######## rcc_vcore_scan_mon ########
rcc_vcore_scan_mon/density.png
8 x 8 tiles, from dark blue (low) to red (high), 0 to 100% covered.
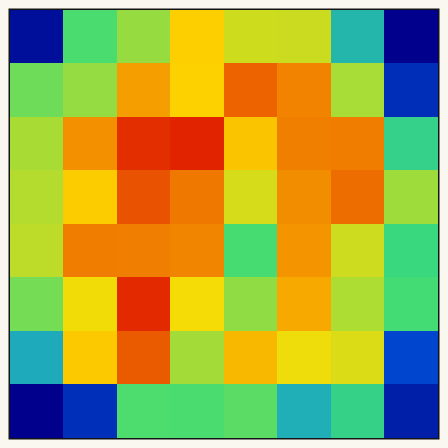

--- config.mk ---
export PLATFORM = sky130hd
export DESIGN_NAME = rcc_vcore_scan_mon
export DESIGN_NICKNAME = d
export VERILOG_FILES = /design/src/rtl/rcc_scan_mon_pkg.sv /design/src/rtl/rcc_scan_sync_edge.sv /design/src/rtl/rcc_vcore_scan_mon.sv
export SDC_FILE = /design/constraint.sdc
export NUM_CORES = 1
export LEC_CHECK = 0
export CAP_MARGIN = 10
export CORE_MARGIN = 1.5
export CORE_UTILIZATION = 54
export CTS_CLUSTER_SIZE = 24
export DETAILED_ROUTE_END_ITERATION = 16
export PLACE_DENSITY = 0.86
export SETUP_SLACK_MARGIN = 0.5
export SYNTH_ARGS = -nofsm -noshare
export SYNTH_HDL_FRONTEND = slang
export SYNTH_HIERARCHICAL = 1
export SYNTH_SLANG_ARGS = --single-unit
--- constraint.sdc ---
create_clock -name clk -period 6.9 [get_ports clk]
set_clock_uncertainty 0.15 [all_clocks]
set_input_delay 1.725 -clock clk [delete_from_list [all_inputs] [get_ports clk]]
set_output_delay 1.725 -clock clk [all_outputs]
set_load 0.005 [all_outputs]
--- src/rtl/rcc_scan_mon_pkg.sv ---
// rtl/rcc_scan_mon_pkg.sv - shared constants and helpers for the VCORE scan monitor
package rcc_scan_mon_pkg;

  localparam int STS_STICKY_LSB = 0;
  localparam int STS_LVL_LSB    = 16;
  localparam int STS_SAT_BIT    = 31;
  localparam int RD_SEL_STATUS  = 0;

  function automatic logic [31:0] sat_inc(input logic [31:0] val, input logic [31:0] max);
    if (val >= max) return val;
    return val + 32'd1;
  endfunction

endpackage

--- src/rtl/rcc_scan_sync_edge.sv ---
// rtl/rcc_scan_sync_edge.sv - one-channel synchroniser with rising-edge detect
module rcc_scan_sync_edge
  import rcc_scan_mon_pkg::*;
#(
  parameter int SYNC_STAGES = 2
) (
  input  logic clk,
  input  logic rst,
  input  logic d,
  output logic lvl,
  output logic rise
);

  logic [SYNC_STAGES-1:0] sync;
  logic                   prev;

  always_ff @(posedge clk) begin
    if (rst) begin
      sync <= '0;
      prev <= 1'b0;
    end else begin
      sync <= {sync[SYNC_STAGES-2:0], d};
      prev <= lvl;
    end
  end

  assign lvl  = sync[SYNC_STAGES-1];
  assign rise = lvl & ~prev;

endmodule

--- src/rtl/rcc_vcore_scan_mon.sv ---
// rtl/rcc_vcore_scan_mon.sv - scan/debug edge monitor OR-merged into VCORE read data; optional IRQ via RCC_SCAN_MON_IRQ_EN
module rcc_vcore_scan_mon
  import rcc_scan_mon_pkg::*;
#(
  parameter int DW          = 32,
  parameter int NCH         = 4,
  parameter int CW          = 8,
  parameter int SYNC_STAGES = 2,
  parameter int AW_SEL      = 5
) (
  input  logic              clk,
  input  logic              rst,
  input  logic [NCH-1:0]    scan_in,
  input  logic [DW-1:0]     mdata,
  input  logic              rd_req,
  input  logic [AW_SEL-1:0] rd_sel,
  input  logic              rd_clr,
`ifdef RCC_SCAN_MON_IRQ_EN
  input  logic [NCH-1:0]    irq_mask,
  output logic              irq,
`endif
  output logic [DW-1:0]     wdata,
  output logic              rd_ack
);

  localparam logic [CW-1:0] CNT_MAX = '1;

  logic [NCH-1:0] lvl;
  logic [NCH-1:0] rise;
  logic [NCH-1:0] sticky;
  logic [NCH-1:0] sat;
  logic [CW-1:0]  cnt [NCH];
  logic [DW-1:0]  group;
  logic           clr_req;
  logic           clr_sts;

  for (genvar g = 0; g < NCH; g++) begin : g_ch
    rcc_scan_sync_edge #(.SYNC_STAGES(SYNC_STAGES)) u_sync (
      .clk  (clk),
      .rst  (rst),
      .d    (scan_in[g]),
      .lvl  (lvl[g]),
      .rise (rise[g])
    );
    assign sat[g] = (cnt[g] == CNT_MAX);
  end

  assign clr_req = rd_req & rd_clr;
  assign clr_sts = clr_req && (rd_sel == AW_SEL'(RD_SEL_STATUS));

  always_comb begin
    group = '0;
    if (rd_sel == AW_SEL'(RD_SEL_STATUS)) begin
      group[STS_STICKY_LSB +: NCH] = sticky;
      group[STS_LVL_LSB +: NCH]    = lvl;
      group[STS_SAT_BIT]           = |sat;
    end else begin
      for (int k = 0; k < NCH; k++) begin
        if (rd_sel == AW_SEL'(k + 1)) group = DW'(cnt[k]);
      end
    end
  end

  // A rise coinciding with a clear wins, so the edge is never lost.
  always_ff @(posedge clk) begin
    if (rst) begin
      sticky <= '0;
      wdata  <= '0;
      rd_ack <= 1'b0;
      for (int i = 0; i < NCH; i++) cnt[i] <= '0;
    end else begin
      sticky <= rise | (sticky & ~{NCH{clr_sts}});
      for (int i = 0; i < NCH; i++) begin
        if (clr_req && (rd_sel == AW_SEL'(i + 1)))
          cnt[i] <= rise[i] ? CW'(1) : '0;
        else if (rise[i])
          cnt[i] <= CW'(sat_inc(32'(cnt[i]), 32'(CNT_MAX)));
      end
      wdata  <= mdata | (rd_req ? group : '0);
      rd_ack <= rd_req;
    end
  end

`ifdef RCC_SCAN_MON_IRQ_EN
  always_ff @(posedge clk) begin
    if (rst) irq <= 1'b0;
    else     irq <= |(sticky & irq_mask);
  end
`endif

endmodule

######## onehot_decoder_pipe ########
$ cat src/rtl/onehot_decoder_pipe.sv
// onehot_decoder_pipe
//   Pipelined binary-to-one-hot decoder with a 2-entry skid buffer.
//   The block keeps an accumulated busy mask of every one-hot bit it has
//   emitted since that bit was last cleared.
//
// Ports:
//   i_clk, i_rst_n   clock (rising edge) and asynchronous active-low reset
//   i_valid/o_ready  upstream handshake carrying i_data (index) and i_en
//   o_valid/i_ready  downstream handshake carrying o_data (one-hot mask)
//   i_clr_mask       per-bit clear of the busy mask
//   o_busy_mask      accumulated OR of transferred masks
//   o_collision      (only with ONEHOT_DEC_COLLISION_EN) registered pulse
//                    after a transfer that hits an already-busy bit
//
// Build option: define ONEHOT_DEC_COLLISION_EN to add o_collision.

module onehot_decoder_pipe #(
    parameter int unsigned  IDX_W = 3,
    localparam int unsigned OUT_W = 1 << IDX_W
) (
    input  logic             i_clk,
    input  logic             i_rst_n,
    input  logic             i_valid,
    output logic             o_ready,
    input  logic [IDX_W-1:0] i_data,
    input  logic             i_en,
    output logic             o_valid,
    input  logic             i_ready,
    output logic [OUT_W-1:0] o_data,
    input  logic [OUT_W-1:0] i_clr_mask,
    output logic [OUT_W-1:0] o_busy_mask
`ifdef ONEHOT_DEC_COLLISION_EN
    ,
    output logic             o_collision
`endif
);

    // Output register (OREG) and skid register (SREG)
    logic             oreg_valid_q, oreg_valid_d;
    logic [OUT_W-1:0] oreg_data_q,  oreg_data_d;
    logic             sreg_valid_q, sreg_valid_d;
    logic [OUT_W-1:0] sreg_data_q,  sreg_data_d;
    logic [OUT_W-1:0] busy_q,       busy_d;

    logic             accept;
    logic             fire;
    logic [OUT_W-1:0] mask_in;

    // Ready comes straight from a flop, so it never depends on i_ready.
    assign o_ready = ~sreg_valid_q;
    assign accept  = i_valid & ~sreg_valid_q;
    assign fire    = oreg_valid_q & i_ready;

    always_comb begin
        mask_in = '0;
        if (i_en) begin
            mask_in[i_data] = 1'b1;
        end
    end

    always_comb begin
        oreg_valid_d = oreg_valid_q;
        oreg_data_d  = oreg_data_q;
        sreg_valid_d = sreg_valid_q;
        sreg_data_d  = sreg_data_q;
        if (!oreg_valid_q || fire) begin
            // OREG is free this cycle; the older skid entry has priority.
            // No accept can happen while SREG is full because o_ready is low.
            if (sreg_valid_q) begin
                oreg_valid_d = 1'b1;
                oreg_data_d  = sreg_data_q;
                sreg_valid_d = 1'b0;
            end else if (accept) begin
                oreg_valid_d = 1'b1;
                oreg_data_d  = mask_in;
            end else begin
                oreg_valid_d = 1'b0;
            end
        end else if (accept) begin
            sreg_valid_d = 1'b1;
            sreg_data_d  = mask_in;
        end
    end

    // Set wins over clear on the same bit.
    assign busy_d = (busy_q & ~i_clr_mask) | (fire ? oreg_data_q : '0);

    always_ff @(posedge i_clk or negedge i_rst_n) begin
        if (!i_rst_n) begin
            oreg_valid_q <= 1'b0;
            oreg_data_q  <= '0;
            sreg_valid_q <= 1'b0;
            sreg_data_q  <= '0;
            busy_q       <= '0;
        end else begin
            oreg_valid_q <= oreg_valid_d;
            oreg_data_q  <= oreg_data_d;
            sreg_valid_q <= sreg_valid_d;
            sreg_data_q  <= sreg_data_d;
            busy_q       <= busy_d;
        end
    end

    assign o_valid     = oreg_valid_q;
    assign o_data      = oreg_data_q;
    assign o_busy_mask = busy_q;

`ifdef ONEHOT_DEC_COLLISION_EN
    logic collision_q, collision_d;

    // Compare against the pre-update busy mask; a same-cycle clear of the
    // hit bit counts as a release, so no pulse.
    assign collision_d = fire & (|(oreg_data_q & busy_q & ~i_clr_mask));

    always_ff @(posedge i_clk or negedge i_rst_n) begin
        if (!i_rst_n) begin
            collision_q <= 1'b0;
        end else begin
            collision_q <= collision_d;
        end
    end

    assign o_collision = collision_q;
`endif

endmodule

$ cat config.mk
export PLATFORM = sky130hd
export DESIGN_NAME = onehot_decoder_pipe
export DESIGN_NICKNAME = d
export VERILOG_FILES = /design/src/rtl/onehot_decoder_pipe.sv
export SDC_FILE = /design/constraint.sdc
export NUM_CORES = 1
export LEC_CHECK = 0
export CORE_ASPECT_RATIO = 0.7
export CORE_UTILIZATION = 52
export CTS_BUF_LIST = sky130_fd_sc_hd__clkbuf_8
export CTS_CLUSTER_SIZE = 14
export DETAILED_ROUTE_END_ITERATION = 10
export PLACE_DENSITY = 0.85
export REMOVE_ABC_BUFFERS = 1
export SLEW_MARGIN = 25
export SYNTH_ARGS = -nofsm -noshare
export SYNTH_HDL_FRONTEND = slang
export SYNTH_SLANG_ARGS = --single-unit
$ cat constraint.sdc
create_clock -name i_clk -period 3.8 [get_ports i_clk]
set_input_delay 0.57 -clock i_clk [delete_from_list [all_inputs] [get_ports i_clk]]
set_output_delay 0.57 -clock i_clk [all_outputs]
set_load 0.05 [all_outputs]
######## ex_mem_pipe ########
## src/rtl/ex_mem_pipe.sv

```systemverilog
// EX/MEM pipeline register: two-entry skid buffer (main + skid) with a forwarding tap.
// Optional stall counter output enabled by defining EX_MEM_STALL_CNT_EN.
module ex_mem_pipe #(
    parameter int DATA_W = 64,
    parameter int RD_W   = 5
) (
    input  logic              clk_i,
    input  logic              rst_n_i,
    input  logic              valid_i,
    output logic              ready_o,
    input  logic              flush_i,
    input  logic [DATA_W-1:0] alu_result_i,
    input  logic [DATA_W-1:0] store_data_i,
    input  logic [RD_W-1:0]   rd_addr_i,
    input  logic              mem_read_i,
    input  logic              mem_write_i,
    input  logic              reg_write_i,
    output logic              valid_o,
    input  logic              ready_i,
    output logic [DATA_W-1:0] result_o,
    output logic [DATA_W-1:0] store_data_o,
    output logic [RD_W-1:0]   rd_addr_o,
    output logic              mem_read_o,
    output logic              mem_write_o,
    output logic              reg_write_o,
    output logic              fwd_en_o,
    output logic [RD_W-1:0]   fwd_rd_o,
    output logic [DATA_W-1:0] fwd_data_o
`ifdef EX_MEM_STALL_CNT_EN
    ,
    output logic [31:0]       stall_cnt_o
`endif
);

    typedef struct packed {
        logic [DATA_W-1:0] result;
        logic [DATA_W-1:0] store_data;
        logic [RD_W-1:0]   rd;
        logic              mem_read;
        logic              mem_write;
        logic              reg_write;
    } entry_t;

    typedef enum logic [1:0] {EMPTY = 2'd0, ONE = 2'd1, FULL = 2'd2} state_t;

    state_t state_q, state_d;
    entry_t main_q, main_d;
    entry_t skid_q, skid_d;
    entry_t in_entry;
    logic   valid_q, valid_d;
    logic   ready_q, ready_d;
    logic   accept;

    always_comb begin
        in_entry.result     = alu_result_i;
        in_entry.store_data = store_data_i;
        in_entry.rd         = rd_addr_i;
        in_entry.mem_read   = mem_read_i;
        in_entry.mem_write  = mem_write_i;
        in_entry.reg_write  = reg_write_i;

        accept  = valid_i & ready_q;
        state_d = state_q;
        main_d  = main_q;
        skid_d  = skid_q;

        case (state_q)
            EMPTY: begin
                if (accept) begin
                    main_d  = in_entry;
                    state_d = ONE;
                end
            end
            ONE: begin
                if (ready_i && accept) begin
                    main_d = in_entry;
                end else if (ready_i) begin
                    state_d = EMPTY;
                end else if (accept) begin
                    skid_d  = in_entry;
                    state_d = FULL;
                end
            end
            FULL: begin
                if (ready_i) begin
                    main_d  = skid_q;
                    state_d = ONE;
                end
            end
            default: state_d = EMPTY;
        endcase

        // Flush wins over every handshake; the payload is left as-is since it is dead once EMPTY.
        if (flush_i) begin
            state_d = EMPTY;
            main_d  = main_q;
            skid_d  = skid_q;
        end

        valid_d = (state_d != EMPTY);
        ready_d = (state_d != FULL);
    end

    always_ff @(posedge clk_i or negedge rst_n_i) begin
        if (!rst_n_i) begin
            state_q <= EMPTY;
            main_q  <= '0;
            skid_q  <= '0;
            valid_q <= 1'b0;
            ready_q <= 1'b1;
        end else begin
            state_q <= state_d;
            main_q  <= main_d;
            skid_q  <= skid_d;
            valid_q <= valid_d;
            ready_q <= ready_d;
        end
    end

    assign ready_o      = ready_q;
    assign valid_o      = valid_q;
    assign result_o     = main_q.result;
    assign store_data_o = main_q.store_data;
    assign rd_addr_o    = main_q.rd;
    assign mem_read_o   = valid_q & main_q.mem_read;
    assign mem_write_o  = valid_q & main_q.mem_write;
    assign reg_write_o  = valid_q & main_q.reg_write;

    // x0 is hardwired zero, so a write to it must never be forwarded.
    assign fwd_en_o   = valid_q & main_q.reg_write & (main_q.rd != '0);
    assign fwd_rd_o   = main_q.rd;
    assign fwd_data_o = main_q.result;

`ifdef EX_MEM_STALL_CNT_EN
    logic [31:0] stall_cnt_q, stall_cnt_d;

    always_comb begin
        stall_cnt_d = stall_cnt_q;
        if (valid_q && !ready_i && (stall_cnt_q != 32'hFFFF_FFFF)) begin
            stall_cnt_d = stall_cnt_q + 32'd1;
        end
    end

    always_ff @(posedge clk_i or negedge rst_n_i) begin
        if (!rst_n_i) begin
            stall_cnt_q <= 32'd0;
        end else begin
            stall_cnt_q <= stall_cnt_d;
        end
    end

    assign stall_cnt_o = stall_cnt_q;
`endif

endmodule

```

## config.mk

```make
export PLATFORM = sky130hd
export DESIGN_NAME = ex_mem_pipe
export DESIGN_NICKNAME = d
export VERILOG_FILES = /design/src/rtl/ex_mem_pipe.sv
export SDC_FILE = /design/constraint.sdc
export NUM_CORES = 1
export LEC_CHECK = 0
export ABC_AREA = 1
export CORE_MARGIN = 2
export CORE_UTILIZATION = 34
export DETAILED_ROUTE_END_ITERATION = 7
export PLACE_DENSITY = 0.73
export SYNTH_ARGS = -nofsm -noshare
export SYNTH_HDL_FRONTEND = slang
export SYNTH_SLANG_ARGS = --single-unit
export TNS_END_PERCENT = 1
```

## constraint.sdc

```tcl
create_clock -name clk_i -period 1.35 [get_ports clk_i]
set_input_delay 0.135 -clock clk_i [delete_from_list [all_inputs] [get_ports clk_i]]
set_output_delay 0.135 -clock clk_i [all_outputs]
set_load 0.01 [all_outputs]
```

######## fetch_decode_reg ########
==> config.mk <==
export PLATFORM = sky130hd
export DESIGN_NAME = fetch_decode_reg
export DESIGN_NICKNAME = d
export VERILOG_FILES = /design/src/rtl/fetch_decode_reg.sv
export SDC_FILE = /design/constraint.sdc
export NUM_CORES = 1
export LEC_CHECK = 0
export ABC_CLOCK_PERIOD_IN_PS = 3100
export CORE_UTILIZATION = 40
export CTS_BUF_LIST = sky130_fd_sc_hd__clkbuf_4
export CTS_CLUSTER_DIAMETER = 60
export DETAILED_ROUTE_END_ITERATION = 16
export PLACE_DENSITY = 0.75
export SLEW_MARGIN = 15
export SYNTH_ARGS = -nofsm -noshare
export SYNTH_HDL_FRONTEND = slang
export SYNTH_SLANG_ARGS = --single-unit
==> constraint.sdc <==
create_clock -name clk -period 3.1 [get_ports clk]
set_clock_uncertainty 0.2 [all_clocks]
set_input_delay 0.31 -clock clk [delete_from_list [all_inputs] [get_ports clk]]
set_output_delay 0.31 -clock clk [all_outputs]
set_load 0.005 [all_outputs]
==> src/rtl/fetch_decode_reg.sv <==
// rtl/fetch_decode_reg.sv - IF/ID pipeline register with stall, flush and event counters
// Priority per edge: rst > flush_d > stall_d > capture.
module fetch_decode_reg #(
   parameter int                  D_WIDTH = 32,
   parameter int                  P_WIDTH = 32,
   parameter logic [D_WIDTH-1:0]  NOP     = 32'h0000_0013
) (
   input  logic               clk,
   input  logic               rst,
   input  logic [D_WIDTH-1:0] instr_f,
   input  logic [P_WIDTH-1:0] pc_f,
   input  logic [P_WIDTH-1:0] pc_4f,
   input  logic               valid_f,
   input  logic               stall_d,
   input  logic               flush_d,
   output logic [D_WIDTH-1:0] instr_d,
   output logic [P_WIDTH-1:0] pc_d,
   output logic [P_WIDTH-1:0] pc_4d,
   output logic               valid_d,
   output logic [15:0]        stall_cnt,
   output logic [15:0]        flush_cnt,
   output logic [31:0]        instr_cnt
);

   logic [D_WIDTH-1:0] instr_q, instr_d_nxt;
   logic [P_WIDTH-1:0] pc_q, pc_d_nxt;
   logic [P_WIDTH-1:0] pc_4_q, pc_4_d;
   logic               valid_q, valid_d_nxt;
   logic [15:0]        stall_cnt_q, stall_cnt_d;
   logic [15:0]        flush_cnt_q, flush_cnt_d;
   logic [31:0]        instr_cnt_q, instr_cnt_d;

   always_comb begin
      instr_d_nxt = instr_q;
      pc_d_nxt    = pc_q;
      pc_4_d      = pc_4_q;
      valid_d_nxt = valid_q;
      stall_cnt_d = stall_cnt_q;
      flush_cnt_d = flush_cnt_q;
      instr_cnt_d = instr_cnt_q;
      if (flush_d) begin
         instr_d_nxt = NOP;
         pc_d_nxt    = '0;
         pc_4_d      = '0;
         valid_d_nxt = 1'b0;
         if (flush_cnt_q != 16'hFFFF) flush_cnt_d = flush_cnt_q + 16'd1;
      end else if (stall_d) begin
         if (stall_cnt_q != 16'hFFFF) stall_cnt_d = stall_cnt_q + 16'd1;
      end else begin
         // Invalid fetch slots enter decode as a bubble, never as garbage
         instr_d_nxt = valid_f ? instr_f : NOP;
         pc_d_nxt    = pc_f;
         pc_4_d      = pc_4f;
         valid_d_nxt = valid_f;
         if (valid_f) instr_cnt_d = instr_cnt_q + 32'd1;
      end
   end

   always_ff @(posedge clk) begin
      if (rst) begin
         instr_q     <= NOP;
         pc_q        <= '0;
         pc_4_q      <= '0;
         valid_q     <= 1'b0;
         stall_cnt_q <= '0;
         flush_cnt_q <= '0;
         instr_cnt_q <= '0;
      end else begin
         instr_q     <= instr_d_nxt;
         pc_q        <= pc_d_nxt;
         pc_4_q      <= pc_4_d;
         valid_q     <= valid_d_nxt;
         stall_cnt_q <= stall_cnt_d;
         flush_cnt_q <= flush_cnt_d;
         instr_cnt_q <= instr_cnt_d;
      end
   end

   assign instr_d   = instr_q;
   assign pc_d      = pc_q;
   assign pc_4d     = pc_4_q;
   assign valid_d   = valid_q;
   assign stall_cnt = stall_cnt_q;
   assign flush_cnt = flush_cnt_q;
   assign instr_cnt = instr_cnt_q;

endmodule

######## pulse_arbiter ########
**src/rtl/pulse_arb_pkg.sv**
```systemverilog
// pulse_arb_pkg: shared FSM state encodings and default operand width for pulse_arbiter
package pulse_arb_pkg;
  localparam logic [1:0] S_WAIT  = 2'd0;
  localparam logic [1:0] S_ACK   = 2'd1;
  localparam logic [1:0] S_PULSE = 2'd2;
  localparam int PA_W = 8;
endpackage

```
**src/rtl/max_cmp.sv**
```systemverilog
// max_cmp: unsigned max of x and y from the carry-out of x + ~y + 1 (no carry means x < y)
module max_cmp
  import pulse_arb_pkg::*;
#(
  parameter int W = PA_W
) (
  input  logic [W-1:0] x,
  input  logic [W-1:0] y,
  output logic [W-1:0] max
);
  logic c_out;
  assign c_out = 1'(({1'b0, x} + {1'b0, ~y} + (W+1)'(1)) >> W);
  assign max = c_out ? x : y;
endmodule

```
**src/rtl/pulse_arbiter.sv**
```systemverilog
// pulse_arbiter: round-robin two-channel max(x,y)-cycle pulse generator; ZERO_SKIP_EN drops zero-length grants
module pulse_arbiter
  import pulse_arb_pkg::*;
#(
  parameter int W = PA_W
) (
  input  logic         clock,
  input  logic         reset_,
  input  logic         dav0_,
  input  logic [W-1:0] x0,
  input  logic [W-1:0] y0,
  output logic         rfd0,
  input  logic         dav1_,
  input  logic [W-1:0] x1,
  input  logic [W-1:0] y1,
  output logic         rfd1,
  output logic         out,
  output logic         chan
);
  logic [1:0] star;
  logic [W-1:0] count;
  logic [W-1:0] m;
  logic ptr;
  logic req;
  logic g;
  logic dav_g;
  always_comb begin
    req   = !dav0_ || !dav1_;
    g     = (!dav0_ && !dav1_) ? ptr : !dav1_;
    dav_g = chan ? dav1_ : dav0_;
  end
  max_cmp #(.W(W)) u_max (
    .x   (g ? x1 : x0),
    .y   (g ? y1 : y0),
    .max (m)
  );
  always_ff @(posedge clock) begin
    if (!reset_) begin
      star <= S_WAIT;
      rfd0 <= 1'b1;
      rfd1 <= 1'b1;
      out  <= 1'b0;
      chan <= 1'b0;
      ptr  <= 1'b0;
    end else begin
      case (star)
        S_WAIT: if (req) begin
          chan  <= g;
          count <= m;
          rfd0  <= 1'b0;
          rfd1  <= 1'b0;
          ptr   <= ~g;
          star  <= S_ACK;
        end
        S_ACK: if (dav_g) begin
`ifdef ZERO_SKIP_EN
          if (count == '0) begin
            rfd0 <= 1'b1;
            rfd1 <= 1'b1;
            star <= S_WAIT;
          end else begin
            out  <= 1'b1;
            star <= S_PULSE;
          end
`else
          out  <= 1'b1;
          star <= S_PULSE;
`endif
        end
        S_PULSE: begin
          count <= count - W'(1);
          if (count == W'(1)) begin
            out  <= 1'b0;
            rfd0 <= 1'b1;
            rfd1 <= 1'b1;
            star <= S_WAIT;
          end
        end
        default: begin
          star <= S_WAIT;
          out  <= 1'b0;
          rfd0 <= 1'b1;
          rfd1 <= 1'b1;
        end
      endcase
    end
  end
endmodule

```
**config.mk**
```make
export PLATFORM = sky130hd
export DESIGN_NAME = pulse_arbiter
export DESIGN_NICKNAME = d
export VERILOG_FILES = /design/src/rtl/pulse_arb_pkg.sv /design/src/rtl/max_cmp.sv /design/src/rtl/pulse_arbiter.sv
export SDC_FILE = /design/constraint.sdc
export NUM_CORES = 1
export LEC_CHECK = 0
export ABC_AREA = 1
export CORE_MARGIN = 2
export CORE_UTILIZATION = 35
export CTS_BUF_LIST = sky130_fd_sc_hd__clkbuf_4
export CTS_CLUSTER_SIZE = 14
export DETAILED_ROUTE_END_ITERATION = 16
export DONT_BUFFER_PORTS = 1
export HOLD_SLACK_MARGIN = 0.15
export SYNTH_ARGS = -nofsm -noshare
export SYNTH_HDL_FRONTEND = slang
export SYNTH_SLANG_ARGS = --single-unit
```
**constraint.sdc**
```tcl
create_clock -name clock -period 2.3 [get_ports clock]
set_input_delay 0.23 -clock clock [delete_from_list [all_inputs] [get_ports clock]]
set_output_delay 0.23 -clock clock [all_outputs]
set_load 0.03 [all_outputs]
```
pulse_arbiter/metal_stack.png
Scale bar: 20 um.
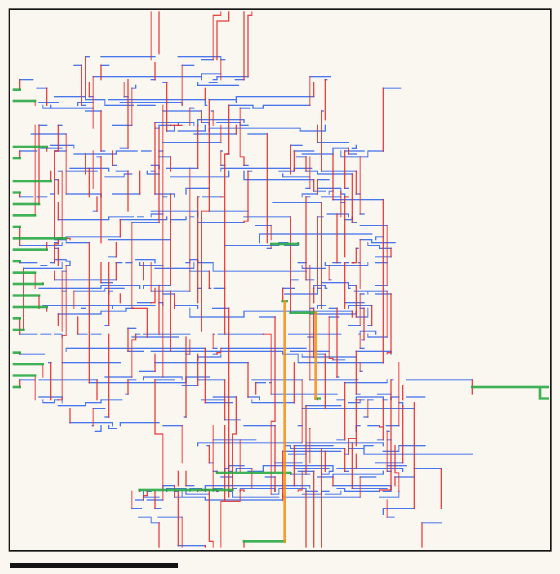
met3 -> green  # wire length 94.5 um
met1 -> blue  # wire length 1,230 um
met4 -> orange  # wire length 38.8 um
met2 -> red  # wire length 1,150 um
Routed wire per std cell: 10.3 um
vias: 1,159
Post-Route WL: 2520 um

==> impl_metrics.toml, pulse_arbiter <==
# synthesis and place-and-route metrics
[setup_path]
timing.rr.start = "ptr"
end_kind = "flop"

[synthesis]
synth.distinct_cells = 24
synth_seq_share = 0.284
xor_area_frac = 0
avgSynthCellArea_sq_um = 6.75
top_logic_kind = "simple AND/OR/NAND/NOR gates"
synthSimpleGateAreaFrac = 0.298
most_common_cell = "nand2_1"

[final_timing]
worstMarginPinSlew_ns = 1.06
max_clock_freq_mhz = 444

[die]
dieArea_sq_mm = 0.00412
rows = 21

[place]
dpl_worst_slack_ns = -0.0322
place_congestion = 0.737

[grt]
grt_busiest_layer = "met2"
grt_pass1_wl_um = 4170

[hold_path]
hold_class = "primary input to flop"
holdPathEnd = "ptr"

[detailed_routing]
wl_met3_um = 94

[cells_and_area]
num-fill-cells = 380
seq_cells = 14
final_net_count = 245
lay_top_count = "nand2_1"
reg.largest.list = "count: 8 flops, star: 2 flops"

[run_status]
status = "complete, no violations"

[pwr]
power-top-group = "sequential cells"
clock_power_share = 0.159
p_clk_uw = 141

[cts]
clockRootBuffer = "clkbuf_4"
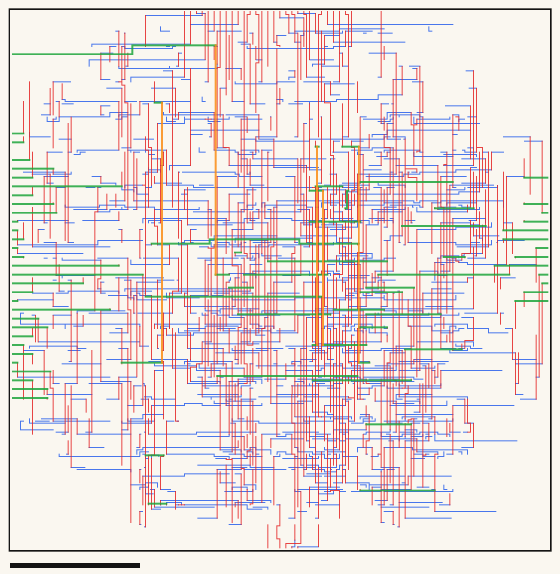
rcc_vcore_scan_mon/metal_stack.png
Scale bar: 20 um.
met4 -> orange  # wire length 163 um
met1 -> blue  # wire length 3,250 um
met3 -> green  # wire length 551 um
met2 -> red  # wire length 3,850 um
vias: 2,768
Post-Route WL: 7820 um

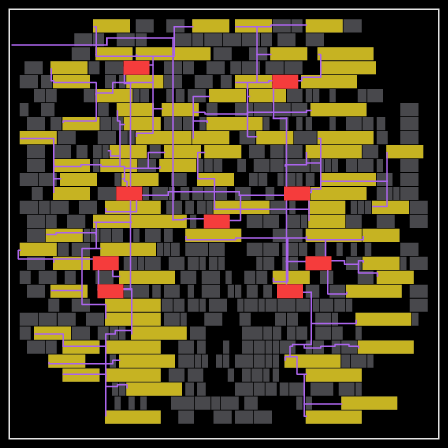
rcc_vcore_scan_mon/clock_map.png
flip-flops -> yellow  # count 81
clock wires -> purple  # length 889 um
cells driving clock nets -> red  # count 9
routed clock nets = 10
Clock power frac: 0.322
worst-skew pair later-pin latency: 0.35 ns

About rcc_vcore_scan_mon/density.png:
nearly empty tiles = 3.1%
tiles over 75% full = 39%
mean over tiles = 63%
fullest tile = 96%
CORE AREA: 0.00628 sq mm
Starting Density: 0.555
final core occ: 0.715

==> impl_metrics.toml, rcc_vcore_scan_mon <==
# synthesis and place-and-route metrics
[run_status]
status = "complete, no violations"

[pwr]
switching_power_uw = 229
p_int_uw = 726
ir_drop_mv = 0.149
p_clk_uw = 308
powerComb_uw = 105
power_uw = 955

[grt]
grt_busiest_layer = "met2"
use_met3 = 0.0447

[synthesis]
synth_chip_area_sq_mm = 0.00348
synth_seq_share = 0.557
syn_nets = 389
avgSynthCellArea_sq_um = 10.2
top_logic_kind = "simple AND/OR/NAND/NOR gates"
synth_top_area_share = 0.282
xor_area_frac = 0.0603

[cts]
tritoncts = "done"

[cells_and_area]
reg.largest.list = "cnt: 32 flops, wdata: 32 flops, g_ch.u_sync/sync: 8 flops"

[final_timing]
fin_ws_ns = 3.05
hold_violations = 0

[hold_path]
hold_class = "flop to flop"

[setup_path]
crit_type = "primary input to flop"
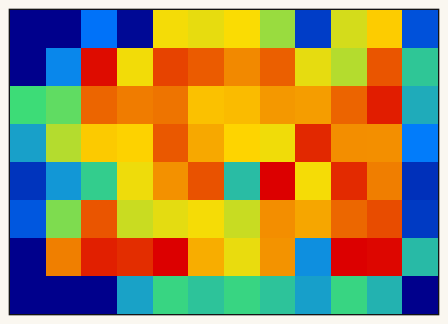
onehot_decoder_pipe/density.png
12 x 8 tiles, from dark blue (low) to red (high), 0 to 100% covered.
emptiest ninth of the die = top left
tiles over 75% full = 44%
fullest tile = 100%
nearly empty tiles = 9.4%
mean over tiles = 61%
CORE AREA: 0.00215 sq mm
Starting Density: 0.552
final core occ: 0.723

==> impl_metrics.toml, onehot_decoder_pipe <==
# synthesis and place-and-route metrics
[cells_and_area]
inverters = 10
fin_area_sq_mm = 0.00156
seq_share = 0.418
diodes = 0
lay_top_count = "clkdlybuf4s50_1"
register_area_sq_um = 651
clock_area_frac = 0.0353

[cts]
cts_buffer_depth = 2
cts-resized-gates = 0

[pwr]
p_seq_uw = 313
clock_power_share = 0.269

[detailed_routing]
wl_um = 2190
wl_met2_um = 992
dr.pass1.iters = 4

[grt]
grt_usage = 0.208

[setup_path]
cp_max_fo = 20
crit_path_end = "o_ready"
path_depth = 2

[place]
place_congestion = 0.803
io_buffers = 33

[final_timing]
timing.final.crit_share = 0.615
whs_ns = 0.280

[synthesis]
synth_area_sq_mm = 0.00119
most_common_cell = "nand2_1"
yosysTopAreaCell = "dfrtp_1"

[run_status]
status = "complete, no violations"

[die]
die_w_um = 59.2
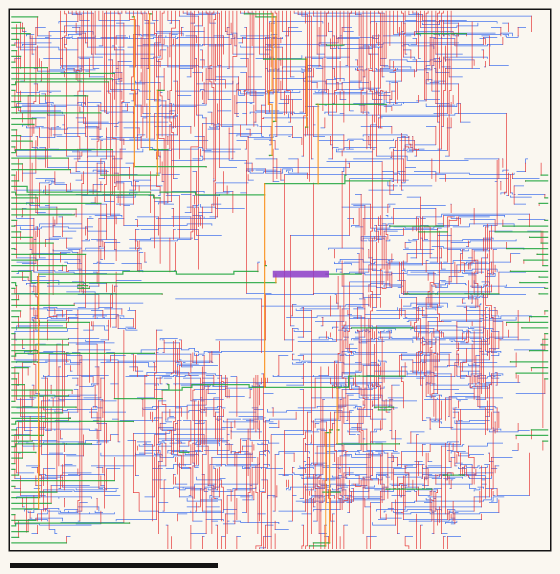
fetch_decode_reg/metal_stack.png
Scale bar: 50 um.
met3 -> green  # wire length 1,460 um
met4 -> orange  # wire length 361 um
met2 -> red  # wire length 8,940 um
met1 -> blue  # wire length 7,800 um
met5 -> purple  # wire length 12.0 um
GRT Total Usage: 0.217
Routed wire per std cell: 15.7 um
Post-Route WL: 18,600 um
vias: 6,109

==> impl_metrics.toml, fetch_decode_reg <==
# synthesis and place-and-route metrics
[setup_path]
r2r_cells = 4
reg2reg_to = "instr_cnt[31]"
r2r_slack_ns = 0.65
cp_cell_sequence = "nand4_1 > or4_1 > nor4_1 > mux2_2"
critPathMaxStageDelay_ns = 0.70
crit_type = "flop to flop"
cp.arrival_ns = 2.69
crit_path_end = "instr_cnt[31]"
cp_max_fo = 17
end_kind = "flop"

[synthesis]
edf_count = 0
synth.distinct_cells = 49
yosysWarnings = 0
yosys_most_used_dff = "dfxtp_1"
avgSynthCellArea_sq_um = 9.32
syn_nets = 805

[pwr]
switching_power_uw = 913
combPwrFrac = 0.104

[cells_and_area]
layout.area.comb_sq_mm = 0.00307
lay_top_count = "clkdlybuf4s50_1"
seq_cells = 161

[detailed_routing]
wl_met2_um = 8940

[grt]
grt_max_degree = 95

[cts]
cts-resized-gates = 0
clockRootBuffer = "clkbuf_4"

[final_timing]
max_clock_freq_mhz = 408
fin_ws_ns = 0.651
timing.final.max_slew_violations = 0

[die]
floorplan.core_util = 0.410

[run_status]
status = "complete, no violations"
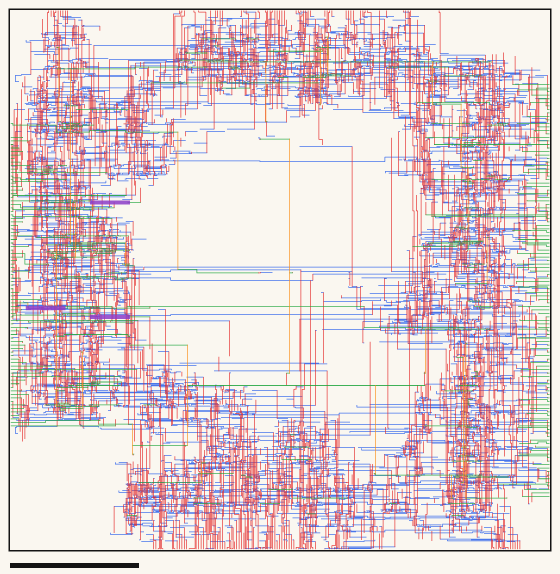
ex_mem_pipe/metal_stack.png
Scale bar: 50 um.
met5 -> purple  # wire length 41.4 um
met1 -> blue  # wire length 18,800 um
met2 -> red  # wire length 20.5 mm
met3 -> green  # wire length 3,580 um
met4 -> orange  # wire length 726 um
Routed wire per std cell: 16.9 um
vias: 12,800
Post-Route WL: 43,600 um
GRT Total Usage: 0.189

==> impl_metrics.toml, ex_mem_pipe <==
# synthesis and place-and-route metrics
[run_status]
status = "finished, violations left"
violations = "setup timing"

[synthesis]
syn_nets = 2014
synthCells = 1873
xor_area_frac = 0
synth_seq_share = 0.485

[detailed_routing]
wl_met2_um = 20500
drcViolationCount = 0
wl_met3_um = 3580

[hold_path]
hold_class = "primary input to async pin"

[cts]
clockRootBuffer = "clkbuf_16"
cts_setup_buffers = 2

[final_timing]
finalSetupViolations = 283
hold_violations = 0
fin_ws_ns = -0.248

[cells_and_area]
layout.area.comb_sq_mm = 0.00534
inverters = 13

[pwr]
clock_power_share = 0.330
p_int_uw = 17600

[setup_path]
startpoint = "ready_o"

==> gallery <==
Track usage over the die.
(a)
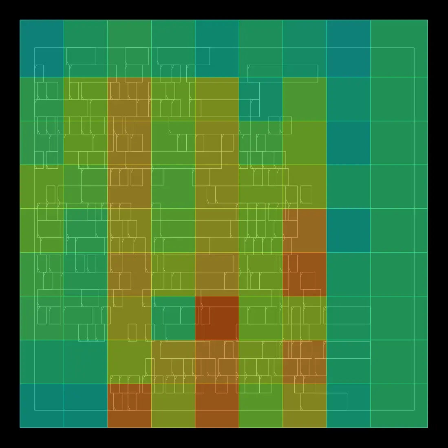
(b)
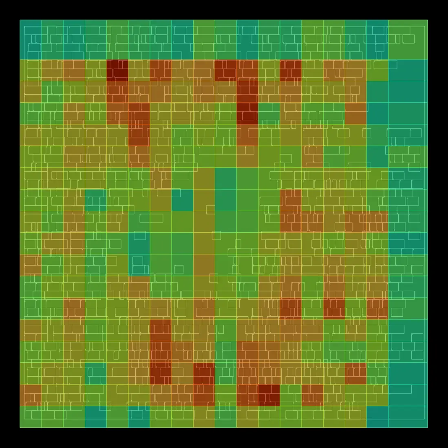
(c)
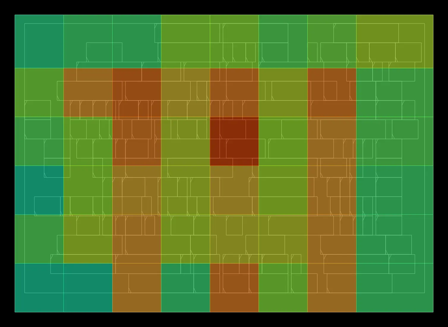
(d)
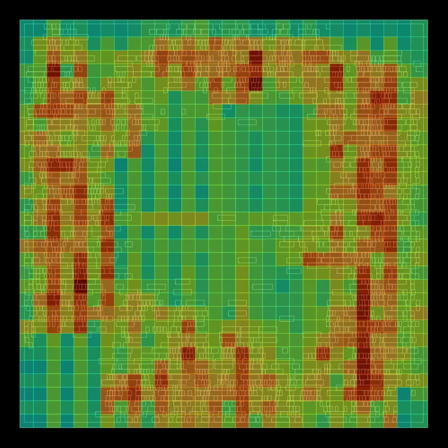
(e)
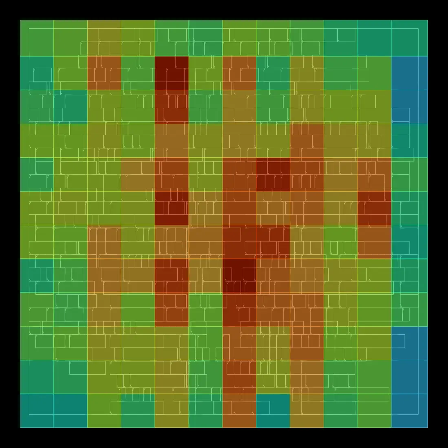
Of these, lowest track usage: (a)
Of these, least wire per cell: (a)
(d): ex_mem_pipe
(a): pulse_arbiter
(b): fetch_decode_reg
(e): rcc_vcore_scan_mon
(c): onehot_decoder_pipe


######## uart_rx ########
<file path="config.mk">
export PLATFORM = sky130hd
export DESIGN_NAME = uart_rx
export DESIGN_NICKNAME = d
export VERILOG_FILES = /design/src/rtl/uart_pkg.sv /design/src/rtl/uart_sync2.sv /design/src/rtl/uart_rx.sv
export SDC_FILE = /design/constraint.sdc
export NUM_CORES = 1
export LEC_CHECK = 0
export ABC_AREA = 1
export CAP_MARGIN = 15
export CORE_AREA = 2 2 76 78
export CTS_CLUSTER_DIAMETER = 30
export DETAILED_ROUTE_END_ITERATION = 8
export DIE_AREA = 0 0 78 80
export DONT_BUFFER_PORTS = 1
export GPL_TIMING_DRIVEN = 0
export PLACE_DENSITY = 0.42
export SLEW_MARGIN = 20
export SYNTH_ARGS = -nofsm -noshare
export SYNTH_HDL_FRONTEND = slang
export SYNTH_HIERARCHICAL = 1
export SYNTH_SLANG_ARGS = --single-unit
export TNS_END_PERCENT = 1
</file>
<file path="constraint.sdc">
create_clock -name clk -period 1.75 [get_ports clk]
set_clock_uncertainty 0.15 [all_clocks]
set_input_delay 0.35 -clock clk [delete_from_list [all_inputs] [get_ports clk]]
set_output_delay 0.35 -clock clk [all_outputs]
set_load 0.005 [all_outputs]
</file>
<file path="src/rtl/uart_pkg.sv">
// Shared UART definitions (receiver FSM states, divisor default, byte width).
// Pure declarations: no logic, no latency, no backpressure.
package uart_pkg;
  localparam int UART_BAUD_DIV_DEF = 109;
  localparam int UART_DATA_BITS    = 8;

  typedef enum logic [1:0] {IDLE, START, DATA, STOP} rx_state_t;
endpackage

</file>
<file path="src/rtl/uart_sync2.sv">
// Two-flop synchronizer for an asynchronous input, resets to 1 (idle-high lines).
// Latency 2 clk; no backpressure.
module uart_sync2 (
  input  logic clk,
  input  logic rst_n,
  input  logic d,
  output logic q
);
  logic meta;

  always_ff @(posedge clk) begin
    if (!rst_n) begin
      meta <= 1'b1;
      q    <= 1'b1;
    end else begin
      meta <= d;
      q    <= meta;
    end
  end
endmodule

</file>
<file path="src/rtl/uart_rx.sv">
// 8N1 serial receiver; rdy rises 2+HALF_DIV+9*BAUD_DIV clk after RX falls, sticky until clr_rdy.
// No backpressure: an unread byte is overwritten by the next frame. Optional frm_err via UART_RX_FRAME_ERR_EN.
module uart_rx
  import uart_pkg::*;
#(
  parameter int BAUD_DIV = UART_BAUD_DIV_DEF,
  parameter int HALF_DIV = BAUD_DIV / 2
) (
  input  logic                      clk,
  input  logic                      rst_n,
  input  logic                      RX,
  input  logic                      clr_rdy,
  output logic [UART_DATA_BITS-1:0] rx_data,
  output logic                      rdy
`ifdef UART_RX_FRAME_ERR_EN
  ,
  output logic                      frm_err
`endif
);
  localparam int            CW       = $clog2(BAUD_DIV);
  localparam logic [CW-1:0] BIT_LD   = CW'(BAUD_DIV - 1);
  localparam logic [CW-1:0] HALF_LD  = CW'(HALF_DIV - 1);
  localparam logic [3:0]    LAST_BIT = 4'(UART_DATA_BITS - 1);

  rx_state_t                 state;
  logic [CW-1:0]             baud_cnt;
  logic [3:0]                bit_cnt;
  logic [UART_DATA_BITS-1:0] shreg;
  logic                      armed;
  logic                      rx_s;
  logic                      sample;

  uart_sync2 u_sync (
    .clk   (clk),
    .rst_n (rst_n),
    .d     (RX),
    .q     (rx_s)
  );

  assign sample = (baud_cnt == '0);

  always_ff @(posedge clk) begin
    if (!rst_n) begin
      state    <= IDLE;
      baud_cnt <= '0;
      bit_cnt  <= '0;
      shreg    <= '0;
      rx_data  <= '0;
      rdy      <= 1'b0;
      armed    <= 1'b0;
`ifdef UART_RX_FRAME_ERR_EN
      frm_err  <= 1'b0;
`endif
    end else begin
      // Later assignments in the FSM override this, so a same-cycle set wins.
      if (clr_rdy) begin
        rdy     <= 1'b0;
`ifdef UART_RX_FRAME_ERR_EN
        frm_err <= 1'b0;
`endif
      end
      case (state)
        IDLE: begin
          // armed blocks a held-low (break) line from retriggering after STOP.
          if (rx_s) begin
            armed <= 1'b1;
          end else if (armed) begin
            state    <= START;
            baud_cnt <= HALF_LD;
            rdy      <= 1'b0;
`ifdef UART_RX_FRAME_ERR_EN
            frm_err  <= 1'b0;
`endif
          end
        end
        START: begin
          if (!sample) begin
            baud_cnt <= baud_cnt - 1'b1;
          end else if (!rx_s) begin
            state    <= DATA;
            baud_cnt <= BIT_LD;
            bit_cnt  <= '0;
          end else begin
            state <= IDLE;
          end
        end
        DATA: begin
          if (!sample) begin
            baud_cnt <= baud_cnt - 1'b1;
          end else begin
            shreg    <= {rx_s, shreg[UART_DATA_BITS-1:1]};
            bit_cnt  <= bit_cnt + 1'b1;
            baud_cnt <= BIT_LD;
            if (bit_cnt == LAST_BIT) state <= STOP;
          end
        end
        STOP: begin
          if (!sample) begin
            baud_cnt <= baud_cnt - 1'b1;
          end else begin
            state <= IDLE;
            armed <= rx_s;
`ifdef UART_RX_FRAME_ERR_EN
            if (rx_s) begin
              rx_data <= shreg;
              rdy     <= 1'b1;
            end else begin
              frm_err <= 1'b1;
            end
`else
            rx_data <= shreg;
            rdy     <= 1'b1;
`endif
          end
        end
        default: state <= IDLE;
      endcase
    end
  end
endmodule

</file>
######## mem_wb_stage ########
**src/rtl/mips_pkg.sv**
```systemverilog
// Shared constants and the load-kind encoding for the MIPS memory/writeback path.
package mips_pkg;

  localparam int DATA_W = 32;
  localparam int REG_AW = 5;

  localparam logic [REG_AW-1:0] REG_ZERO = 5'd0;

  // Encodings 5..7 all mean "not a load"; the stage forwards the ALU result.
  typedef enum logic [2:0] {
    LT_LW   = 3'd0,
    LT_LH   = 3'd1,
    LT_LHU  = 3'd2,
    LT_LB   = 3'd3,
    LT_LBU  = 3'd4,
    LT_NONE = 3'd5
  } load_type_e;

endpackage

```
**src/rtl/mem_wb_stage_load_formatter.sv**
```systemverilog
// Big-endian byte/halfword lane select with sign/zero extension and
// misalignment detection for raw aligned load words.
module load_formatter
  import mips_pkg::*;
(
  input  logic [2:0]        load_type,
  input  logic [1:0]        offset,
  input  logic [DATA_W-1:0] mem_data,
  output logic [DATA_W-1:0] data,
  output logic              misaligned
);

  logic [7:0]  byte_sel;
  logic [15:0] half_sel;

  // Pick the addressed lane, then extend according to the load kind.
  always_comb begin
    byte_sel   = 8'h00;
    half_sel   = offset[1] ? mem_data[15:0] : mem_data[31:16];
    data       = mem_data;
    misaligned = 1'b0;
    case (offset)
      2'd0:    byte_sel = mem_data[31:24];
      2'd1:    byte_sel = mem_data[23:16];
      2'd2:    byte_sel = mem_data[15:8];
      default: byte_sel = mem_data[7:0];
    endcase
    case (load_type)
      LT_LW: begin
        data       = mem_data;
        misaligned = (offset != 2'd0);
      end
      LT_LH: begin
        data       = {{16{half_sel[15]}}, half_sel};
        misaligned = offset[0];
      end
      LT_LHU: begin
        data       = {16'h0000, half_sel};
        misaligned = offset[0];
      end
      LT_LB:   data = {{24{byte_sel[7]}}, byte_sel};
      LT_LBU:  data = {24'h000000, byte_sel};
      default: data = mem_data;
    endcase
  end

endmodule

```
**src/rtl/mem_wb_stage.sv**
```systemverilog
// MEM/WB pipeline register: captures one instruction, formats load data,
// drives the register-file write port, forwarding, fault and retire count.
module mem_wb_stage
  import mips_pkg::*;
#(
  parameter int DATA_W = mips_pkg::DATA_W,
  parameter int REG_AW = mips_pkg::REG_AW
) (
  input  logic              clock,
  input  logic              reset,
  input  logic              in_valid,
  output logic              in_ready,
  input  logic              in_reg_write,
  input  logic              in_mem_to_reg,
  input  logic [2:0]        in_load_type,
  input  logic [DATA_W-1:0] in_alu_result,
  input  logic [DATA_W-1:0] in_mem_data,
  input  logic [REG_AW-1:0] in_dest,
  input  logic              stall,
  input  logic              flush,
  output logic              regWrite,
  output logic [REG_AW-1:0] writeReg,
  output logic [DATA_W-1:0] writeData,
  output logic              fwd_valid,
  output logic [REG_AW-1:0] fwd_reg,
  output logic [DATA_W-1:0] fwd_data,
  output logic              load_fault,
  output logic [DATA_W-1:0] fault_addr,
  output logic [31:0]       retire_count
);

  logic              valid_q, valid_d;
  logic              first_q, first_d;
  logic              wr_ok_q, wr_ok_d;
  logic              fault_q, fault_d;
  logic [REG_AW-1:0] dest_q, dest_d;
  logic [DATA_W-1:0] data_q, data_d;
  logic [DATA_W-1:0] fault_addr_q, fault_addr_d;
  logic [31:0]       retire_count_q, retire_count_d;

  logic [DATA_W-1:0] fmt_data;
  logic              fmt_misaligned;
  logic              is_load;
  logic              capture;
  logic              misaligned;

  load_formatter u_fmt (
    .load_type  (in_load_type),
    .offset     (in_alu_result[1:0]),
    .mem_data   (in_mem_data),
    .data       (fmt_data),
    .misaligned (fmt_misaligned)
  );

  assign in_ready   = !stall && !reset;
  assign is_load    = in_mem_to_reg && (in_load_type <= LT_LBU);
  assign misaligned = in_mem_to_reg && fmt_misaligned;
  assign capture    = in_valid && in_ready && !flush;

  // Next-state: flush beats stall beats capture. The result is formatted at
  // capture time so the held entry already carries its final write data.
  // Retirement is counted at capture, which lands it in the entry's first cycle.
  always_comb begin
    valid_d        = 1'b0;
    first_d        = 1'b0;
    wr_ok_d        = wr_ok_q;
    fault_d        = fault_q;
    dest_d         = dest_q;
    data_d         = data_q;
    fault_addr_d   = fault_addr_q;
    retire_count_d = retire_count_q;
    if (flush) begin
      valid_d = 1'b0;
    end else if (stall) begin
      valid_d = valid_q;
    end else if (capture) begin
      valid_d        = 1'b1;
      first_d        = 1'b1;
      dest_d         = in_dest;
      data_d         = is_load ? fmt_data : in_alu_result;
      fault_d        = misaligned;
      // $zero is not protected by the register file, so guard it here.
      wr_ok_d        = in_reg_write && (in_dest != REG_AW'(REG_ZERO)) && !misaligned;
      retire_count_d = retire_count_q + 32'd1;
      if (misaligned) fault_addr_d = in_alu_result;
    end
  end

  // State register with synchronous reset.
  always_ff @(posedge clock) begin
    if (reset) begin
      valid_q        <= 1'b0;
      first_q        <= 1'b0;
      wr_ok_q        <= 1'b0;
      fault_q        <= 1'b0;
      dest_q         <= '0;
      data_q         <= '0;
      fault_addr_q   <= '0;
      retire_count_q <= '0;
    end else begin
      valid_q        <= valid_d;
      first_q        <= first_d;
      wr_ok_q        <= wr_ok_d;
      fault_q        <= fault_d;
      dest_q         <= dest_d;
      data_q         <= data_d;
      fault_addr_q   <= fault_addr_d;
      retire_count_q <= retire_count_d;
    end
  end

  assign regWrite     = valid_q && first_q && wr_ok_q;
  assign writeReg     = dest_q;
  assign writeData    = data_q;
  assign fwd_valid    = valid_q && wr_ok_q;
  assign fwd_reg      = dest_q;
  assign fwd_data     = data_q;
  assign load_fault   = valid_q && first_q && fault_q;
  assign fault_addr   = fault_addr_q;
  assign retire_count = retire_count_q;

endmodule

```
**config.mk**
```make
export PLATFORM = sky130hd
export DESIGN_NAME = mem_wb_stage
export DESIGN_NICKNAME = d
export VERILOG_FILES = /design/src/rtl/mips_pkg.sv /design/src/rtl/mem_wb_stage_load_formatter.sv /design/src/rtl/mem_wb_stage.sv
export SDC_FILE = /design/constraint.sdc
export NUM_CORES = 1
export LEC_CHECK = 0
export ABC_AREA = 1
export CORE_ASPECT_RATIO = 1.5
export CORE_MARGIN = 3
export CORE_UTILIZATION = 33
export CTS_BUF_LIST = sky130_fd_sc_hd__clkbuf_8
export DETAILED_ROUTE_END_ITERATION = 16
export SYNTH_ARGS = -nofsm -noshare
export SYNTH_HDL_FRONTEND = slang
export SYNTH_SLANG_ARGS = --single-unit
```
**constraint.sdc**
```tcl
create_clock -name clock -period 4 [get_ports clock]
set_clock_uncertainty 0.15 [all_clocks]
set_input_delay 0.6 -clock clock [delete_from_list [all_inputs] [get_ports clock]]
set_output_delay 0.6 -clock clock [all_outputs]
set_load 0.02 [all_outputs]
```
######## alu_arbiter ########
`src/rtl/alu_arbiter.sv`:
```
// Two-requester round-robin front end for one shared combinational ALU; optional divide-by-zero guard under ALU_ARBITER_DIV_GUARD_EN.
// Latency: rsp_valid rises 2 cycles after the accepting reqN_ready cycle; peak one operation per 3 cycles.
// Backpressure: the response is held stable until rsp_ready; no new request is accepted until the response drains.
module alu_arbiter #(
  parameter int CNT_W = 16
) (
  input  logic             clk,
  input  logic             rst,
  input  logic             req0_valid,
  input  logic [3:0]       req0_cmd,
  input  logic [7:0]       req0_a,
  input  logic [7:0]       req0_b,
  output logic             req0_ready,
  input  logic             req1_valid,
  input  logic [3:0]       req1_cmd,
  input  logic [7:0]       req1_a,
  input  logic [7:0]       req1_b,
  output logic             req1_ready,
  output logic             rsp_valid,
  input  logic             rsp_ready,
  output logic [15:0]      rsp_data,
  output logic             rsp_id,
  output logic             rsp_err,
  output logic [3:0]       alu_command,
  output logic [7:0]       alu_a,
  output logic [7:0]       alu_b,
  output logic             alu_oe,
  input  logic [15:0]      alu_dout,
  output logic [CNT_W-1:0] op_count
);

  typedef enum logic [1:0] {IDLE, EXEC, RESP} state_t;

  state_t           r_state;
  state_t           w_state_nxt;
  logic             r_last_grant;
  logic             r_gnt_id;
  logic [3:0]       r_cmd;
  logic [7:0]       r_a;
  logic [7:0]       r_b;
  logic [15:0]      r_rsp_data;
  logic             r_rsp_err;
  logic [CNT_W-1:0] r_op_count;
  logic             w_any;
  logic             w_sel;
  logic             w_accept;
  logic             w_div_guard;

`ifdef ALU_ARBITER_DIV_GUARD_EN
  // Divide with a zero divisor never reaches the ALU; the result is forced instead.
  assign w_div_guard = (r_cmd == 4'b0101) && (r_b == 8'd0);
`else
  assign w_div_guard = 1'b0;
`endif

  // Round-robin pick: a lone requester wins, under contention the one not granted last wins.
  always_comb begin
    w_any = req0_valid | req1_valid;
    w_sel = (req0_valid && req1_valid) ? ~r_last_grant : req1_valid;
  end

  // Next-state and accept decode; no grant while reset is asserted so nothing is lost.
  always_comb begin
    w_state_nxt = r_state;
    w_accept    = 1'b0;
    case (r_state)
      IDLE: begin
        if (w_any && !rst) begin
          w_accept    = 1'b1;
          w_state_nxt = EXEC;
        end
      end
      EXEC:    w_state_nxt = RESP;
      RESP:    if (rsp_ready) w_state_nxt = IDLE;
      default: w_state_nxt = IDLE;
    endcase
  end

  assign req0_ready  = w_accept & ~w_sel;
  assign req1_ready  = w_accept & w_sel;
  assign alu_oe      = (r_state == EXEC) & ~w_div_guard;
  assign alu_command = (r_state == EXEC) ? r_cmd : 4'd0;
  assign alu_a       = (r_state == EXEC) ? r_a   : 8'd0;
  assign alu_b       = (r_state == EXEC) ? r_b   : 8'd0;
  assign rsp_valid   = (r_state == RESP);
  assign rsp_data    = r_rsp_data;
  assign rsp_id      = r_gnt_id;
  assign rsp_err     = r_rsp_err;
  assign op_count    = r_op_count;

  // State register; reset abandons any in-flight operation.
  always_ff @(posedge clk) begin
    if (rst) r_state <= IDLE;
    else     r_state <= w_state_nxt;
  end

  // Operand latch on grant, result capture at end of EXEC, completion count on response handshake.
  always_ff @(posedge clk) begin
    if (rst) begin
      r_last_grant <= 1'b1;
      r_gnt_id     <= 1'b0;
      r_cmd        <= 4'd0;
      r_a          <= 8'd0;
      r_b          <= 8'd0;
      r_rsp_data   <= 16'd0;
      r_rsp_err    <= 1'b0;
      r_op_count   <= '0;
    end else begin
      if (w_accept) begin
        r_gnt_id     <= w_sel;
        r_last_grant <= w_sel;
        r_cmd        <= w_sel ? req1_cmd : req0_cmd;
        r_a          <= w_sel ? req1_a   : req0_a;
        r_b          <= w_sel ? req1_b   : req0_b;
      end
      if (r_state == EXEC) begin
        r_rsp_data <= w_div_guard ? 16'hFFFF : alu_dout;
        r_rsp_err  <= w_div_guard;
      end
      if ((r_state == RESP) && rsp_ready) begin
        r_op_count <= r_op_count + CNT_W'(1);
      end
    end
  end

endmodule

```
`config.mk`:
```
export PLATFORM = sky130hd
export DESIGN_NAME = alu_arbiter
export DESIGN_NICKNAME = d
export VERILOG_FILES = /design/src/rtl/alu_arbiter.sv
export SDC_FILE = /design/constraint.sdc
export NUM_CORES = 1
export LEC_CHECK = 0
export CORE_MARGIN = 1.5
export CORE_UTILIZATION = 41
export CTS_CLUSTER_DIAMETER = 30
export DETAILED_ROUTE_END_ITERATION = 10
export PLACE_DENSITY = 0.8
export SLEW_MARGIN = 10
export SYNTH_ARGS = -nofsm -noshare
export SYNTH_HDL_FRONTEND = slang
export SYNTH_SLANG_ARGS = --single-unit
```
`constraint.sdc`:
```
create_clock -name clk -period 2.27 [get_ports clk]
set_input_delay 0.5675 -clock clk [delete_from_list [all_inputs] [get_ports clk]]
set_output_delay 0.5675 -clock clk [all_outputs]
set_load 0.05 [all_outputs]
```
######## vga_request_controller ########
<file path="config.mk">
export PLATFORM = sky130hd
export DESIGN_NAME = vga_request_controller
export DESIGN_NICKNAME = d
export VERILOG_FILES = /design/src/rtl/vga_request_controller.sv
export SDC_FILE = /design/constraint.sdc
export NUM_CORES = 1
export LEC_CHECK = 0
export CAP_MARGIN = 20
export CELL_PAD_IN_SITES_DETAIL_PLACEMENT = 0
export CELL_PAD_IN_SITES_GLOBAL_PLACEMENT = 2
export CORE_MARGIN = 5
export CORE_UTILIZATION = 25
export CTS_CLUSTER_SIZE = 25
export DETAILED_ROUTE_END_ITERATION = 8
export GPL_TIMING_DRIVEN = 0
export PLACE_DENSITY = 0.83
export SYNTH_ARGS = -nofsm -noshare
export SYNTH_HDL_FRONTEND = slang
export SYNTH_SLANG_ARGS = --single-unit
</file>
<file path="constraint.sdc">
create_clock -name iClk -period 3.1 [get_ports iClk]
set_input_delay 0.465 -clock iClk [delete_from_list [all_inputs] [get_ports iClk]]
set_output_delay 0.465 -clock iClk [all_outputs]
set_load 0.02 [all_outputs]
</file>
<file path="src/rtl/vga_request_controller.sv">
//==============================================================================
// Module  : vga_request_controller
// Brief   : Raster timing master; issues pixel requests and re-aligns sync,
//           blanking and RGB replies onto registered VGA DAC outputs.
// Revision: 1.0 - initial release
//==============================================================================
`default_nettype none

module vga_request_controller #(
  parameter int H_ACTIVE    = 640,
  parameter int H_FP        = 16,
  parameter int H_SYNC      = 96,
  parameter int H_BP        = 48,
  parameter int V_ACTIVE    = 480,
  parameter int V_FP        = 10,
  parameter int V_SYNC      = 2,
  parameter int V_BP        = 33,
  parameter int PIX_LATENCY = 1
) (
  input  logic        iClk,
  input  logic        iRST,
  input  logic [7:0]  iR,
  input  logic [7:0]  iG,
  input  logic [7:0]  iB,
  output logic [11:0] oRequestX,
  output logic [11:0] oRequestY,
  output logic        oRequestValid,
  output logic        oFrameStart,
  output logic [7:0]  oVGA_R,
  output logic [7:0]  oVGA_G,
  output logic [7:0]  oVGA_B,
  output logic        oVGA_HS,
  output logic        oVGA_VS,
  output logic        oVGA_BLANK_N
);

  localparam int H_TOTAL = H_ACTIVE + H_FP + H_SYNC + H_BP;
  localparam int V_TOTAL = V_ACTIVE + V_FP + V_SYNC + V_BP;

  localparam logic [11:0] C_H_ACT   = 12'(H_ACTIVE);
  localparam logic [11:0] C_V_ACT   = 12'(V_ACTIVE);
  localparam logic [11:0] C_H_LAST  = 12'(H_TOTAL - 1);
  localparam logic [11:0] C_V_LAST  = 12'(V_TOTAL - 1);
  localparam logic [11:0] C_HS_FIRST = 12'(H_ACTIVE + H_FP);
  localparam logic [11:0] C_HS_LAST  = 12'(H_ACTIVE + H_FP + H_SYNC - 1);
  localparam logic [11:0] C_VS_FIRST = 12'(V_ACTIVE + V_FP);
  localparam logic [11:0] C_VS_LAST  = 12'(V_ACTIVE + V_FP + V_SYNC - 1);

  logic [11:0] h_cnt_q, h_cnt_d;
  logic [11:0] v_cnt_q, v_cnt_d;
  logic        w_active;
  logic        w_hs_raw;
  logic        w_vs_raw;

  // Alignment pipe: index 0 is the newest stage, PIX_LATENCY-1 the tail.
  logic [PIX_LATENCY-1:0] hs_pipe_q;
  logic [PIX_LATENCY-1:0] vs_pipe_q;
  logic [PIX_LATENCY-1:0] act_pipe_q;

  always_comb begin
    h_cnt_d = h_cnt_q + 12'd1;
    v_cnt_d = v_cnt_q;
    if (h_cnt_q == C_H_LAST) begin
      h_cnt_d = 12'd0;
      v_cnt_d = (v_cnt_q == C_V_LAST) ? 12'd0 : v_cnt_q + 12'd1;
    end
  end

  assign w_active = (h_cnt_q < C_H_ACT) && (v_cnt_q < C_V_ACT);
  assign w_hs_raw = !((h_cnt_q >= C_HS_FIRST) && (h_cnt_q <= C_HS_LAST));
  assign w_vs_raw = !((v_cnt_q >= C_VS_FIRST) && (v_cnt_q <= C_VS_LAST));

  assign oRequestValid = w_active;
  assign oRequestX     = w_active ? h_cnt_q : 12'd0;
  assign oRequestY     = w_active ? v_cnt_q : 12'd0;
  assign oFrameStart   = (h_cnt_q == 12'd0) && (v_cnt_q == 12'd0);

  always_ff @(posedge iClk) begin
    if (iRST) begin
      h_cnt_q      <= 12'd0;
      v_cnt_q      <= 12'd0;
      hs_pipe_q    <= '1;
      vs_pipe_q    <= '1;
      act_pipe_q   <= '0;
      oVGA_R       <= 8'd0;
      oVGA_G       <= 8'd0;
      oVGA_B       <= 8'd0;
      oVGA_HS      <= 1'b1;
      oVGA_VS      <= 1'b1;
      oVGA_BLANK_N <= 1'b0;
    end else begin
      h_cnt_q       <= h_cnt_d;
      v_cnt_q       <= v_cnt_d;
      hs_pipe_q[0]  <= w_hs_raw;
      vs_pipe_q[0]  <= w_vs_raw;
      act_pipe_q[0] <= w_active;
      for (int i = 1; i < PIX_LATENCY; i++) begin
        hs_pipe_q[i]  <= hs_pipe_q[i-1];
        vs_pipe_q[i]  <= vs_pipe_q[i-1];
        act_pipe_q[i] <= act_pipe_q[i-1];
      end
      // The generator reply arrives together with the pipe tail.
      oVGA_HS      <= hs_pipe_q[PIX_LATENCY-1];
      oVGA_VS      <= vs_pipe_q[PIX_LATENCY-1];
      oVGA_BLANK_N <= act_pipe_q[PIX_LATENCY-1];
      oVGA_R       <= act_pipe_q[PIX_LATENCY-1] ? iR : 8'd0;
      oVGA_G       <= act_pipe_q[PIX_LATENCY-1] ? iG : 8'd0;
      oVGA_B       <= act_pipe_q[PIX_LATENCY-1] ? iB : 8'd0;
    end
  end

endmodule

`default_nettype wire

</file>
######## bit_serializer ########
## src/rtl/bit_serializer.sv

```systemverilog
// Purpose: parallel-to-serial front end; WIDTH-bit words in over valid/ready, one bit per clock out.
// Latency: first bit on out one edge after the accepting edge; back-to-back words stream with no gap.
// Backpressure: in_ready drops only while the holding register is full and the shifter is mid-word.
module bit_serializer #(
    parameter int WIDTH     = 8,
    parameter bit MSB_FIRST = 1'b1,
    parameter bit IDLE_BIT  = 1'b0
) (
    input  logic             clk,
    input  logic             rst_n,
    input  logic [WIDTH-1:0] in_data,
    input  logic             in_valid,
    output logic             in_ready,
    output logic             out,
    output logic             out_valid,
    output logic             word_start,
    output logic             busy
);

    localparam int CW = $clog2(WIDTH);
    localparam logic [CW-1:0] LAST = CW'(WIDTH - 1);

    typedef enum logic {
        IDLE,
        SHIFT
    } state_t;

    state_t           state;
    state_t           state_nxt;
    logic [WIDTH-1:0] hold_data;
    logic             hold_valid;
    logic             hold_valid_nxt;
    logic [WIDTH-1:0] shift_reg;
    logic [CW-1:0]    bit_cnt;
    logic             last_bit;
    logic             load;
    logic             accept;
    logic             first_bit;
    logic             next_bit;
    logic [WIDTH-1:0] shifted;

    // Handshake is driven from registered state only, so in_ready never depends on in_valid.
    assign last_bit  = (bit_cnt == LAST);
    assign load      = hold_valid && ((state == IDLE) || ((state == SHIFT) && last_bit));
    assign in_ready  = !hold_valid || load;
    assign accept    = in_valid && in_ready;

    // Bit selection follows the shift direction: the bit leaving next always sits at the output end.
    assign first_bit = MSB_FIRST ? hold_data[WIDTH-1] : hold_data[0];
    assign next_bit  = MSB_FIRST ? shift_reg[WIDTH-2] : shift_reg[1];
    assign shifted   = MSB_FIRST ? {shift_reg[WIDTH-2:0], 1'b0} : {1'b0, shift_reg[WIDTH-1:1]};

    // Next-state values for the holding register flag and the FSM, shared by busy.
    always_comb begin
        hold_valid_nxt = hold_valid;
        state_nxt      = state;
        if (accept) begin
            hold_valid_nxt = 1'b1;
        end else if (load) begin
            hold_valid_nxt = 1'b0;
        end
        if (load) begin
            state_nxt = SHIFT;
        end else if ((state == SHIFT) && last_bit) begin
            state_nxt = IDLE;
        end
    end

    // Holding register: a word accepted on a load edge replaces the one moving into the shifter.
    always_ff @(posedge clk or negedge rst_n) begin
        if (!rst_n) begin
            hold_data  <= '0;
            hold_valid <= 1'b0;
        end else begin
            hold_valid <= hold_valid_nxt;
            if (accept) begin
                hold_data <= in_data;
            end
        end
    end

    // Shifter FSM with registered serial outputs.
    always_ff @(posedge clk or negedge rst_n) begin
        if (!rst_n) begin
            state      <= IDLE;
            shift_reg  <= '0;
            bit_cnt    <= '0;
            out        <= IDLE_BIT;
            out_valid  <= 1'b0;
            word_start <= 1'b0;
            busy       <= 1'b0;
        end else begin
            state <= state_nxt;
            busy  <= hold_valid_nxt || (state_nxt == SHIFT);
            if (load) begin
                shift_reg  <= hold_data;
                bit_cnt    <= '0;
                out        <= first_bit;
                out_valid  <= 1'b1;
                word_start <= 1'b1;
            end else if ((state == SHIFT) && !last_bit) begin
                shift_reg  <= shifted;
                bit_cnt    <= bit_cnt + CW'(1);
                out        <= next_bit;
                word_start <= 1'b0;
            end else begin
                out        <= IDLE_BIT;
                out_valid  <= 1'b0;
                word_start <= 1'b0;
            end
        end
    end

endmodule

```

## config.mk

```make
export PLATFORM = sky130hd
export DESIGN_NAME = bit_serializer
export DESIGN_NICKNAME = d
export VERILOG_FILES = /design/src/rtl/bit_serializer.sv
export SDC_FILE = /design/constraint.sdc
export NUM_CORES = 1
export LEC_CHECK = 0
export CAP_MARGIN = 20
export CORE_MARGIN = 2
export CORE_UTILIZATION = 35
export CTS_CLUSTER_DIAMETER = 30
export DETAILED_ROUTE_END_ITERATION = 10
export PLACE_DENSITY = 0.62
export SLEW_MARGIN = 20
export SYNTH_ARGS = -nofsm -noshare
export SYNTH_HDL_FRONTEND = slang
export SYNTH_SLANG_ARGS = --single-unit
```

## constraint.sdc

```tcl
create_clock -name clk -period 1.9 [get_ports clk]
set_input_delay 0.475 -clock clk [delete_from_list [all_inputs] [get_ports clk]]
set_output_delay 0.475 -clock clk [all_outputs]
set_load 0.01 [all_outputs]
```


==> gallery <==
Track usage over the die.
shot_01.png
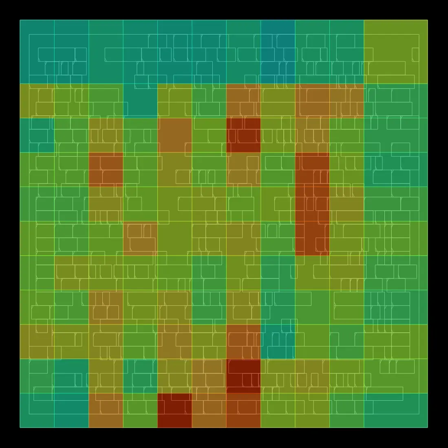
shot_02.png
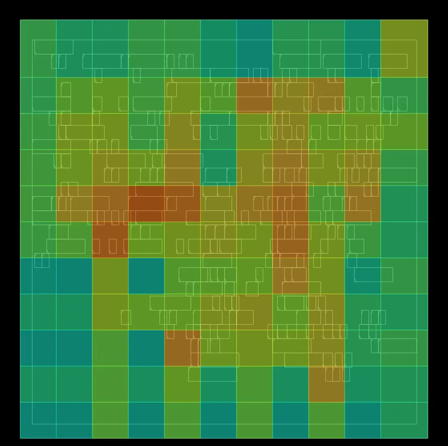
shot_03.png
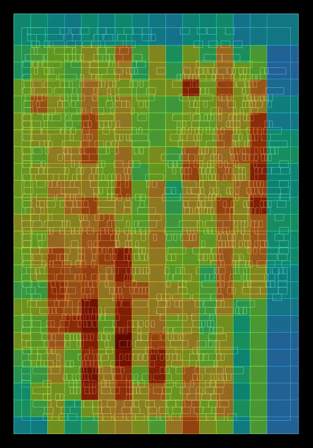
shot_04.png
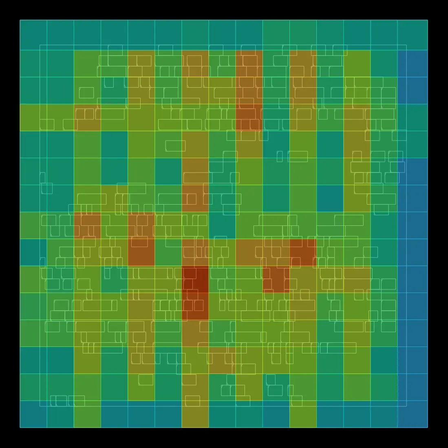
shot_05.png
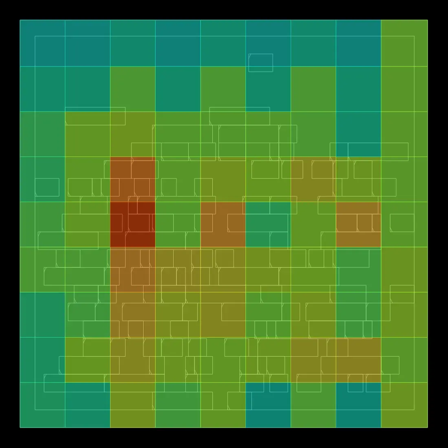
The one with the lowest track usage is shot_04.png.
| picture | from |
|---|---|
| shot_05.png | bit_serializer |
| shot_01.png | alu_arbiter |
| shot_04.png | vga_request_controller |
| shot_03.png | mem_wb_stage |
| shot_02.png | uart_rx |

vga_request_controller/gate_families.png
Scale bar: 20 um.
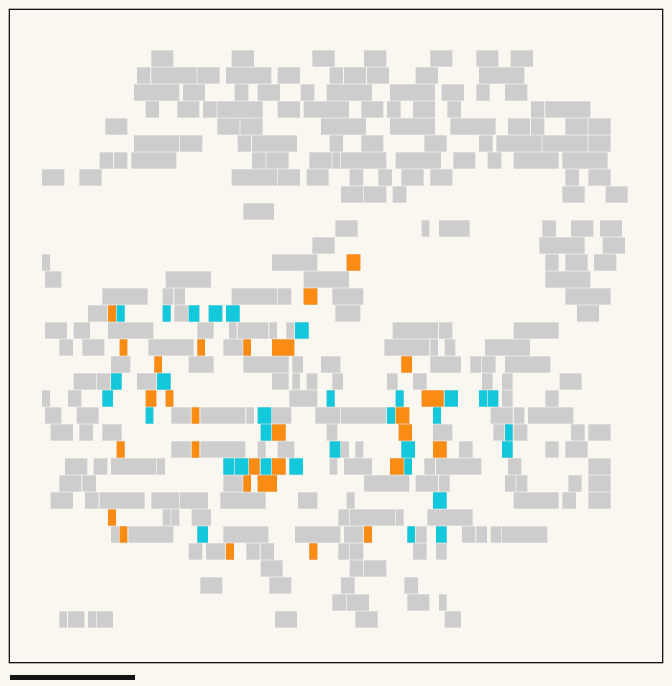
NOR gates -> orange  # cells 29, most used nor2_1
NAND gates -> cyan  # cells 32
Finished Layout Cells: 436
Top cell excl fill/tap: clkdlybuf4s50_1

==> impl_metrics.toml, vga_request_controller <==
# synthesis and place-and-route metrics
[run_status]
status = "complete, no violations"

[place]
dp.cells = 429

[cts]
cts_buffers = 5
clockRootBuffer = "clkbuf_8"
cts_buffer_depth = 2

[setup_path]
crit_path_end = "oRequestX[5]"
cp_max_fo = 10
cp_cell_sequence = "clkbuf_1 > o21ai_0 > and4_1 > clkbuf_1 > and2_2 > clkdlybuf4s50_1"
startpoint = "h_cnt_q[8]"

[pwr]
p_leak_uw = 0.00115
p_clk_uw = 365
switching_power_uw = 276

[synthesis]
ys_top_cells_by_count = "dfxtp_1, and2_1, nor2_1"
synth_top_area_share = 0.486
edf_count = 0

[cells_and_area]
final_net_count = 358
layout.area.comb_sq_mm = 0.00104

[die]
coreArea_sq_mm = 0.00868
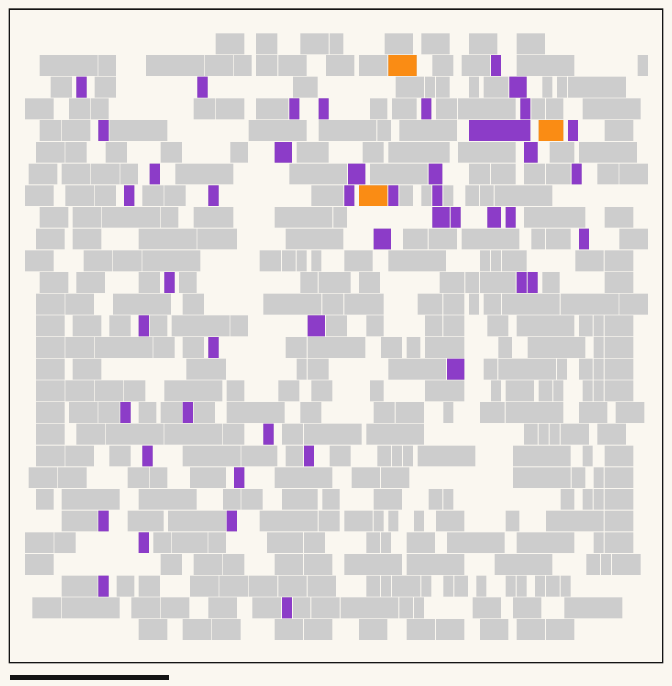
alu_arbiter/gate_families.png
Scale bar: 20 um.
AND-OR and OR-AND gates -> orange  # cells 3
NOR gates -> purple  # cells 46, most used nor2_1
Top cell excl fill/tap: clkdlybuf4s50_1
Comb area share: 0.337

==> impl_metrics.toml, alu_arbiter <==
# synthesis and place-and-route metrics
[synthesis]
synth_top_area_share = 0.441
synth_seq_share = 0.441
yosysTopAreaCell = "dfxtp_1"
avgSynthCellArea_sq_um = 8.86

[final_timing]
worstMarginPinSlew_ns = 0.636
timing.final.max_slew_violations = 0
finalClockSkew_ns = 0.00804
max_clock_freq_mhz = 448

[setup_path]
critPathMaxStageDelay_ns = 0.44
slowest_stage = "or4_4"
path_depth = 7
crit_type = "primary input to primary output"
cp.arrival_ns = 1.66

[cells_and_area]
final_net_count = 470
n_all_buffers = 132

[detailed_routing]
drcViolationCount = 0

[hold_path]
holdCritStartpoint = "rsp_data[9]"

[pwr]
powerDensity_mw_per_mm2 = 561
seq_power_share = 0.488

[run_status]
status = "complete, no violations"

[grt]
gr-usage-met1 = 0.202
grt_usage = 0.183
antenna_found_initial = 0

[run]
drv_cap = 0

[cts]
clk_pin_slew_ns = 0.09
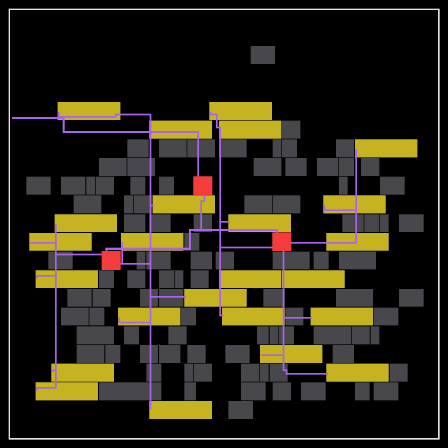
bit_serializer/clock_map.png
cells driving clock nets -> red  # count 3
flip-flops -> yellow  # count 24
clock wires -> purple  # length 297 um
routed clock nets = 4
clock skew: 0.00441 ns
worst-skew pair later-pin latency: 0.31 ns

==> impl_metrics.toml, bit_serializer <==
# synthesis and place-and-route metrics
[run_status]
violations = "setup timing"
status = "finished, violations left"

[setup_path]
start_kind = "flop"
r2r_slack_ns = 0.23

[place]
dpl.hpwl_um = 1600

[grt]
overflow = 0
met2_usage = 0.224

[final_timing]
max_clock_freq_mhz = 517
fin_ws_ns = -0.0327
finalSetupViolations = 1
timing.final.max_slew_violations = 0

[cts]
tritoncts = "done"
clk_pin_slew_ns = 0.13

[cells_and_area]
diodes = 0
num-fill-cells = 344
largestClassByArea = "flip-flops and latches"
fin_cells = 166
seq_share = 0.411

[pwr]
powerDensity_mw_per_mm2 = 1340

[synthesis]
area_leaders = "dfrtp_1, mux2_2, nand4b_1"

[detailed_routing]
drt_iter0_markers = 55
avgRoutedWirePerCell_um = 13.8
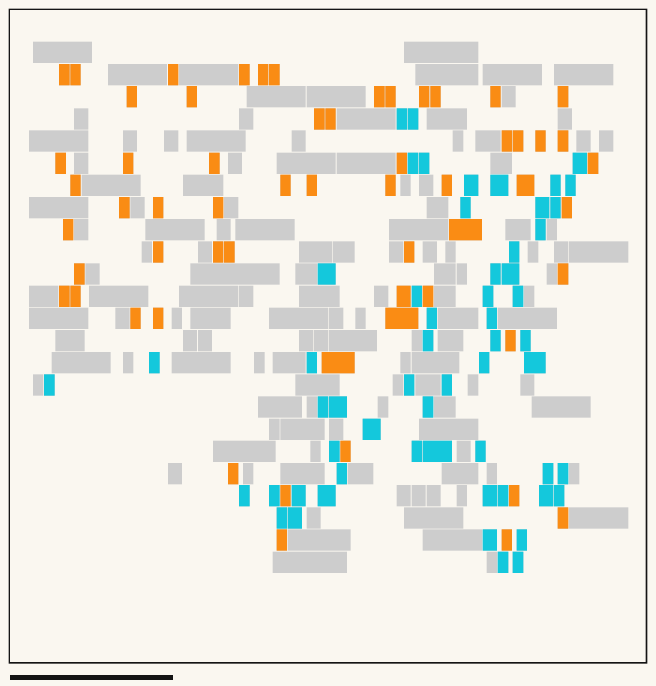
uart_rx/gate_families.png
Scale bar: 20 um.
NAND gates -> cyan  # cells 57, most used nand2_1
NOR gates -> orange  # cells 59, most used nor2_1
Finished Layout Cells: 316
Top cell excl fill/tap: nor2_1
Comb area share: 0.449

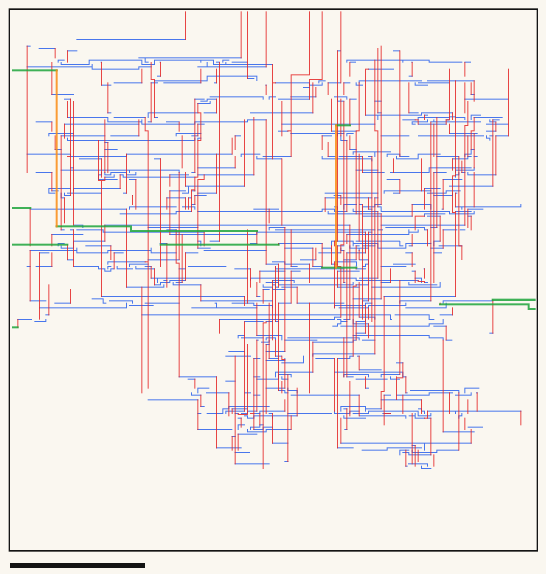
uart_rx/metal_stack.png
Scale bar: 20 um.
met3 -> green  # wire length 93.6 um
met2 -> red  # wire length 1,740 um
met1 -> blue  # wire length 1,970 um
met4 -> orange  # wire length 44.2 um
GRT Total Usage: 0.133
Routed wire per std cell: 12.2 um

==> impl_metrics.toml, uart_rx <==
# synthesis and place-and-route metrics
[run_status]
status = "complete, no violations"

[die]
floorplan.core_util = 0.292

[setup_path]
critPathMaxStageDelay_ns = 0.32
r2r_slack_ns = 0.07
cp_cell_sequence = "inv_2 > ha_4 > nand2_2 > nor2_4 > inv_2 > nor2_4 > buf_4 > nand3_2 > a21oi_1"

[grt]
use_met3 = 0.0328

[final_timing]
hold_violations = 0
whs_ns = 0.0483

[synthesis]
synth_area_sq_mm = 0.00158
synth_chip_area_sq_mm = 0.00158

[run]
warning_count = 31

[cts]
htreeDepth = 2

[place]
dpl.hpwl_um = 2660

[pwr]
p_seq_uw = 988

[detailed_routing]
vias = 1400
vias_per_cell = 4.43
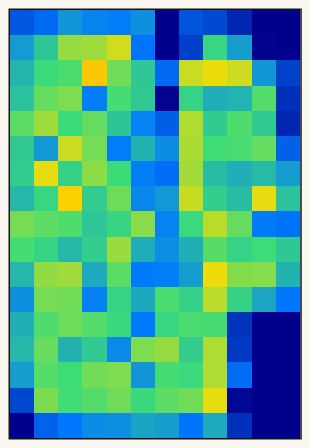
mem_wb_stage/density.png
12 x 17 tiles, from dark blue (low) to red (high), 0 to 100% covered.
fullest tile = 77%
tiles over 75% full = 1.0%
emptiest ninth of the die = bottom right
final core occ: 0.468
CORE AREA: 0.0176 sq mm
Starting Density: 0.342

==> impl_metrics.toml, mem_wb_stage <==
# synthesis and place-and-route metrics
[synthesis]
synth_seq_share = 0.349
yosys_most_used_dff = "dfxtp_1"
synth.area.mux_share = 0
synth-seq-cells = 105
top_logic_kind = "simple AND/OR/NAND/NOR gates"
synth_top_area_share = 0.349

[grt]
grt_pass1_wl_um = 35000
use_met3 = 0.0524

[cells_and_area]
lay_top_count = "nand2_1"
seq_cells = 105
comb_area_frac = 0.395
lay_top_cells = "nand2_1, clkdlybuf4s50_1, nor2_1"

[run_status]
status = "complete, no violations"

[setup_path]
cp.arrival_ns = 2.71
end_kind = "flop"

[detailed_routing]
dr.pass1.iters = 5

[pwr]
power-top-group = "sequential cells"
p_clk_uw = 713

[cts]
clock_sinks = 105
cts_buffer_depth = 2

######## seq_detector_param_flat ########
seq_detector_param_flat/gate_families.png
Scale bar: 10 um.
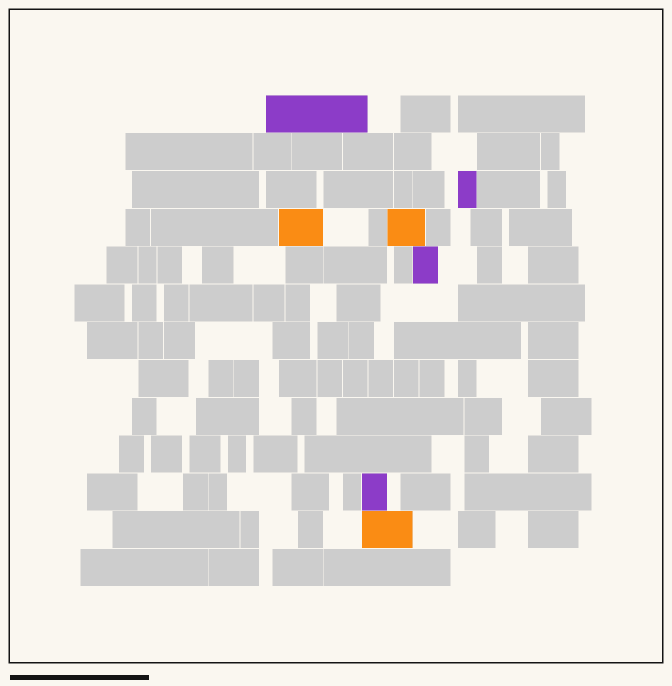

File: src/rtl/seq_detector_param_if.sv
// rtl/seq_detector_param_if.sv - serial pattern detector signal bundle
//
// Groups the detector's sample/clear inputs and its status outputs.
//   en          : sample enable, w is consumed only when high
//   w           : serial data bit
//   clr         : synchronous clear of match_count/count_sat
//   z           : Moore match flag
//   state_o     : matched-prefix length, for debug
//   match_count : saturating match counter
//   count_sat   : sticky counter-saturated flag
// master drives the inputs (stimulus side), slave is the detector.
interface seq_detector_param_if #(
  parameter int N     = 4,
  parameter int CNT_W = 8
);
  localparam int SW = $clog2(N + 1);

  logic             en;
  logic             w;
  logic             clr;
  logic             z;
  logic [SW-1:0]    state_o;
  logic [CNT_W-1:0] match_count;
  logic             count_sat;

  modport master (
    output en, w, clr,
    input  z, state_o, match_count, count_sat
  );

  modport slave (
    input  en, w, clr,
    output z, state_o, match_count, count_sat
  );
endinterface

File: src/rtl/seq_detector_param.sv
// rtl/seq_detector_param.sv - parametrised Moore serial pattern detector
//
// Tracks how many leading pattern bits the recent enabled samples of w
// match; state N is the match state and drives z. Transitions follow the
// KMP failure function, resolved into constants at elaboration.
// Ports:
//   Clock  : rising-edge clock
//   Resetn : asynchronous active-low reset
//   bus    : seq_detector_param_if.slave (en, w, clr in; z, state_o,
//            match_count, count_sat out)
module seq_detector_param #(
  parameter int             N       = 4,
  parameter logic [N-1:0]   PATTERN = 4'b1101,
  parameter bit             OVERLAP = 1'b1,
  parameter int             CNT_W   = 8
) (
  input  logic                 Clock,
  input  logic                 Resetn,
  seq_detector_param_if.slave  bus
);

  localparam int SW = $clog2(N + 1);
  typedef logic [SW-1:0] state_t;

  localparam state_t           S_MATCH   = state_t'(N);
  localparam logic [16:0]      PAT17     = 17'(PATTERN);
  localparam logic [CNT_W-1:0] CNT_MAX   = '1;
  localparam logic [CNT_W-1:0] CNT_PENULT = CNT_MAX - 1'b1;

  if (N < 1 || N > 16) begin : g_bad_n
    $error("seq_detector_param: N must be in 1..16");
  end
  if (CNT_W < 1 || CNT_W > 32) begin : g_bad_cnt_w
    $error("seq_detector_param: CNT_W must be in 1..32");
  end

  function automatic logic bit_at(input logic [16:0] v, input int idx);
    return v[idx[4:0]];
  endfunction

  // Longest pattern prefix that is a suffix of (first k pattern bits, b).
  // Pattern bit i in arrival order is PATTERN[N-1-i].
  function automatic int kmp_next(input int k, input logic b);
    logic [16:0] hist;
    int          len;
    int          res;
    logic        ok;
    hist = '0;
    for (int i = 0; i < k; i++) begin
      hist = hist | (17'(bit_at(PAT17, N - 1 - i)) << i);
    end
    hist = hist | (17'(b) << k);
    len  = k + 1;
    res  = 0;
    for (int j = 1; j <= N; j++) begin
      if (j <= len) begin
        ok = 1'b1;
        for (int i = 0; i < j; i++) begin
          if (bit_at(hist, len - j + i) != bit_at(PAT17, N - 1 - i)) begin
            ok = 1'b0;
          end
        end
        if (ok) begin
          res = j;
        end
      end
    end
    return res;
  endfunction

  // Constant next-state tables indexed by current state; non-overlap
  // mode makes the match state behave like an empty history.
  state_t nxt0 [N+1];
  state_t nxt1 [N+1];

  for (genvar k = 0; k <= N; k++) begin : g_tab
    localparam int K_SRC = (k == N && !OVERLAP) ? 0 : k;
    assign nxt0[k] = state_t'(kmp_next(K_SRC, 1'b0));
    assign nxt1[k] = state_t'(kmp_next(K_SRC, 1'b1));
  end

  state_t           state;
  state_t           state_nxt;
  logic             match_hit;
  logic [CNT_W-1:0] cnt;
  logic             sat;

  always_ff @(posedge Clock or negedge Resetn) begin
    if (!Resetn) begin
      state <= '0;
    end else begin
      state <= state_nxt;
    end
  end

  always_comb begin
    state_nxt = state;
    match_hit = 1'b0;
    if (int'(state) > N) begin
      // Unreachable encodings recover regardless of en.
      state_nxt = '0;
    end else if (bus.en) begin
      state_nxt = bus.w ? nxt1[state] : nxt0[state];
      match_hit = (state_nxt == S_MATCH);
    end
  end

  // clr wins over the old count but a coincident match still counts.
  always_ff @(posedge Clock or negedge Resetn) begin
    if (!Resetn) begin
      cnt <= '0;
      sat <= 1'b0;
    end else if (bus.clr) begin
      cnt <= match_hit ? CNT_W'(1) : '0;
      sat <= 1'b0;
    end else if (match_hit && cnt != CNT_MAX) begin
      cnt <= cnt + 1'b1;
      if (cnt == CNT_PENULT) begin
        sat <= 1'b1;
      end
    end
  end

  assign bus.z           = (state == S_MATCH);
  assign bus.state_o     = state;
  assign bus.match_count = cnt;
  assign bus.count_sat   = sat;

endmodule

File: src/flat_wrapper.sv
// flat-port wrapper written by rule: the top's interface ports become plain ports
module seq_detector_param_flat 
#(
  parameter int             N       = 4,
  parameter logic [N-1:0]   PATTERN = 4'b1101,
  parameter bit             OVERLAP = 1'b1,
  parameter int             CNT_W   = 8
)
  (Clock, Resetn, bus_en, bus_w, bus_clr, bus_z, bus_state_o, bus_match_count, bus_count_sat);
  seq_detector_param_if #(.N(N), .CNT_W(CNT_W)) bus_i ();
  input  logic Clock;
  input  logic Resetn;
  input wire logic [$bits(bus_i.en)-1:0] bus_en;
  input wire logic [$bits(bus_i.w)-1:0] bus_w;
  input wire logic [$bits(bus_i.clr)-1:0] bus_clr;
  output wire logic [$bits(bus_i.z)-1:0] bus_z;
  output wire logic [$bits(bus_i.state_o)-1:0] bus_state_o;
  output wire logic [$bits(bus_i.match_count)-1:0] bus_match_count;
  output wire logic [$bits(bus_i.count_sat)-1:0] bus_count_sat;
  assign bus_i.en = bus_en;
  assign bus_i.w = bus_w;
  assign bus_i.clr = bus_clr;
  assign bus_z = bus_i.z;
  assign bus_state_o = bus_i.state_o;
  assign bus_match_count = bus_i.match_count;
  assign bus_count_sat = bus_i.count_sat;
  seq_detector_param #(.N(N), .PATTERN(PATTERN), .OVERLAP(OVERLAP), .CNT_W(CNT_W)) u_core (.Clock(Clock), .Resetn(Resetn), .bus(bus_i));
endmodule
File: config.mk
export PLATFORM = sky130hd
export DESIGN_NAME = seq_detector_param_flat
export DESIGN_NICKNAME = d
export VERILOG_FILES = /design/src/rtl/seq_detector_param_if.sv /design/src/rtl/seq_detector_param.sv /design/src/flat_wrapper.sv
export SDC_FILE = /design/constraint.sdc
export NUM_CORES = 1
export LEC_CHECK = 0
export CAP_MARGIN = 20
export CORE_MARGIN = 4
export CORE_UTILIZATION = 48
export CTS_BUF_LIST = sky130_fd_sc_hd__clkbuf_2 sky130_fd_sc_hd__clkbuf_4 sky130_fd_sc_hd__clkbuf_8
export DETAILED_ROUTE_END_ITERATION = 12
export PLACE_DENSITY = 0.78
export RECOVER_POWER = 25
export SETUP_SLACK_MARGIN = 0.15
export SYNTH_ARGS = -nofsm -noshare
export SYNTH_HDL_FRONTEND = slang
export SYNTH_SLANG_ARGS = --single-unit
File: constraint.sdc
create_clock -name Clock -period 3.1 [get_ports Clock]
set_clock_uncertainty 0.15 [all_clocks]
set_input_delay 0.62 -clock Clock [delete_from_list [all_inputs] [get_ports Clock]]
set_output_delay 0.62 -clock Clock [all_outputs]
set_load 0.01 [all_outputs]
######## pipeline_controller_flat ########
==> src/rtl/pipeline_controller_pkg.sv <==
// Shared encodings for the pipeline controller: opcodes, functs, ALU/mux codes,
// sequencer state and the decoded control bundle.
package pipeline_ctrl_pkg;

    localparam logic [5:0] OP_RTYPE = 6'b000000;
    localparam logic [5:0] OP_J     = 6'b000010;
    localparam logic [5:0] OP_BEQ   = 6'b000100;
    localparam logic [5:0] OP_BNE   = 6'b000101;
    localparam logic [5:0] OP_ADDI  = 6'b001000;
    localparam logic [5:0] OP_SLTI  = 6'b001010;
    localparam logic [5:0] OP_ANDI  = 6'b001100;
    localparam logic [5:0] OP_ORI   = 6'b001101;
    localparam logic [5:0] OP_LW    = 6'b100011;
    localparam logic [5:0] OP_SW    = 6'b101011;

    localparam logic [5:0] FN_JR    = 6'b001000;
    localparam logic [5:0] FN_MFHI  = 6'b010000;
    localparam logic [5:0] FN_MFLO  = 6'b010010;
    localparam logic [5:0] FN_MULT  = 6'b011000;
    localparam logic [5:0] FN_MULTU = 6'b011001;
    localparam logic [5:0] FN_ADD   = 6'b100000;
    localparam logic [5:0] FN_ADDU  = 6'b100001;
    localparam logic [5:0] FN_SUB   = 6'b100010;
    localparam logic [5:0] FN_SUBU  = 6'b100011;
    localparam logic [5:0] FN_AND   = 6'b100100;
    localparam logic [5:0] FN_OR    = 6'b100101;
    localparam logic [5:0] FN_XOR   = 6'b100110;
    localparam logic [5:0] FN_NOR   = 6'b100111;
    localparam logic [5:0] FN_SLT   = 6'b101010;

    localparam logic [3:0] ALU_AND = 4'b0000;
    localparam logic [3:0] ALU_OR  = 4'b0001;
    localparam logic [3:0] ALU_XOR = 4'b0010;
    localparam logic [3:0] ALU_NOR = 4'b0011;
    localparam logic [3:0] ALU_ADD = 4'b0100;
    localparam logic [3:0] ALU_SUB = 4'b1100;
    localparam logic [3:0] ALU_SLT = 4'b1101;

    localparam logic [1:0] OUT_ALU = 2'b00;
    localparam logic [1:0] OUT_HI  = 2'b01;
    localparam logic [1:0] OUT_LO  = 2'b10;

    localparam logic [1:0] PC_PLUS4  = 2'b00;
    localparam logic [1:0] PC_BRANCH = 2'b01;
    localparam logic [1:0] PC_JUMP   = 2'b10;
    localparam logic [1:0] PC_REG    = 2'b11;

    localparam int CNT_W = 6;

    typedef enum logic {SEQ_IDLE, SEQ_BUSY} seq_state_t;

    typedef struct packed {
        logic       regwrite;
        logic       regdst;
        logic       alusrc;
        logic [3:0] aluctrl;
        logic       memwrite;
        logic       memtoreg;
        logic       se_ze;
        logic [1:0] outselect;
        logic       branch;
        logic [1:0] pcsrc;
        logic       is_mult;
        logic       mult_sign;
        logic       hilo_use;
        logic       illegal;
    } ctrl_t;

endpackage

==> src/rtl/pipeline_controller_if.sv <==
// Decode-feedback / control bundle between data path (master) and controller (slave).
interface pipeline_controller_if;
    logic [5:0] op_code;
    logic [5:0] control_unit_funct;
    logic       eq_ne;
    logic       regwrite_d;
    logic       regdst_d;
    logic       alusrc_d;
    logic [3:0] aluctrl_d;
    logic       memwrite_d;
    logic       memtoreg_d;
    logic       se_ze;
    logic [1:0] outselect_d;
    logic       start_mult;
    logic       mult_sign;
    logic       output_branch;
    logic [1:0] pcsrc;
    logic       stall;
    logic       illegal_instr;

    modport master (
        output op_code, control_unit_funct, eq_ne,
        input  regwrite_d, regdst_d, alusrc_d, aluctrl_d, memwrite_d, memtoreg_d,
               se_ze, outselect_d, start_mult, mult_sign, output_branch, pcsrc,
               stall, illegal_instr
    );

    modport slave (
        input  op_code, control_unit_funct, eq_ne,
        output regwrite_d, regdst_d, alusrc_d, aluctrl_d, memwrite_d, memtoreg_d,
               se_ze, outselect_d, start_mult, mult_sign, output_branch, pcsrc,
               stall, illegal_instr
    );
endinterface

==> src/rtl/pipeline_controller_mult_sequencer.sv <==
// Multiply sequencer: IDLE/BUSY FSM with a latency down-counter and start pulse.
module mult_sequencer
    import pipeline_ctrl_pkg::*;
#(
    parameter int MULT_LATENCY = 32
) (
    input  logic clk,
    input  logic reset,
    input  logic mult_req,
    output logic start_mult,
    output logic busy
);
    seq_state_t       state_reg;
    logic [CNT_W-1:0] count_reg;

    always_ff @(posedge clk) begin
        if (reset) begin
            state_reg <= SEQ_IDLE;
            count_reg <= '0;
        end else begin
            case (state_reg)
                SEQ_IDLE: begin
                    if (mult_req) begin
                        state_reg <= SEQ_BUSY;
                        count_reg <= CNT_W'(MULT_LATENCY - 1);
                    end
                end
                SEQ_BUSY: begin
                    // HI/LO become readable in the IDLE cycle after count reaches zero
                    if (count_reg == '0) begin
                        state_reg <= SEQ_IDLE;
                    end else begin
                        count_reg <= count_reg - 1'b1;
                    end
                end
                default: state_reg <= SEQ_IDLE;
            endcase
        end
    end

    assign start_mult = (state_reg == SEQ_IDLE) && mult_req && !reset;
    assign busy       = (state_reg == SEQ_BUSY);
endmodule

==> src/rtl/pipeline_controller.sv <==
// MIPS-style pipeline control unit with multiply sequencer and HI/LO stall logic.
// Optional: define PIPELINE_CTRL_MULTU_EN to decode multu (unsigned multiply).
module pipeline_controller
    import pipeline_ctrl_pkg::*;
#(
    parameter int MULT_LATENCY = 32
) (
    input  logic                  clk,
    input  logic                  reset,
    pipeline_controller_if.slave  bus
);
    ctrl_t dec;
    logic  seq_start;
    logic  seq_busy;
    logic  stall_int;

    always_comb begin
        dec = '0;
        case (bus.op_code)
            OP_RTYPE: begin
                dec.regwrite = 1'b1;
                dec.regdst   = 1'b1;
                case (bus.control_unit_funct)
                    FN_ADD, FN_ADDU: dec.aluctrl = ALU_ADD;
                    FN_SUB, FN_SUBU: dec.aluctrl = ALU_SUB;
                    FN_AND:          dec.aluctrl = ALU_AND;
                    FN_OR:           dec.aluctrl = ALU_OR;
                    FN_XOR:          dec.aluctrl = ALU_XOR;
                    FN_NOR:          dec.aluctrl = ALU_NOR;
                    FN_SLT:          dec.aluctrl = ALU_SLT;
                    FN_MFHI: begin
                        dec.outselect = OUT_HI;
                        dec.hilo_use  = 1'b1;
                    end
                    FN_MFLO: begin
                        dec.outselect = OUT_LO;
                        dec.hilo_use  = 1'b1;
                    end
                    FN_JR: begin
                        dec.regwrite = 1'b0;
                        dec.pcsrc    = PC_REG;
                    end
                    FN_MULT: begin
                        dec.regwrite  = 1'b0;
                        dec.is_mult   = 1'b1;
                        dec.mult_sign = 1'b1;
                        dec.hilo_use  = 1'b1;
                    end
`ifdef PIPELINE_CTRL_MULTU_EN
                    FN_MULTU: begin
                        dec.regwrite = 1'b0;
                        dec.is_mult  = 1'b1;
                        dec.hilo_use = 1'b1;
                    end
`endif
                    default: begin
                        dec         = '0;
                        dec.illegal = 1'b1;
                    end
                endcase
            end
            OP_ADDI, OP_ANDI, OP_ORI, OP_SLTI, OP_LW, OP_SW: begin
                dec.alusrc   = 1'b1;
                dec.regwrite = (bus.op_code != OP_SW);
                dec.se_ze    = (bus.op_code != OP_ANDI) && (bus.op_code != OP_ORI);
                dec.memtoreg = (bus.op_code == OP_LW);
                dec.memwrite = (bus.op_code == OP_SW);
                case (bus.op_code)
                    OP_ANDI: dec.aluctrl = ALU_AND;
                    OP_ORI:  dec.aluctrl = ALU_OR;
                    OP_SLTI: dec.aluctrl = ALU_SLT;
                    default: dec.aluctrl = ALU_ADD;
                endcase
            end
            OP_BEQ, OP_BNE: begin
                dec.branch  = 1'b1;
                dec.se_ze   = 1'b1;
                dec.aluctrl = ALU_SUB;
                if ((bus.op_code == OP_BEQ) == bus.eq_ne) begin
                    dec.pcsrc = PC_BRANCH;
                end
            end
            OP_J: dec.pcsrc = PC_JUMP;
            default: dec.illegal = 1'b1;
        endcase
    end

    mult_sequencer #(
        .MULT_LATENCY (MULT_LATENCY)
    ) u_seq (
        .clk        (clk),
        .reset      (reset),
        .mult_req   (dec.is_mult),
        .start_mult (seq_start),
        .busy       (seq_busy)
    );

    assign stall_int = seq_busy && dec.hilo_use && !reset;

    // Reset forces every output low; a stall suppresses side effects only.
    always_comb begin
        bus.regwrite_d    = 1'b0;
        bus.regdst_d      = 1'b0;
        bus.alusrc_d      = 1'b0;
        bus.aluctrl_d     = 4'b0000;
        bus.memwrite_d    = 1'b0;
        bus.memtoreg_d    = 1'b0;
        bus.se_ze         = 1'b0;
        bus.outselect_d   = 2'b00;
        bus.start_mult    = 1'b0;
        bus.mult_sign     = 1'b0;
        bus.output_branch = 1'b0;
        bus.pcsrc         = PC_PLUS4;
        bus.stall         = 1'b0;
        bus.illegal_instr = 1'b0;
        if (!reset) begin
            bus.regwrite_d    = dec.regwrite && !stall_int;
            bus.regdst_d      = dec.regdst;
            bus.alusrc_d      = dec.alusrc;
            bus.aluctrl_d     = dec.aluctrl;
            bus.memwrite_d    = dec.memwrite && !stall_int;
            bus.memtoreg_d    = dec.memtoreg;
            bus.se_ze         = dec.se_ze;
            bus.outselect_d   = dec.outselect;
            bus.start_mult    = seq_start && !stall_int;
            bus.mult_sign     = dec.mult_sign;
            bus.output_branch = dec.branch && !stall_int;
            bus.pcsrc         = stall_int ? PC_PLUS4 : dec.pcsrc;
            bus.stall         = stall_int;
            bus.illegal_instr = dec.illegal;
        end
    end
endmodule

==> src/flat_wrapper.sv <==
// flat-port wrapper written by rule: the top's interface ports become plain ports
module pipeline_controller_flat import pipeline_ctrl_pkg::*;
#(
    parameter int MULT_LATENCY = 32
)
  (clk, reset, bus_op_code, bus_control_unit_funct, bus_eq_ne, bus_regwrite_d, bus_regdst_d, bus_alusrc_d, bus_aluctrl_d, bus_memwrite_d, bus_memtoreg_d, bus_se_ze, bus_outselect_d, bus_start_mult, bus_mult_sign, bus_output_branch, bus_pcsrc, bus_stall, bus_illegal_instr);
  pipeline_controller_if bus_i ();
  input  logic clk;
  input  logic reset;
  input wire logic [$bits(bus_i.op_code)-1:0] bus_op_code;
  input wire logic [$bits(bus_i.control_unit_funct)-1:0] bus_control_unit_funct;
  input wire logic [$bits(bus_i.eq_ne)-1:0] bus_eq_ne;
  output wire logic [$bits(bus_i.regwrite_d)-1:0] bus_regwrite_d;
  output wire logic [$bits(bus_i.regdst_d)-1:0] bus_regdst_d;
  output wire logic [$bits(bus_i.alusrc_d)-1:0] bus_alusrc_d;
  output wire logic [$bits(bus_i.aluctrl_d)-1:0] bus_aluctrl_d;
  output wire logic [$bits(bus_i.memwrite_d)-1:0] bus_memwrite_d;
  output wire logic [$bits(bus_i.memtoreg_d)-1:0] bus_memtoreg_d;
  output wire logic [$bits(bus_i.se_ze)-1:0] bus_se_ze;
  output wire logic [$bits(bus_i.outselect_d)-1:0] bus_outselect_d;
  output wire logic [$bits(bus_i.start_mult)-1:0] bus_start_mult;
  output wire logic [$bits(bus_i.mult_sign)-1:0] bus_mult_sign;
  output wire logic [$bits(bus_i.output_branch)-1:0] bus_output_branch;
  output wire logic [$bits(bus_i.pcsrc)-1:0] bus_pcsrc;
  output wire logic [$bits(bus_i.stall)-1:0] bus_stall;
  output wire logic [$bits(bus_i.illegal_instr)-1:0] bus_illegal_instr;
  assign bus_i.op_code = bus_op_code;
  assign bus_i.control_unit_funct = bus_control_unit_funct;
  assign bus_i.eq_ne = bus_eq_ne;
  assign bus_regwrite_d = bus_i.regwrite_d;
  assign bus_regdst_d = bus_i.regdst_d;
  assign bus_alusrc_d = bus_i.alusrc_d;
  assign bus_aluctrl_d = bus_i.aluctrl_d;
  assign bus_memwrite_d = bus_i.memwrite_d;
  assign bus_memtoreg_d = bus_i.memtoreg_d;
  assign bus_se_ze = bus_i.se_ze;
  assign bus_outselect_d = bus_i.outselect_d;
  assign bus_start_mult = bus_i.start_mult;
  assign bus_mult_sign = bus_i.mult_sign;
  assign bus_output_branch = bus_i.output_branch;
  assign bus_pcsrc = bus_i.pcsrc;
  assign bus_stall = bus_i.stall;
  assign bus_illegal_instr = bus_i.illegal_instr;
  pipeline_controller #(.MULT_LATENCY(MULT_LATENCY)) u_core (.clk(clk), .reset(reset), .bus(bus_i));
endmodule
==> config.mk <==
export PLATFORM = sky130hd
export DESIGN_NAME = pipeline_controller_flat
export DESIGN_NICKNAME = d
export VERILOG_FILES = /design/src/rtl/pipeline_controller_pkg.sv /design/src/rtl/pipeline_controller_if.sv /design/src/rtl/pipeline_controller_mult_sequencer.sv /design/src/rtl/pipeline_controller.sv /design/src/flat_wrapper.sv
export SDC_FILE = /design/constraint.sdc
export NUM_CORES = 1
export LEC_CHECK = 0
export CORE_MARGIN = 10
export CORE_UTILIZATION = 47
export DETAILED_ROUTE_END_ITERATION = 16
export GPL_ROUTABILITY_DRIVEN = 0
export PLACE_DENSITY = 0.85
export SETUP_SLACK_MARGIN = 0.02
export SYNTH_ARGS = -nofsm -noshare
export SYNTH_HDL_FRONTEND = slang
export SYNTH_SLANG_ARGS = --single-unit
==> constraint.sdc <==
create_clock -name clk -period 5.5 [get_ports clk]
set_clock_uncertainty 0.05 [all_clocks]
set_input_delay 0.55 -clock clk [delete_from_list [all_inputs] [get_ports clk]]
set_output_delay 0.55 -clock clk [all_outputs]
set_load 0.005 [all_outputs]
pipeline_controller_flat/metal_stack.png
Scale bar: 20 um.
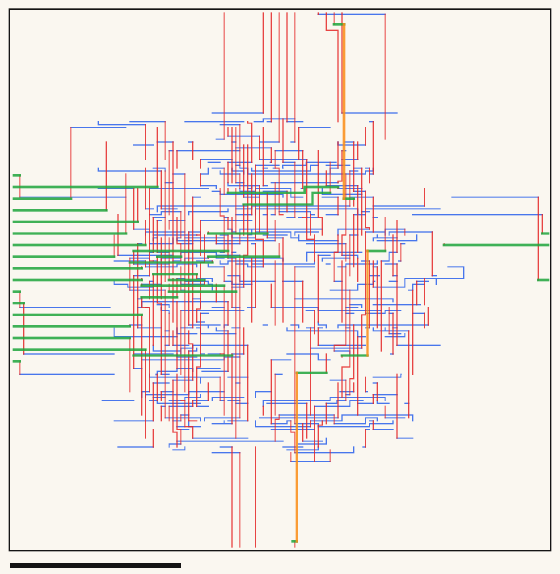
met4 -> orange  # wire length 52.4 um
met2 -> red  # wire length 1,300 um
met1 -> blue  # wire length 1,140 um
met3 -> green  # wire length 311 um
GRT Total Usage: 0.132
vias: 1,095
Post-Route WL: 2800 um
Routed wire per std cell: 15.4 um

==> impl_metrics.toml, pipeline_controller_flat <==
# synthesis and place-and-route metrics
[die]
floorplan.core_util = 0.503
die_w_um = 63.2

[pwr]
ir_drop_mv = 0.0845
p_int_uw = 98.1
switching_power_uw = 42.1
powerComb_uw = 41.6

[synthesis]
synth.area.mux_share = 0.0114
yosys_cells = 127
avgSynthCellArea_sq_um = 6.92
synth_seq_share = 0.160

[grt]
grt_pass1_vias = 1024
met2_usage = 0.227
use_met3 = 0.0583

[run_status]
status = "complete, no violations"

[setup_path]
r2r_slack_ns = 3.77
path_depth = 6
end_kind = "primary output"

[detailed_routing]
drt_iter0_markers = 38

[cells_and_area]
fin_util = 0.701

[place]
io_buffers = 33
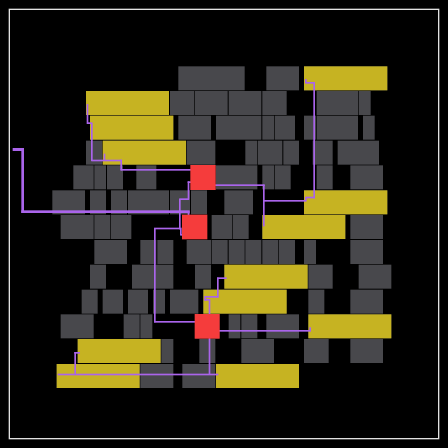
seq_detector_param_flat/clock_map.png
clock wires -> purple  # length 150 um
flip-flops -> yellow  # count 12
cells driving clock nets -> red  # count 3
routed clock nets = 4
worst-skew pair later-pin latency: 0.26 ns
Clock power frac: 0.191
Clk. pwr: 92.6 uW

About seq_detector_param_flat/gate_families.png:
NOR gates -> purple  # cells 4, most used nor3_1
AND-OR and OR-AND gates -> orange  # cells 3
Top cell excl fill/tap: clkdlybuf4s50_1
Finished Layout Cells: 110
Comb area share: 0.413

==> impl_metrics.toml, seq_detector_param_flat <==
# synthesis and place-and-route metrics
[synthesis]
edf_count = 0
top_logic_kind = "AND-OR/OR-AND gates"
synthCells = 77

[grt]
grt_usage = 0.170
grt_max_degree = 13

[cts]
cts_setup_buffers = 0
cts-resized-gates = 0
cts_buffer_depth = 2
htreeDepth = 1

[cells_and_area]
drive_gt1_frac = 0.0947
largest_reg_flops = 8
clock_buffers = 3
largestClassByArea = "logic gates"

[place]
io_buffers = 17

[run_status]
status = "complete, no violations"

[final_timing]
fin_ws_ns = 0.472
worstMarginPinSlew_ns = 0.552

[detailed_routing]
dr.pass1.iters = 4

[setup_path]
start_kind = "flop"
crit_type = "flop to primary output"
critPathMaxStageDelay_ns = 0.53
crit_buf_inv = 2

[die]
die_w_um = 46.9

[pwr]
ir_drop_mv = 0.238
powerComb_uw = 200
powerDensity_mw_per_mm2 = 524

######## io_input_conditioner ########
io_input_conditioner/density.png
18 x 13 tiles, from dark blue (low) to red (high), 0 to 100% covered.
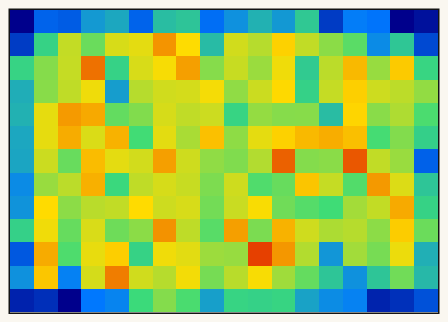

**config.mk**
```make
export PLATFORM = sky130hd
export DESIGN_NAME = io_input_conditioner
export DESIGN_NICKNAME = d
export VERILOG_FILES = /design/src/rtl/io_input_conditioner.sv
export SDC_FILE = /design/constraint.sdc
export NUM_CORES = 1
export LEC_CHECK = 0
export ABC_AREA = 1
export CORE_ASPECT_RATIO = 0.7
export CORE_MARGIN = 2
export CORE_UTILIZATION = 55
export CTS_CLUSTER_DIAMETER = 80
export DETAILED_ROUTE_END_ITERATION = 10
export PLACE_DENSITY_LB_ADDON = 0.1
export SLEW_MARGIN = 20
export SYNTH_ARGS = -nofsm -noshare
export SYNTH_HDL_FRONTEND = slang
export SYNTH_SLANG_ARGS = --single-unit
```
**constraint.sdc**
```tcl
create_clock -name i_clk -period 4.8 [get_ports i_clk]
set_clock_uncertainty 0.05 [all_clocks]
set_input_delay 0.96 -clock i_clk [delete_from_list [all_inputs] [get_ports i_clk]]
set_output_delay 0.96 -clock i_clk [all_outputs]
set_load 0.01 [all_outputs]
```
**src/rtl/io_input_conditioner.sv**
```systemverilog
// Synchronizes, debounces and polarity-normalizes board switches and buttons ahead of the core.
// Define IOCOND_PRESS_LATCH_EN to build the sticky per-button press flags.
module io_input_conditioner #(
  parameter int SW_W           = 32,
  parameter int BTN_W          = 4,
  parameter int TICK_CYCLES    = 100000,
  parameter int STABLE_TICKS   = 10,
  parameter int BTN_ACTIVE_LOW = 1
) (
  input  logic             i_clk,
  input  logic             i_rst,
  input  logic [SW_W-1:0]  i_sw_raw,
  input  logic [BTN_W-1:0] i_btn_raw,
  input  logic [BTN_W-1:0] i_btn_clr,
  output logic [SW_W-1:0]  o_io_sw,
  output logic [BTN_W-1:0] o_io_btn,
  output logic [BTN_W-1:0] o_btn_press,
  output logic             o_tick
);

  localparam int N  = SW_W + BTN_W;
  localparam int CW = $clog2(STABLE_TICKS + 1);
  localparam int TW = $clog2(TICK_CYCLES);
  localparam logic [BTN_W-1:0] BTN_IDLE  = (BTN_ACTIVE_LOW != 0) ? {BTN_W{1'b1}} : {BTN_W{1'b0}};
  localparam logic [TW-1:0]    TICK_LAST = TW'(TICK_CYCLES - 1);
  localparam logic [CW-1:0]    CNT_LAST  = CW'(STABLE_TICKS - 1);

  logic [SW_W-1:0]  sw_meta_reg, sw_sync_reg;
  logic [BTN_W-1:0] btn_meta_reg, btn_sync_reg;
  logic [N-1:0]     s_vec;
  logic [N-1:0]     q_vec;
  logic [TW-1:0]    tick_cnt_reg;
  logic             tick;

  // Button flops reset to the released pin level so no false press is seen leaving reset.
  always_ff @(posedge i_clk) begin
    if (i_rst) begin
      sw_meta_reg  <= '0;
      sw_sync_reg  <= '0;
      btn_meta_reg <= BTN_IDLE;
      btn_sync_reg <= BTN_IDLE;
    end else begin
      sw_meta_reg  <= i_sw_raw;
      sw_sync_reg  <= sw_meta_reg;
      btn_meta_reg <= i_btn_raw;
      btn_sync_reg <= btn_meta_reg;
    end
  end

  assign s_vec = {(BTN_ACTIVE_LOW != 0) ? ~btn_sync_reg : btn_sync_reg, sw_sync_reg};

  assign tick = (tick_cnt_reg == TICK_LAST);

  always_ff @(posedge i_clk) begin
    if (i_rst || tick) begin
      tick_cnt_reg <= '0;
    end else begin
      tick_cnt_reg <= tick_cnt_reg + 1'b1;
    end
  end

  // A new level is accepted only after STABLE_TICKS consecutive differing samples.
  for (genvar gi = 0; gi < N; gi++) begin : g_deb
    logic [CW-1:0] cnt_reg;
    logic          q_reg;

    always_ff @(posedge i_clk) begin
      if (i_rst) begin
        cnt_reg <= '0;
        q_reg   <= 1'b0;
      end else if (tick) begin
        if (s_vec[gi] == q_reg) begin
          cnt_reg <= '0;
        end else if (cnt_reg == CNT_LAST) begin
          q_reg   <= s_vec[gi];
          cnt_reg <= '0;
        end else begin
          cnt_reg <= cnt_reg + 1'b1;
        end
      end
    end

    assign q_vec[gi] = q_reg;
  end

  assign o_io_sw  = q_vec[SW_W-1:0];
  assign o_io_btn = q_vec[N-1:SW_W];
  assign o_tick   = tick;

`ifdef IOCOND_PRESS_LATCH_EN
  logic [BTN_W-1:0] btn_prev_reg;
  logic [BTN_W-1:0] press_reg;

  // Set has priority over clear so a press coinciding with a clear is never lost.
  always_ff @(posedge i_clk) begin
    if (i_rst) begin
      btn_prev_reg <= '0;
      press_reg    <= '0;
    end else begin
      btn_prev_reg <= o_io_btn;
      press_reg    <= (press_reg & ~i_btn_clr) | (o_io_btn & ~btn_prev_reg);
    end
  end

  assign o_btn_press = press_reg;
`else
  logic unused_btn_clr;

  assign unused_btn_clr = ^i_btn_clr;
  assign o_btn_press    = '0;
`endif

endmodule

```
######## datapath_issue_ctrl ########
[config.mk]
export PLATFORM = sky130hd
export DESIGN_NAME = datapath_issue_ctrl
export DESIGN_NICKNAME = d
export VERILOG_FILES = /design/src/rtl/datapath_issue_ctrl.sv
export SDC_FILE = /design/constraint.sdc
export NUM_CORES = 1
export LEC_CHECK = 0
export CAP_MARGIN = 20
export CORE_ASPECT_RATIO = 0.7
export CORE_UTILIZATION = 25
export DETAILED_ROUTE_END_ITERATION = 12
export GPL_ROUTABILITY_DRIVEN = 0
export SLEW_MARGIN = 20
export SYNTH_ARGS = -nofsm -noshare
export SYNTH_HDL_FRONTEND = slang
export SYNTH_SLANG_ARGS = --single-unit
[constraint.sdc]
create_clock -name clk -period 2.9 [get_ports clk]
set_input_delay 0.725 -clock clk [delete_from_list [all_inputs] [get_ports clk]]
set_output_delay 0.725 -clock clk [all_outputs]
set_load 0.03 [all_outputs]
[src/rtl/datapath_issue_ctrl.sv]
// rtl/datapath_issue_ctrl.sv - command FIFO and issue/result sequencing for an external datapath
//
// Purpose: queues {A,B,opcode} commands, issues at most one per cycle onto the
// registered dp_* outputs, and captures the datapath result PIPE+1 cycles after
// issue with a one-cycle res_valid strobe. No arithmetic is done here.
//
// Ports:
//   clk, rst                      rising-edge clock, synchronous active-high reset
//   in_A, in_B, in_opcode         command operands and opcode
//   in_valid / in_ready           command handshake (in_ready = FIFO not full)
//   flush                         discard queued commands; in-flight results still complete
//   dp_A, dp_B, dp_opcode         registered command presented to the datapath
//   dp_Y, dp_co                   datapath result and carry-out
//   res_Y, res_co, res_valid      captured result and its one-cycle strobe
//   busy                          FIFO non-empty or a result still in flight
//   issue_count                   16-bit wrapping pop counter, only with ISSUE_COUNT_EN
//
// Configuration macro: ISSUE_COUNT_EN
module datapath_issue_ctrl #(
  parameter int N     = 16,
  parameter int PIPE  = 0,
  parameter int DEPTH = 4
) (
  input  logic         clk,
  input  logic         rst,
  input  logic [N-1:0] in_A,
  input  logic [N-1:0] in_B,
  input  logic [2:0]   in_opcode,
  input  logic         in_valid,
  output logic         in_ready,
  input  logic         flush,
  output logic [N-1:0] dp_A,
  output logic [N-1:0] dp_B,
  output logic [2:0]   dp_opcode,
  input  logic [N-1:0] dp_Y,
  input  logic         dp_co,
  output logic [N-1:0] res_Y,
  output logic         res_co,
  output logic         res_valid,
  output logic         busy
`ifdef ISSUE_COUNT_EN
  ,
  output logic [15:0]  issue_count
`endif
);

  localparam int AW   = (DEPTH > 1) ? $clog2(DEPTH) : 1;
  localparam int CW   = AW + 1;
  localparam int SW   = PIPE + 2;
  localparam int CMDW = 2 * N + 3;

  logic [CMDW-1:0] r_mem [DEPTH];
  logic [AW-1:0]   r_wr_ptr;
  logic [AW-1:0]   r_rd_ptr;
  logic [CW-1:0]   r_count;
  logic [SW-1:0]   r_vld;
  logic [N-1:0]    r_dp_a;
  logic [N-1:0]    r_dp_b;
  logic [2:0]      r_dp_op;
  logic [N-1:0]    r_res_y;
  logic            r_res_co;

  logic            w_full;
  logic            w_empty;
  logic            w_push;
  logic            w_pop;
  logic [CMDW-1:0] w_rd_cmd;

  assign w_full   = (r_count == CW'(DEPTH));
  assign w_empty  = (r_count == '0);
  // in_ready looks only at the registered count, so a pop in the same cycle
  // never opens a slot early.
  assign in_ready = !w_full;
  // Flush freezes both ends of the FIFO for the cycle it is asserted.
  assign w_push   = in_valid && !w_full && !flush;
  // Pop depends on the count at the start of the cycle, so a freshly pushed
  // command is never bypassed straight through.
  assign w_pop    = !w_empty && !flush;
  assign w_rd_cmd = r_mem[r_rd_ptr];

  // Storage needs no reset: occupancy is tracked entirely by r_count.
  always_ff @(posedge clk) begin
    if (w_push) begin
      r_mem[r_wr_ptr] <= {in_A, in_B, in_opcode};
    end
  end

  always_ff @(posedge clk) begin
    if (rst) begin
      r_wr_ptr <= '0;
      r_rd_ptr <= '0;
      r_count  <= '0;
      r_vld    <= '0;
      r_dp_a   <= '0;
      r_dp_b   <= '0;
      r_dp_op  <= '0;
      r_res_y  <= '0;
      r_res_co <= 1'b0;
    end else begin
      if (flush) begin
        r_count  <= '0;
        r_rd_ptr <= r_wr_ptr;
      end else begin
        if (w_push) r_wr_ptr <= r_wr_ptr + 1'b1;
        if (w_pop)  r_rd_ptr <= r_rd_ptr + 1'b1;
        case ({w_push, w_pop})
          2'b10:   r_count <= r_count + 1'b1;
          2'b01:   r_count <= r_count - 1'b1;
          default: r_count <= r_count;
        endcase
      end

      if (w_pop) begin
        {r_dp_a, r_dp_b, r_dp_op} <= w_rd_cmd;
      end

      // Bit k set means a command issued k+1 cycles ago. Bit PIPE marks the
      // cycle the datapath result is valid; the top bit is the res_valid strobe.
      r_vld <= {r_vld[SW-2:0], w_pop};

      if (r_vld[PIPE]) begin
        r_res_y  <= dp_Y;
        r_res_co <= dp_co;
      end
    end
  end

  assign dp_A      = r_dp_a;
  assign dp_B      = r_dp_b;
  assign dp_opcode = r_dp_op;
  assign res_Y     = r_res_y;
  assign res_co    = r_res_co;
  assign res_valid = r_vld[SW-1];
  assign busy      = !w_empty || (|r_vld);

`ifdef ISSUE_COUNT_EN
  logic [15:0] r_issue_count;

  // Flush deliberately leaves the counter alone; only rst clears it.
  always_ff @(posedge clk) begin
    if (rst) begin
      r_issue_count <= '0;
    end else if (w_pop) begin
      r_issue_count <= r_issue_count + 16'd1;
    end
  end

  assign issue_count = r_issue_count;
`endif

endmodule

io_input_conditioner/gate_families.png
Scale bar: 50 um.
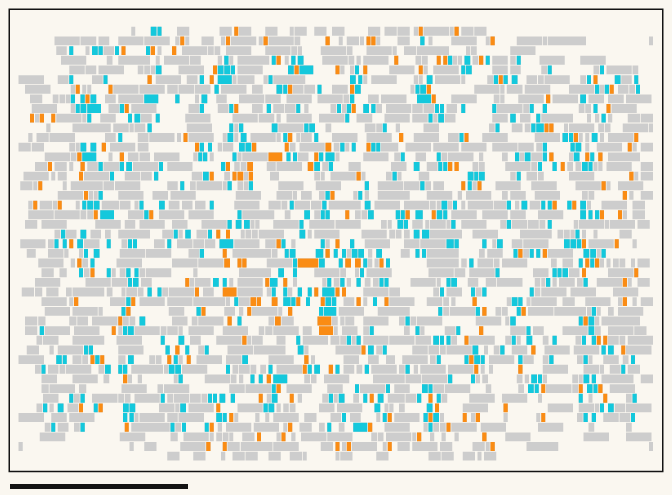
NAND gates -> cyan  # cells 450, most used nand2_1, where spread over the die
NOR gates -> orange  # cells 211, most used nor2_1, where spread over the die
Comb area share: 0.403
Top cell excl fill/tap: nand2_1
Finished Layout Cells: 1,954

## Picture notes: io_input_conditioner/density.png
nearly empty tiles = 1.3%
fullest tile = 93%
tiles over 75% full = 16%
mean over tiles = 57%
CORE AREA: 0.0219 sq mm
final core occ: 0.638
Starting Density: 0.567

==> impl_metrics.toml, io_input_conditioner <==
# synthesis and place-and-route metrics
[run_status]
status = "complete, no violations"

[setup_path]
path_depth = 6
cp_cell_sequence = "ha_1 > nand2_1 > nor2_4 > nand3_2 > nor2_4 > clkdlybuf4s50_1"
startpoint = "tick_cnt_reg[0]"

[synthesis]
synth_area_sq_mm = 0.0124
synth_seq_share = 0.433

[final_timing]
finalSetupTns_ns = 0
relSlewSlack = 0.349
whs_ns = 0.348

[cells_and_area]
diodes = 0
clock_area_frac = 0.0667

[die]
rows = 45

[cts]
cts_hold_buf = 0

[pwr]
combPwrFrac = 0.029
power_uw = 4620
clock_power_share = 0.478

[grt]
gr-usage-met1 = 0.269
grt_usage = 0.193
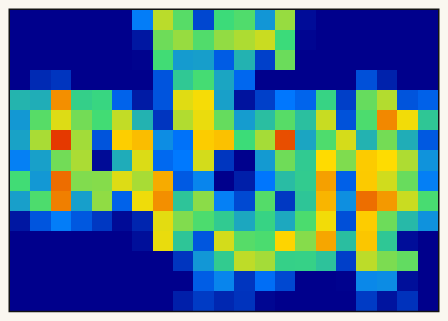
datapath_issue_ctrl/density.png
21 x 15 tiles, from dark blue (low) to red (high), 0 to 100% covered.
mean over tiles = 30%
nearly empty tiles = 31%
emptiest ninth of the die = bottom left
tiles over 75% full = 7.3%
fullest tile = 94%
final core occ: 0.332
CORE AREA: 0.0290 sq mm
Starting Density: 0.254

==> impl_metrics.toml, datapath_issue_ctrl <==
# synthesis and place-and-route metrics
[synthesis]
ys_async_sr_fraction = 0
area_leaders = "edfxtp_1, dfxtp_1, mux4_1"
most_common_cell = "edfxtp_1"

[place]
dpl_cell_area_sq_mm = 0.00896

[run]
drv_cap = 0

[cells_and_area]
drive_gt1_frac = 0.191
logic_gates = 148
lay_top_cells = "edfxtp_1, clkdlybuf4s50_1, dfxtp_1"

[pwr]
ir_drop_mv = 0.345
combPwrFrac = 0.063

[cts]
htreeDepth = 1
cts_setup_buffers = 0

[setup_path]
critPathTopFamily = "simple AND/OR/NAND/NOR gates"
crit_path_end = "busy"
slowest_stage = "or3_4"

[run_status]
violations = "DRC"
status = "finished, violations left"

[detailed_routing]
detail-route-antenna-nets = 0
drcViolationCount = 4

[die]
taps = 378

==> layout pictures side by side <==
Track usage over the die.
image #1
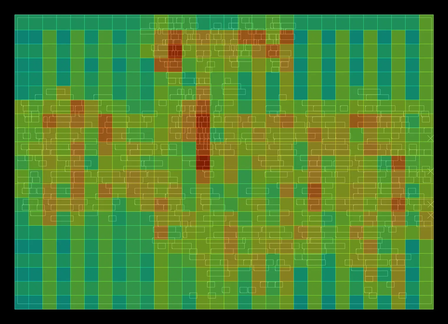
image #2
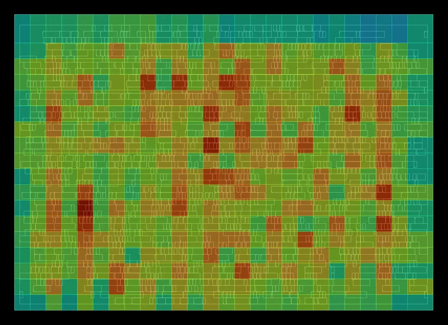
Image #2 comes from io_input_conditioner.
Image #1 comes from datapath_issue_ctrl.



## Gallery

Routed clock nets over the placement.
Plate I
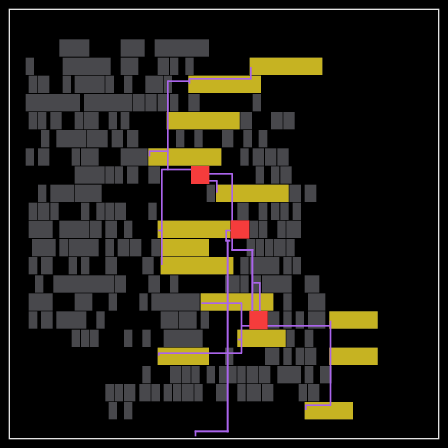
Plate II
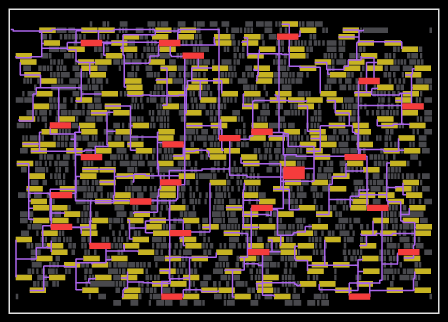
Plate III
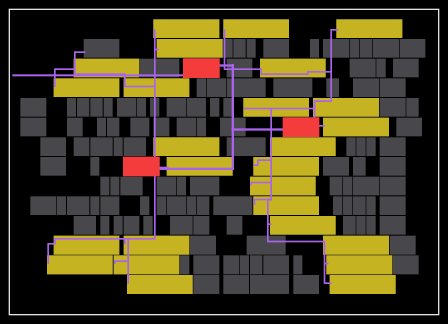
Plate IV
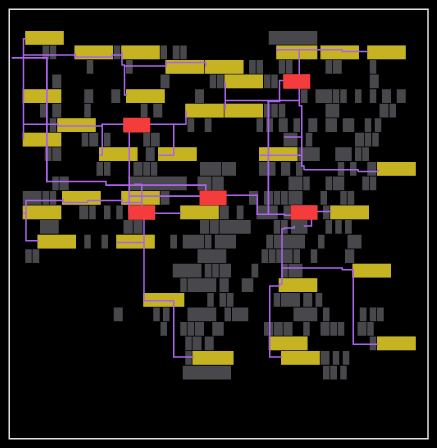
Plate V
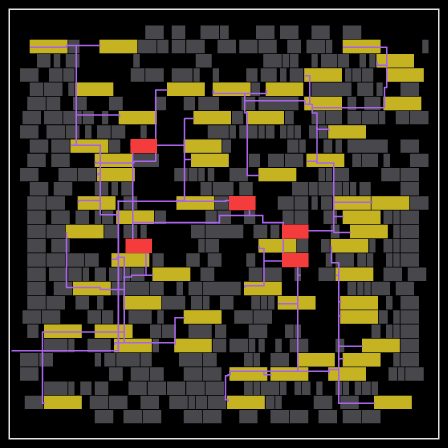
Plate VI
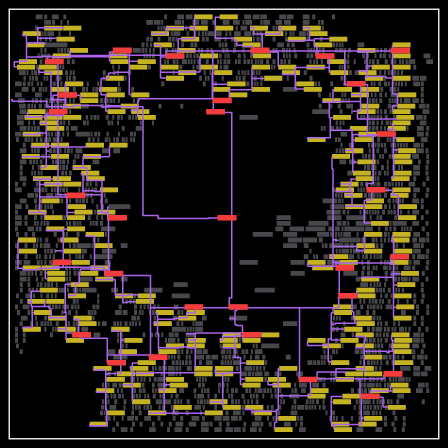
Plate III -> onehot_decoder_pipe
Plate I -> pulse_arbiter
Plate II -> io_input_conditioner
Plate V -> alu_arbiter
Plate IV -> uart_rx
Plate VI -> ex_mem_pipe


==> gallery <==
Gate families picked out.
picture 1
Scale bar: 20 um.
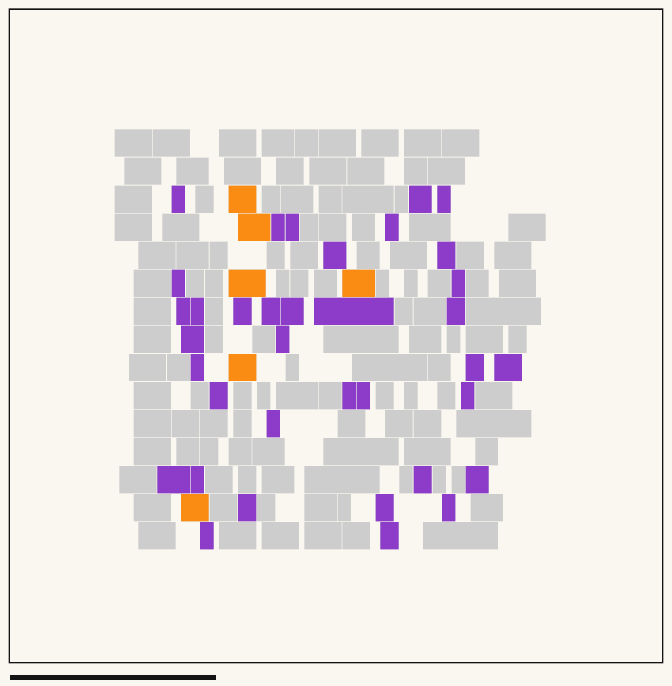
picture 2
Scale bar: 20 um.
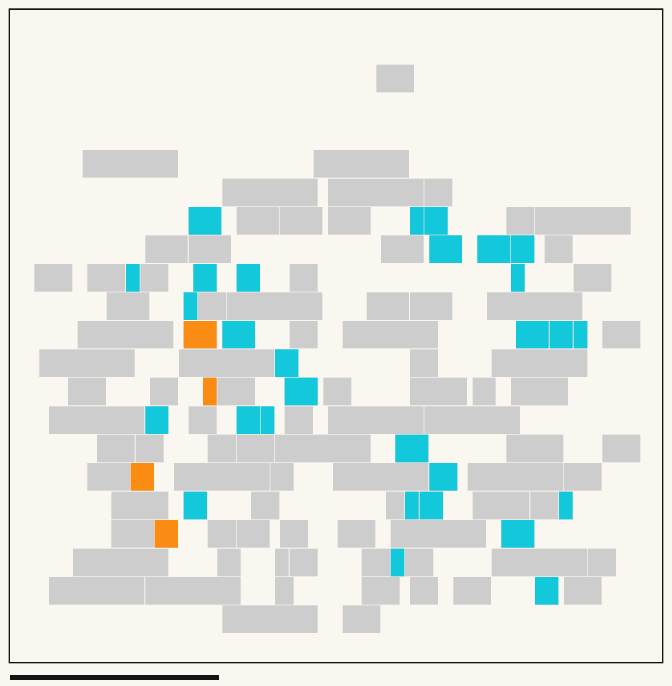
picture 3
Scale bar: 50 um.
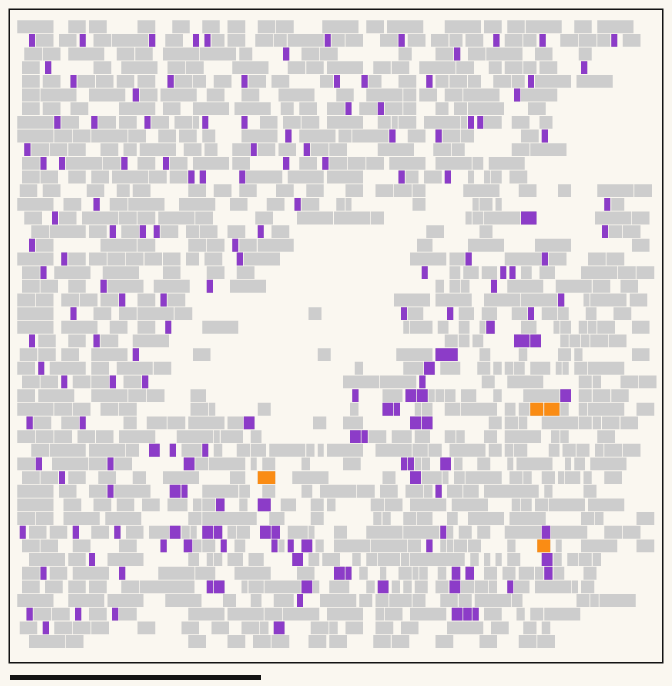
picture 4
Scale bar: 20 um.
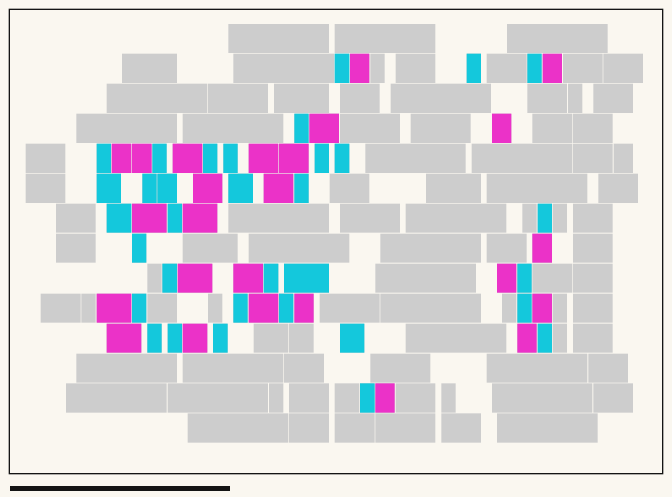
picture 5
Scale bar: 50 um.
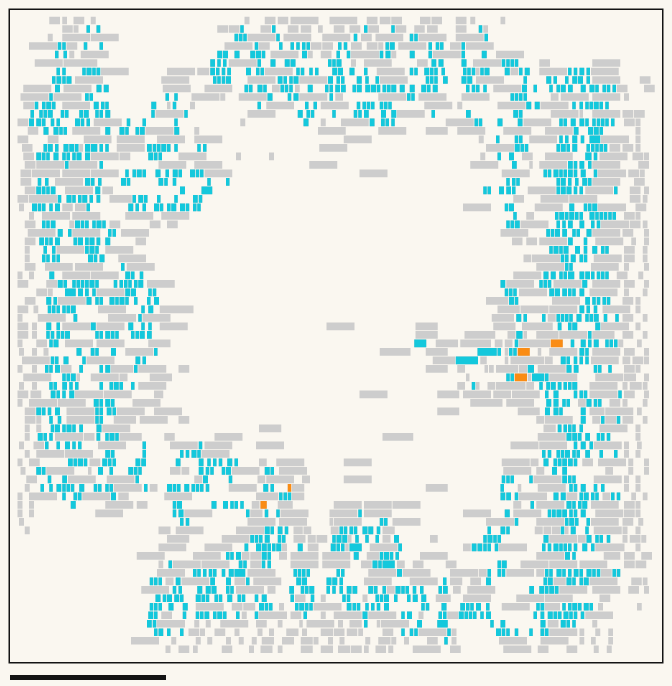
picture 6
Scale bar: 20 um.
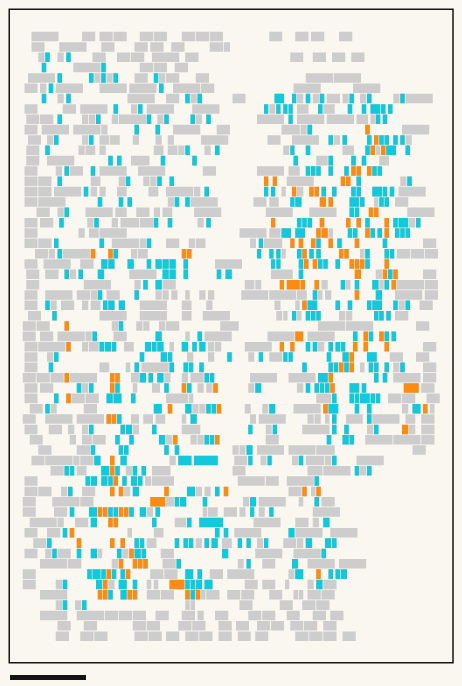
| from | picture |
|---|---|
| pipeline_controller_flat | picture 1 |
| ex_mem_pipe | picture 5 |
| fetch_decode_reg | picture 3 |
| mem_wb_stage | picture 6 |
| onehot_decoder_pipe | picture 4 |
| bit_serializer | picture 2 |
The one with the most cells is picture 5.
The one with the smallest die is picture 4.

Power and IR drop assume default switching activity.
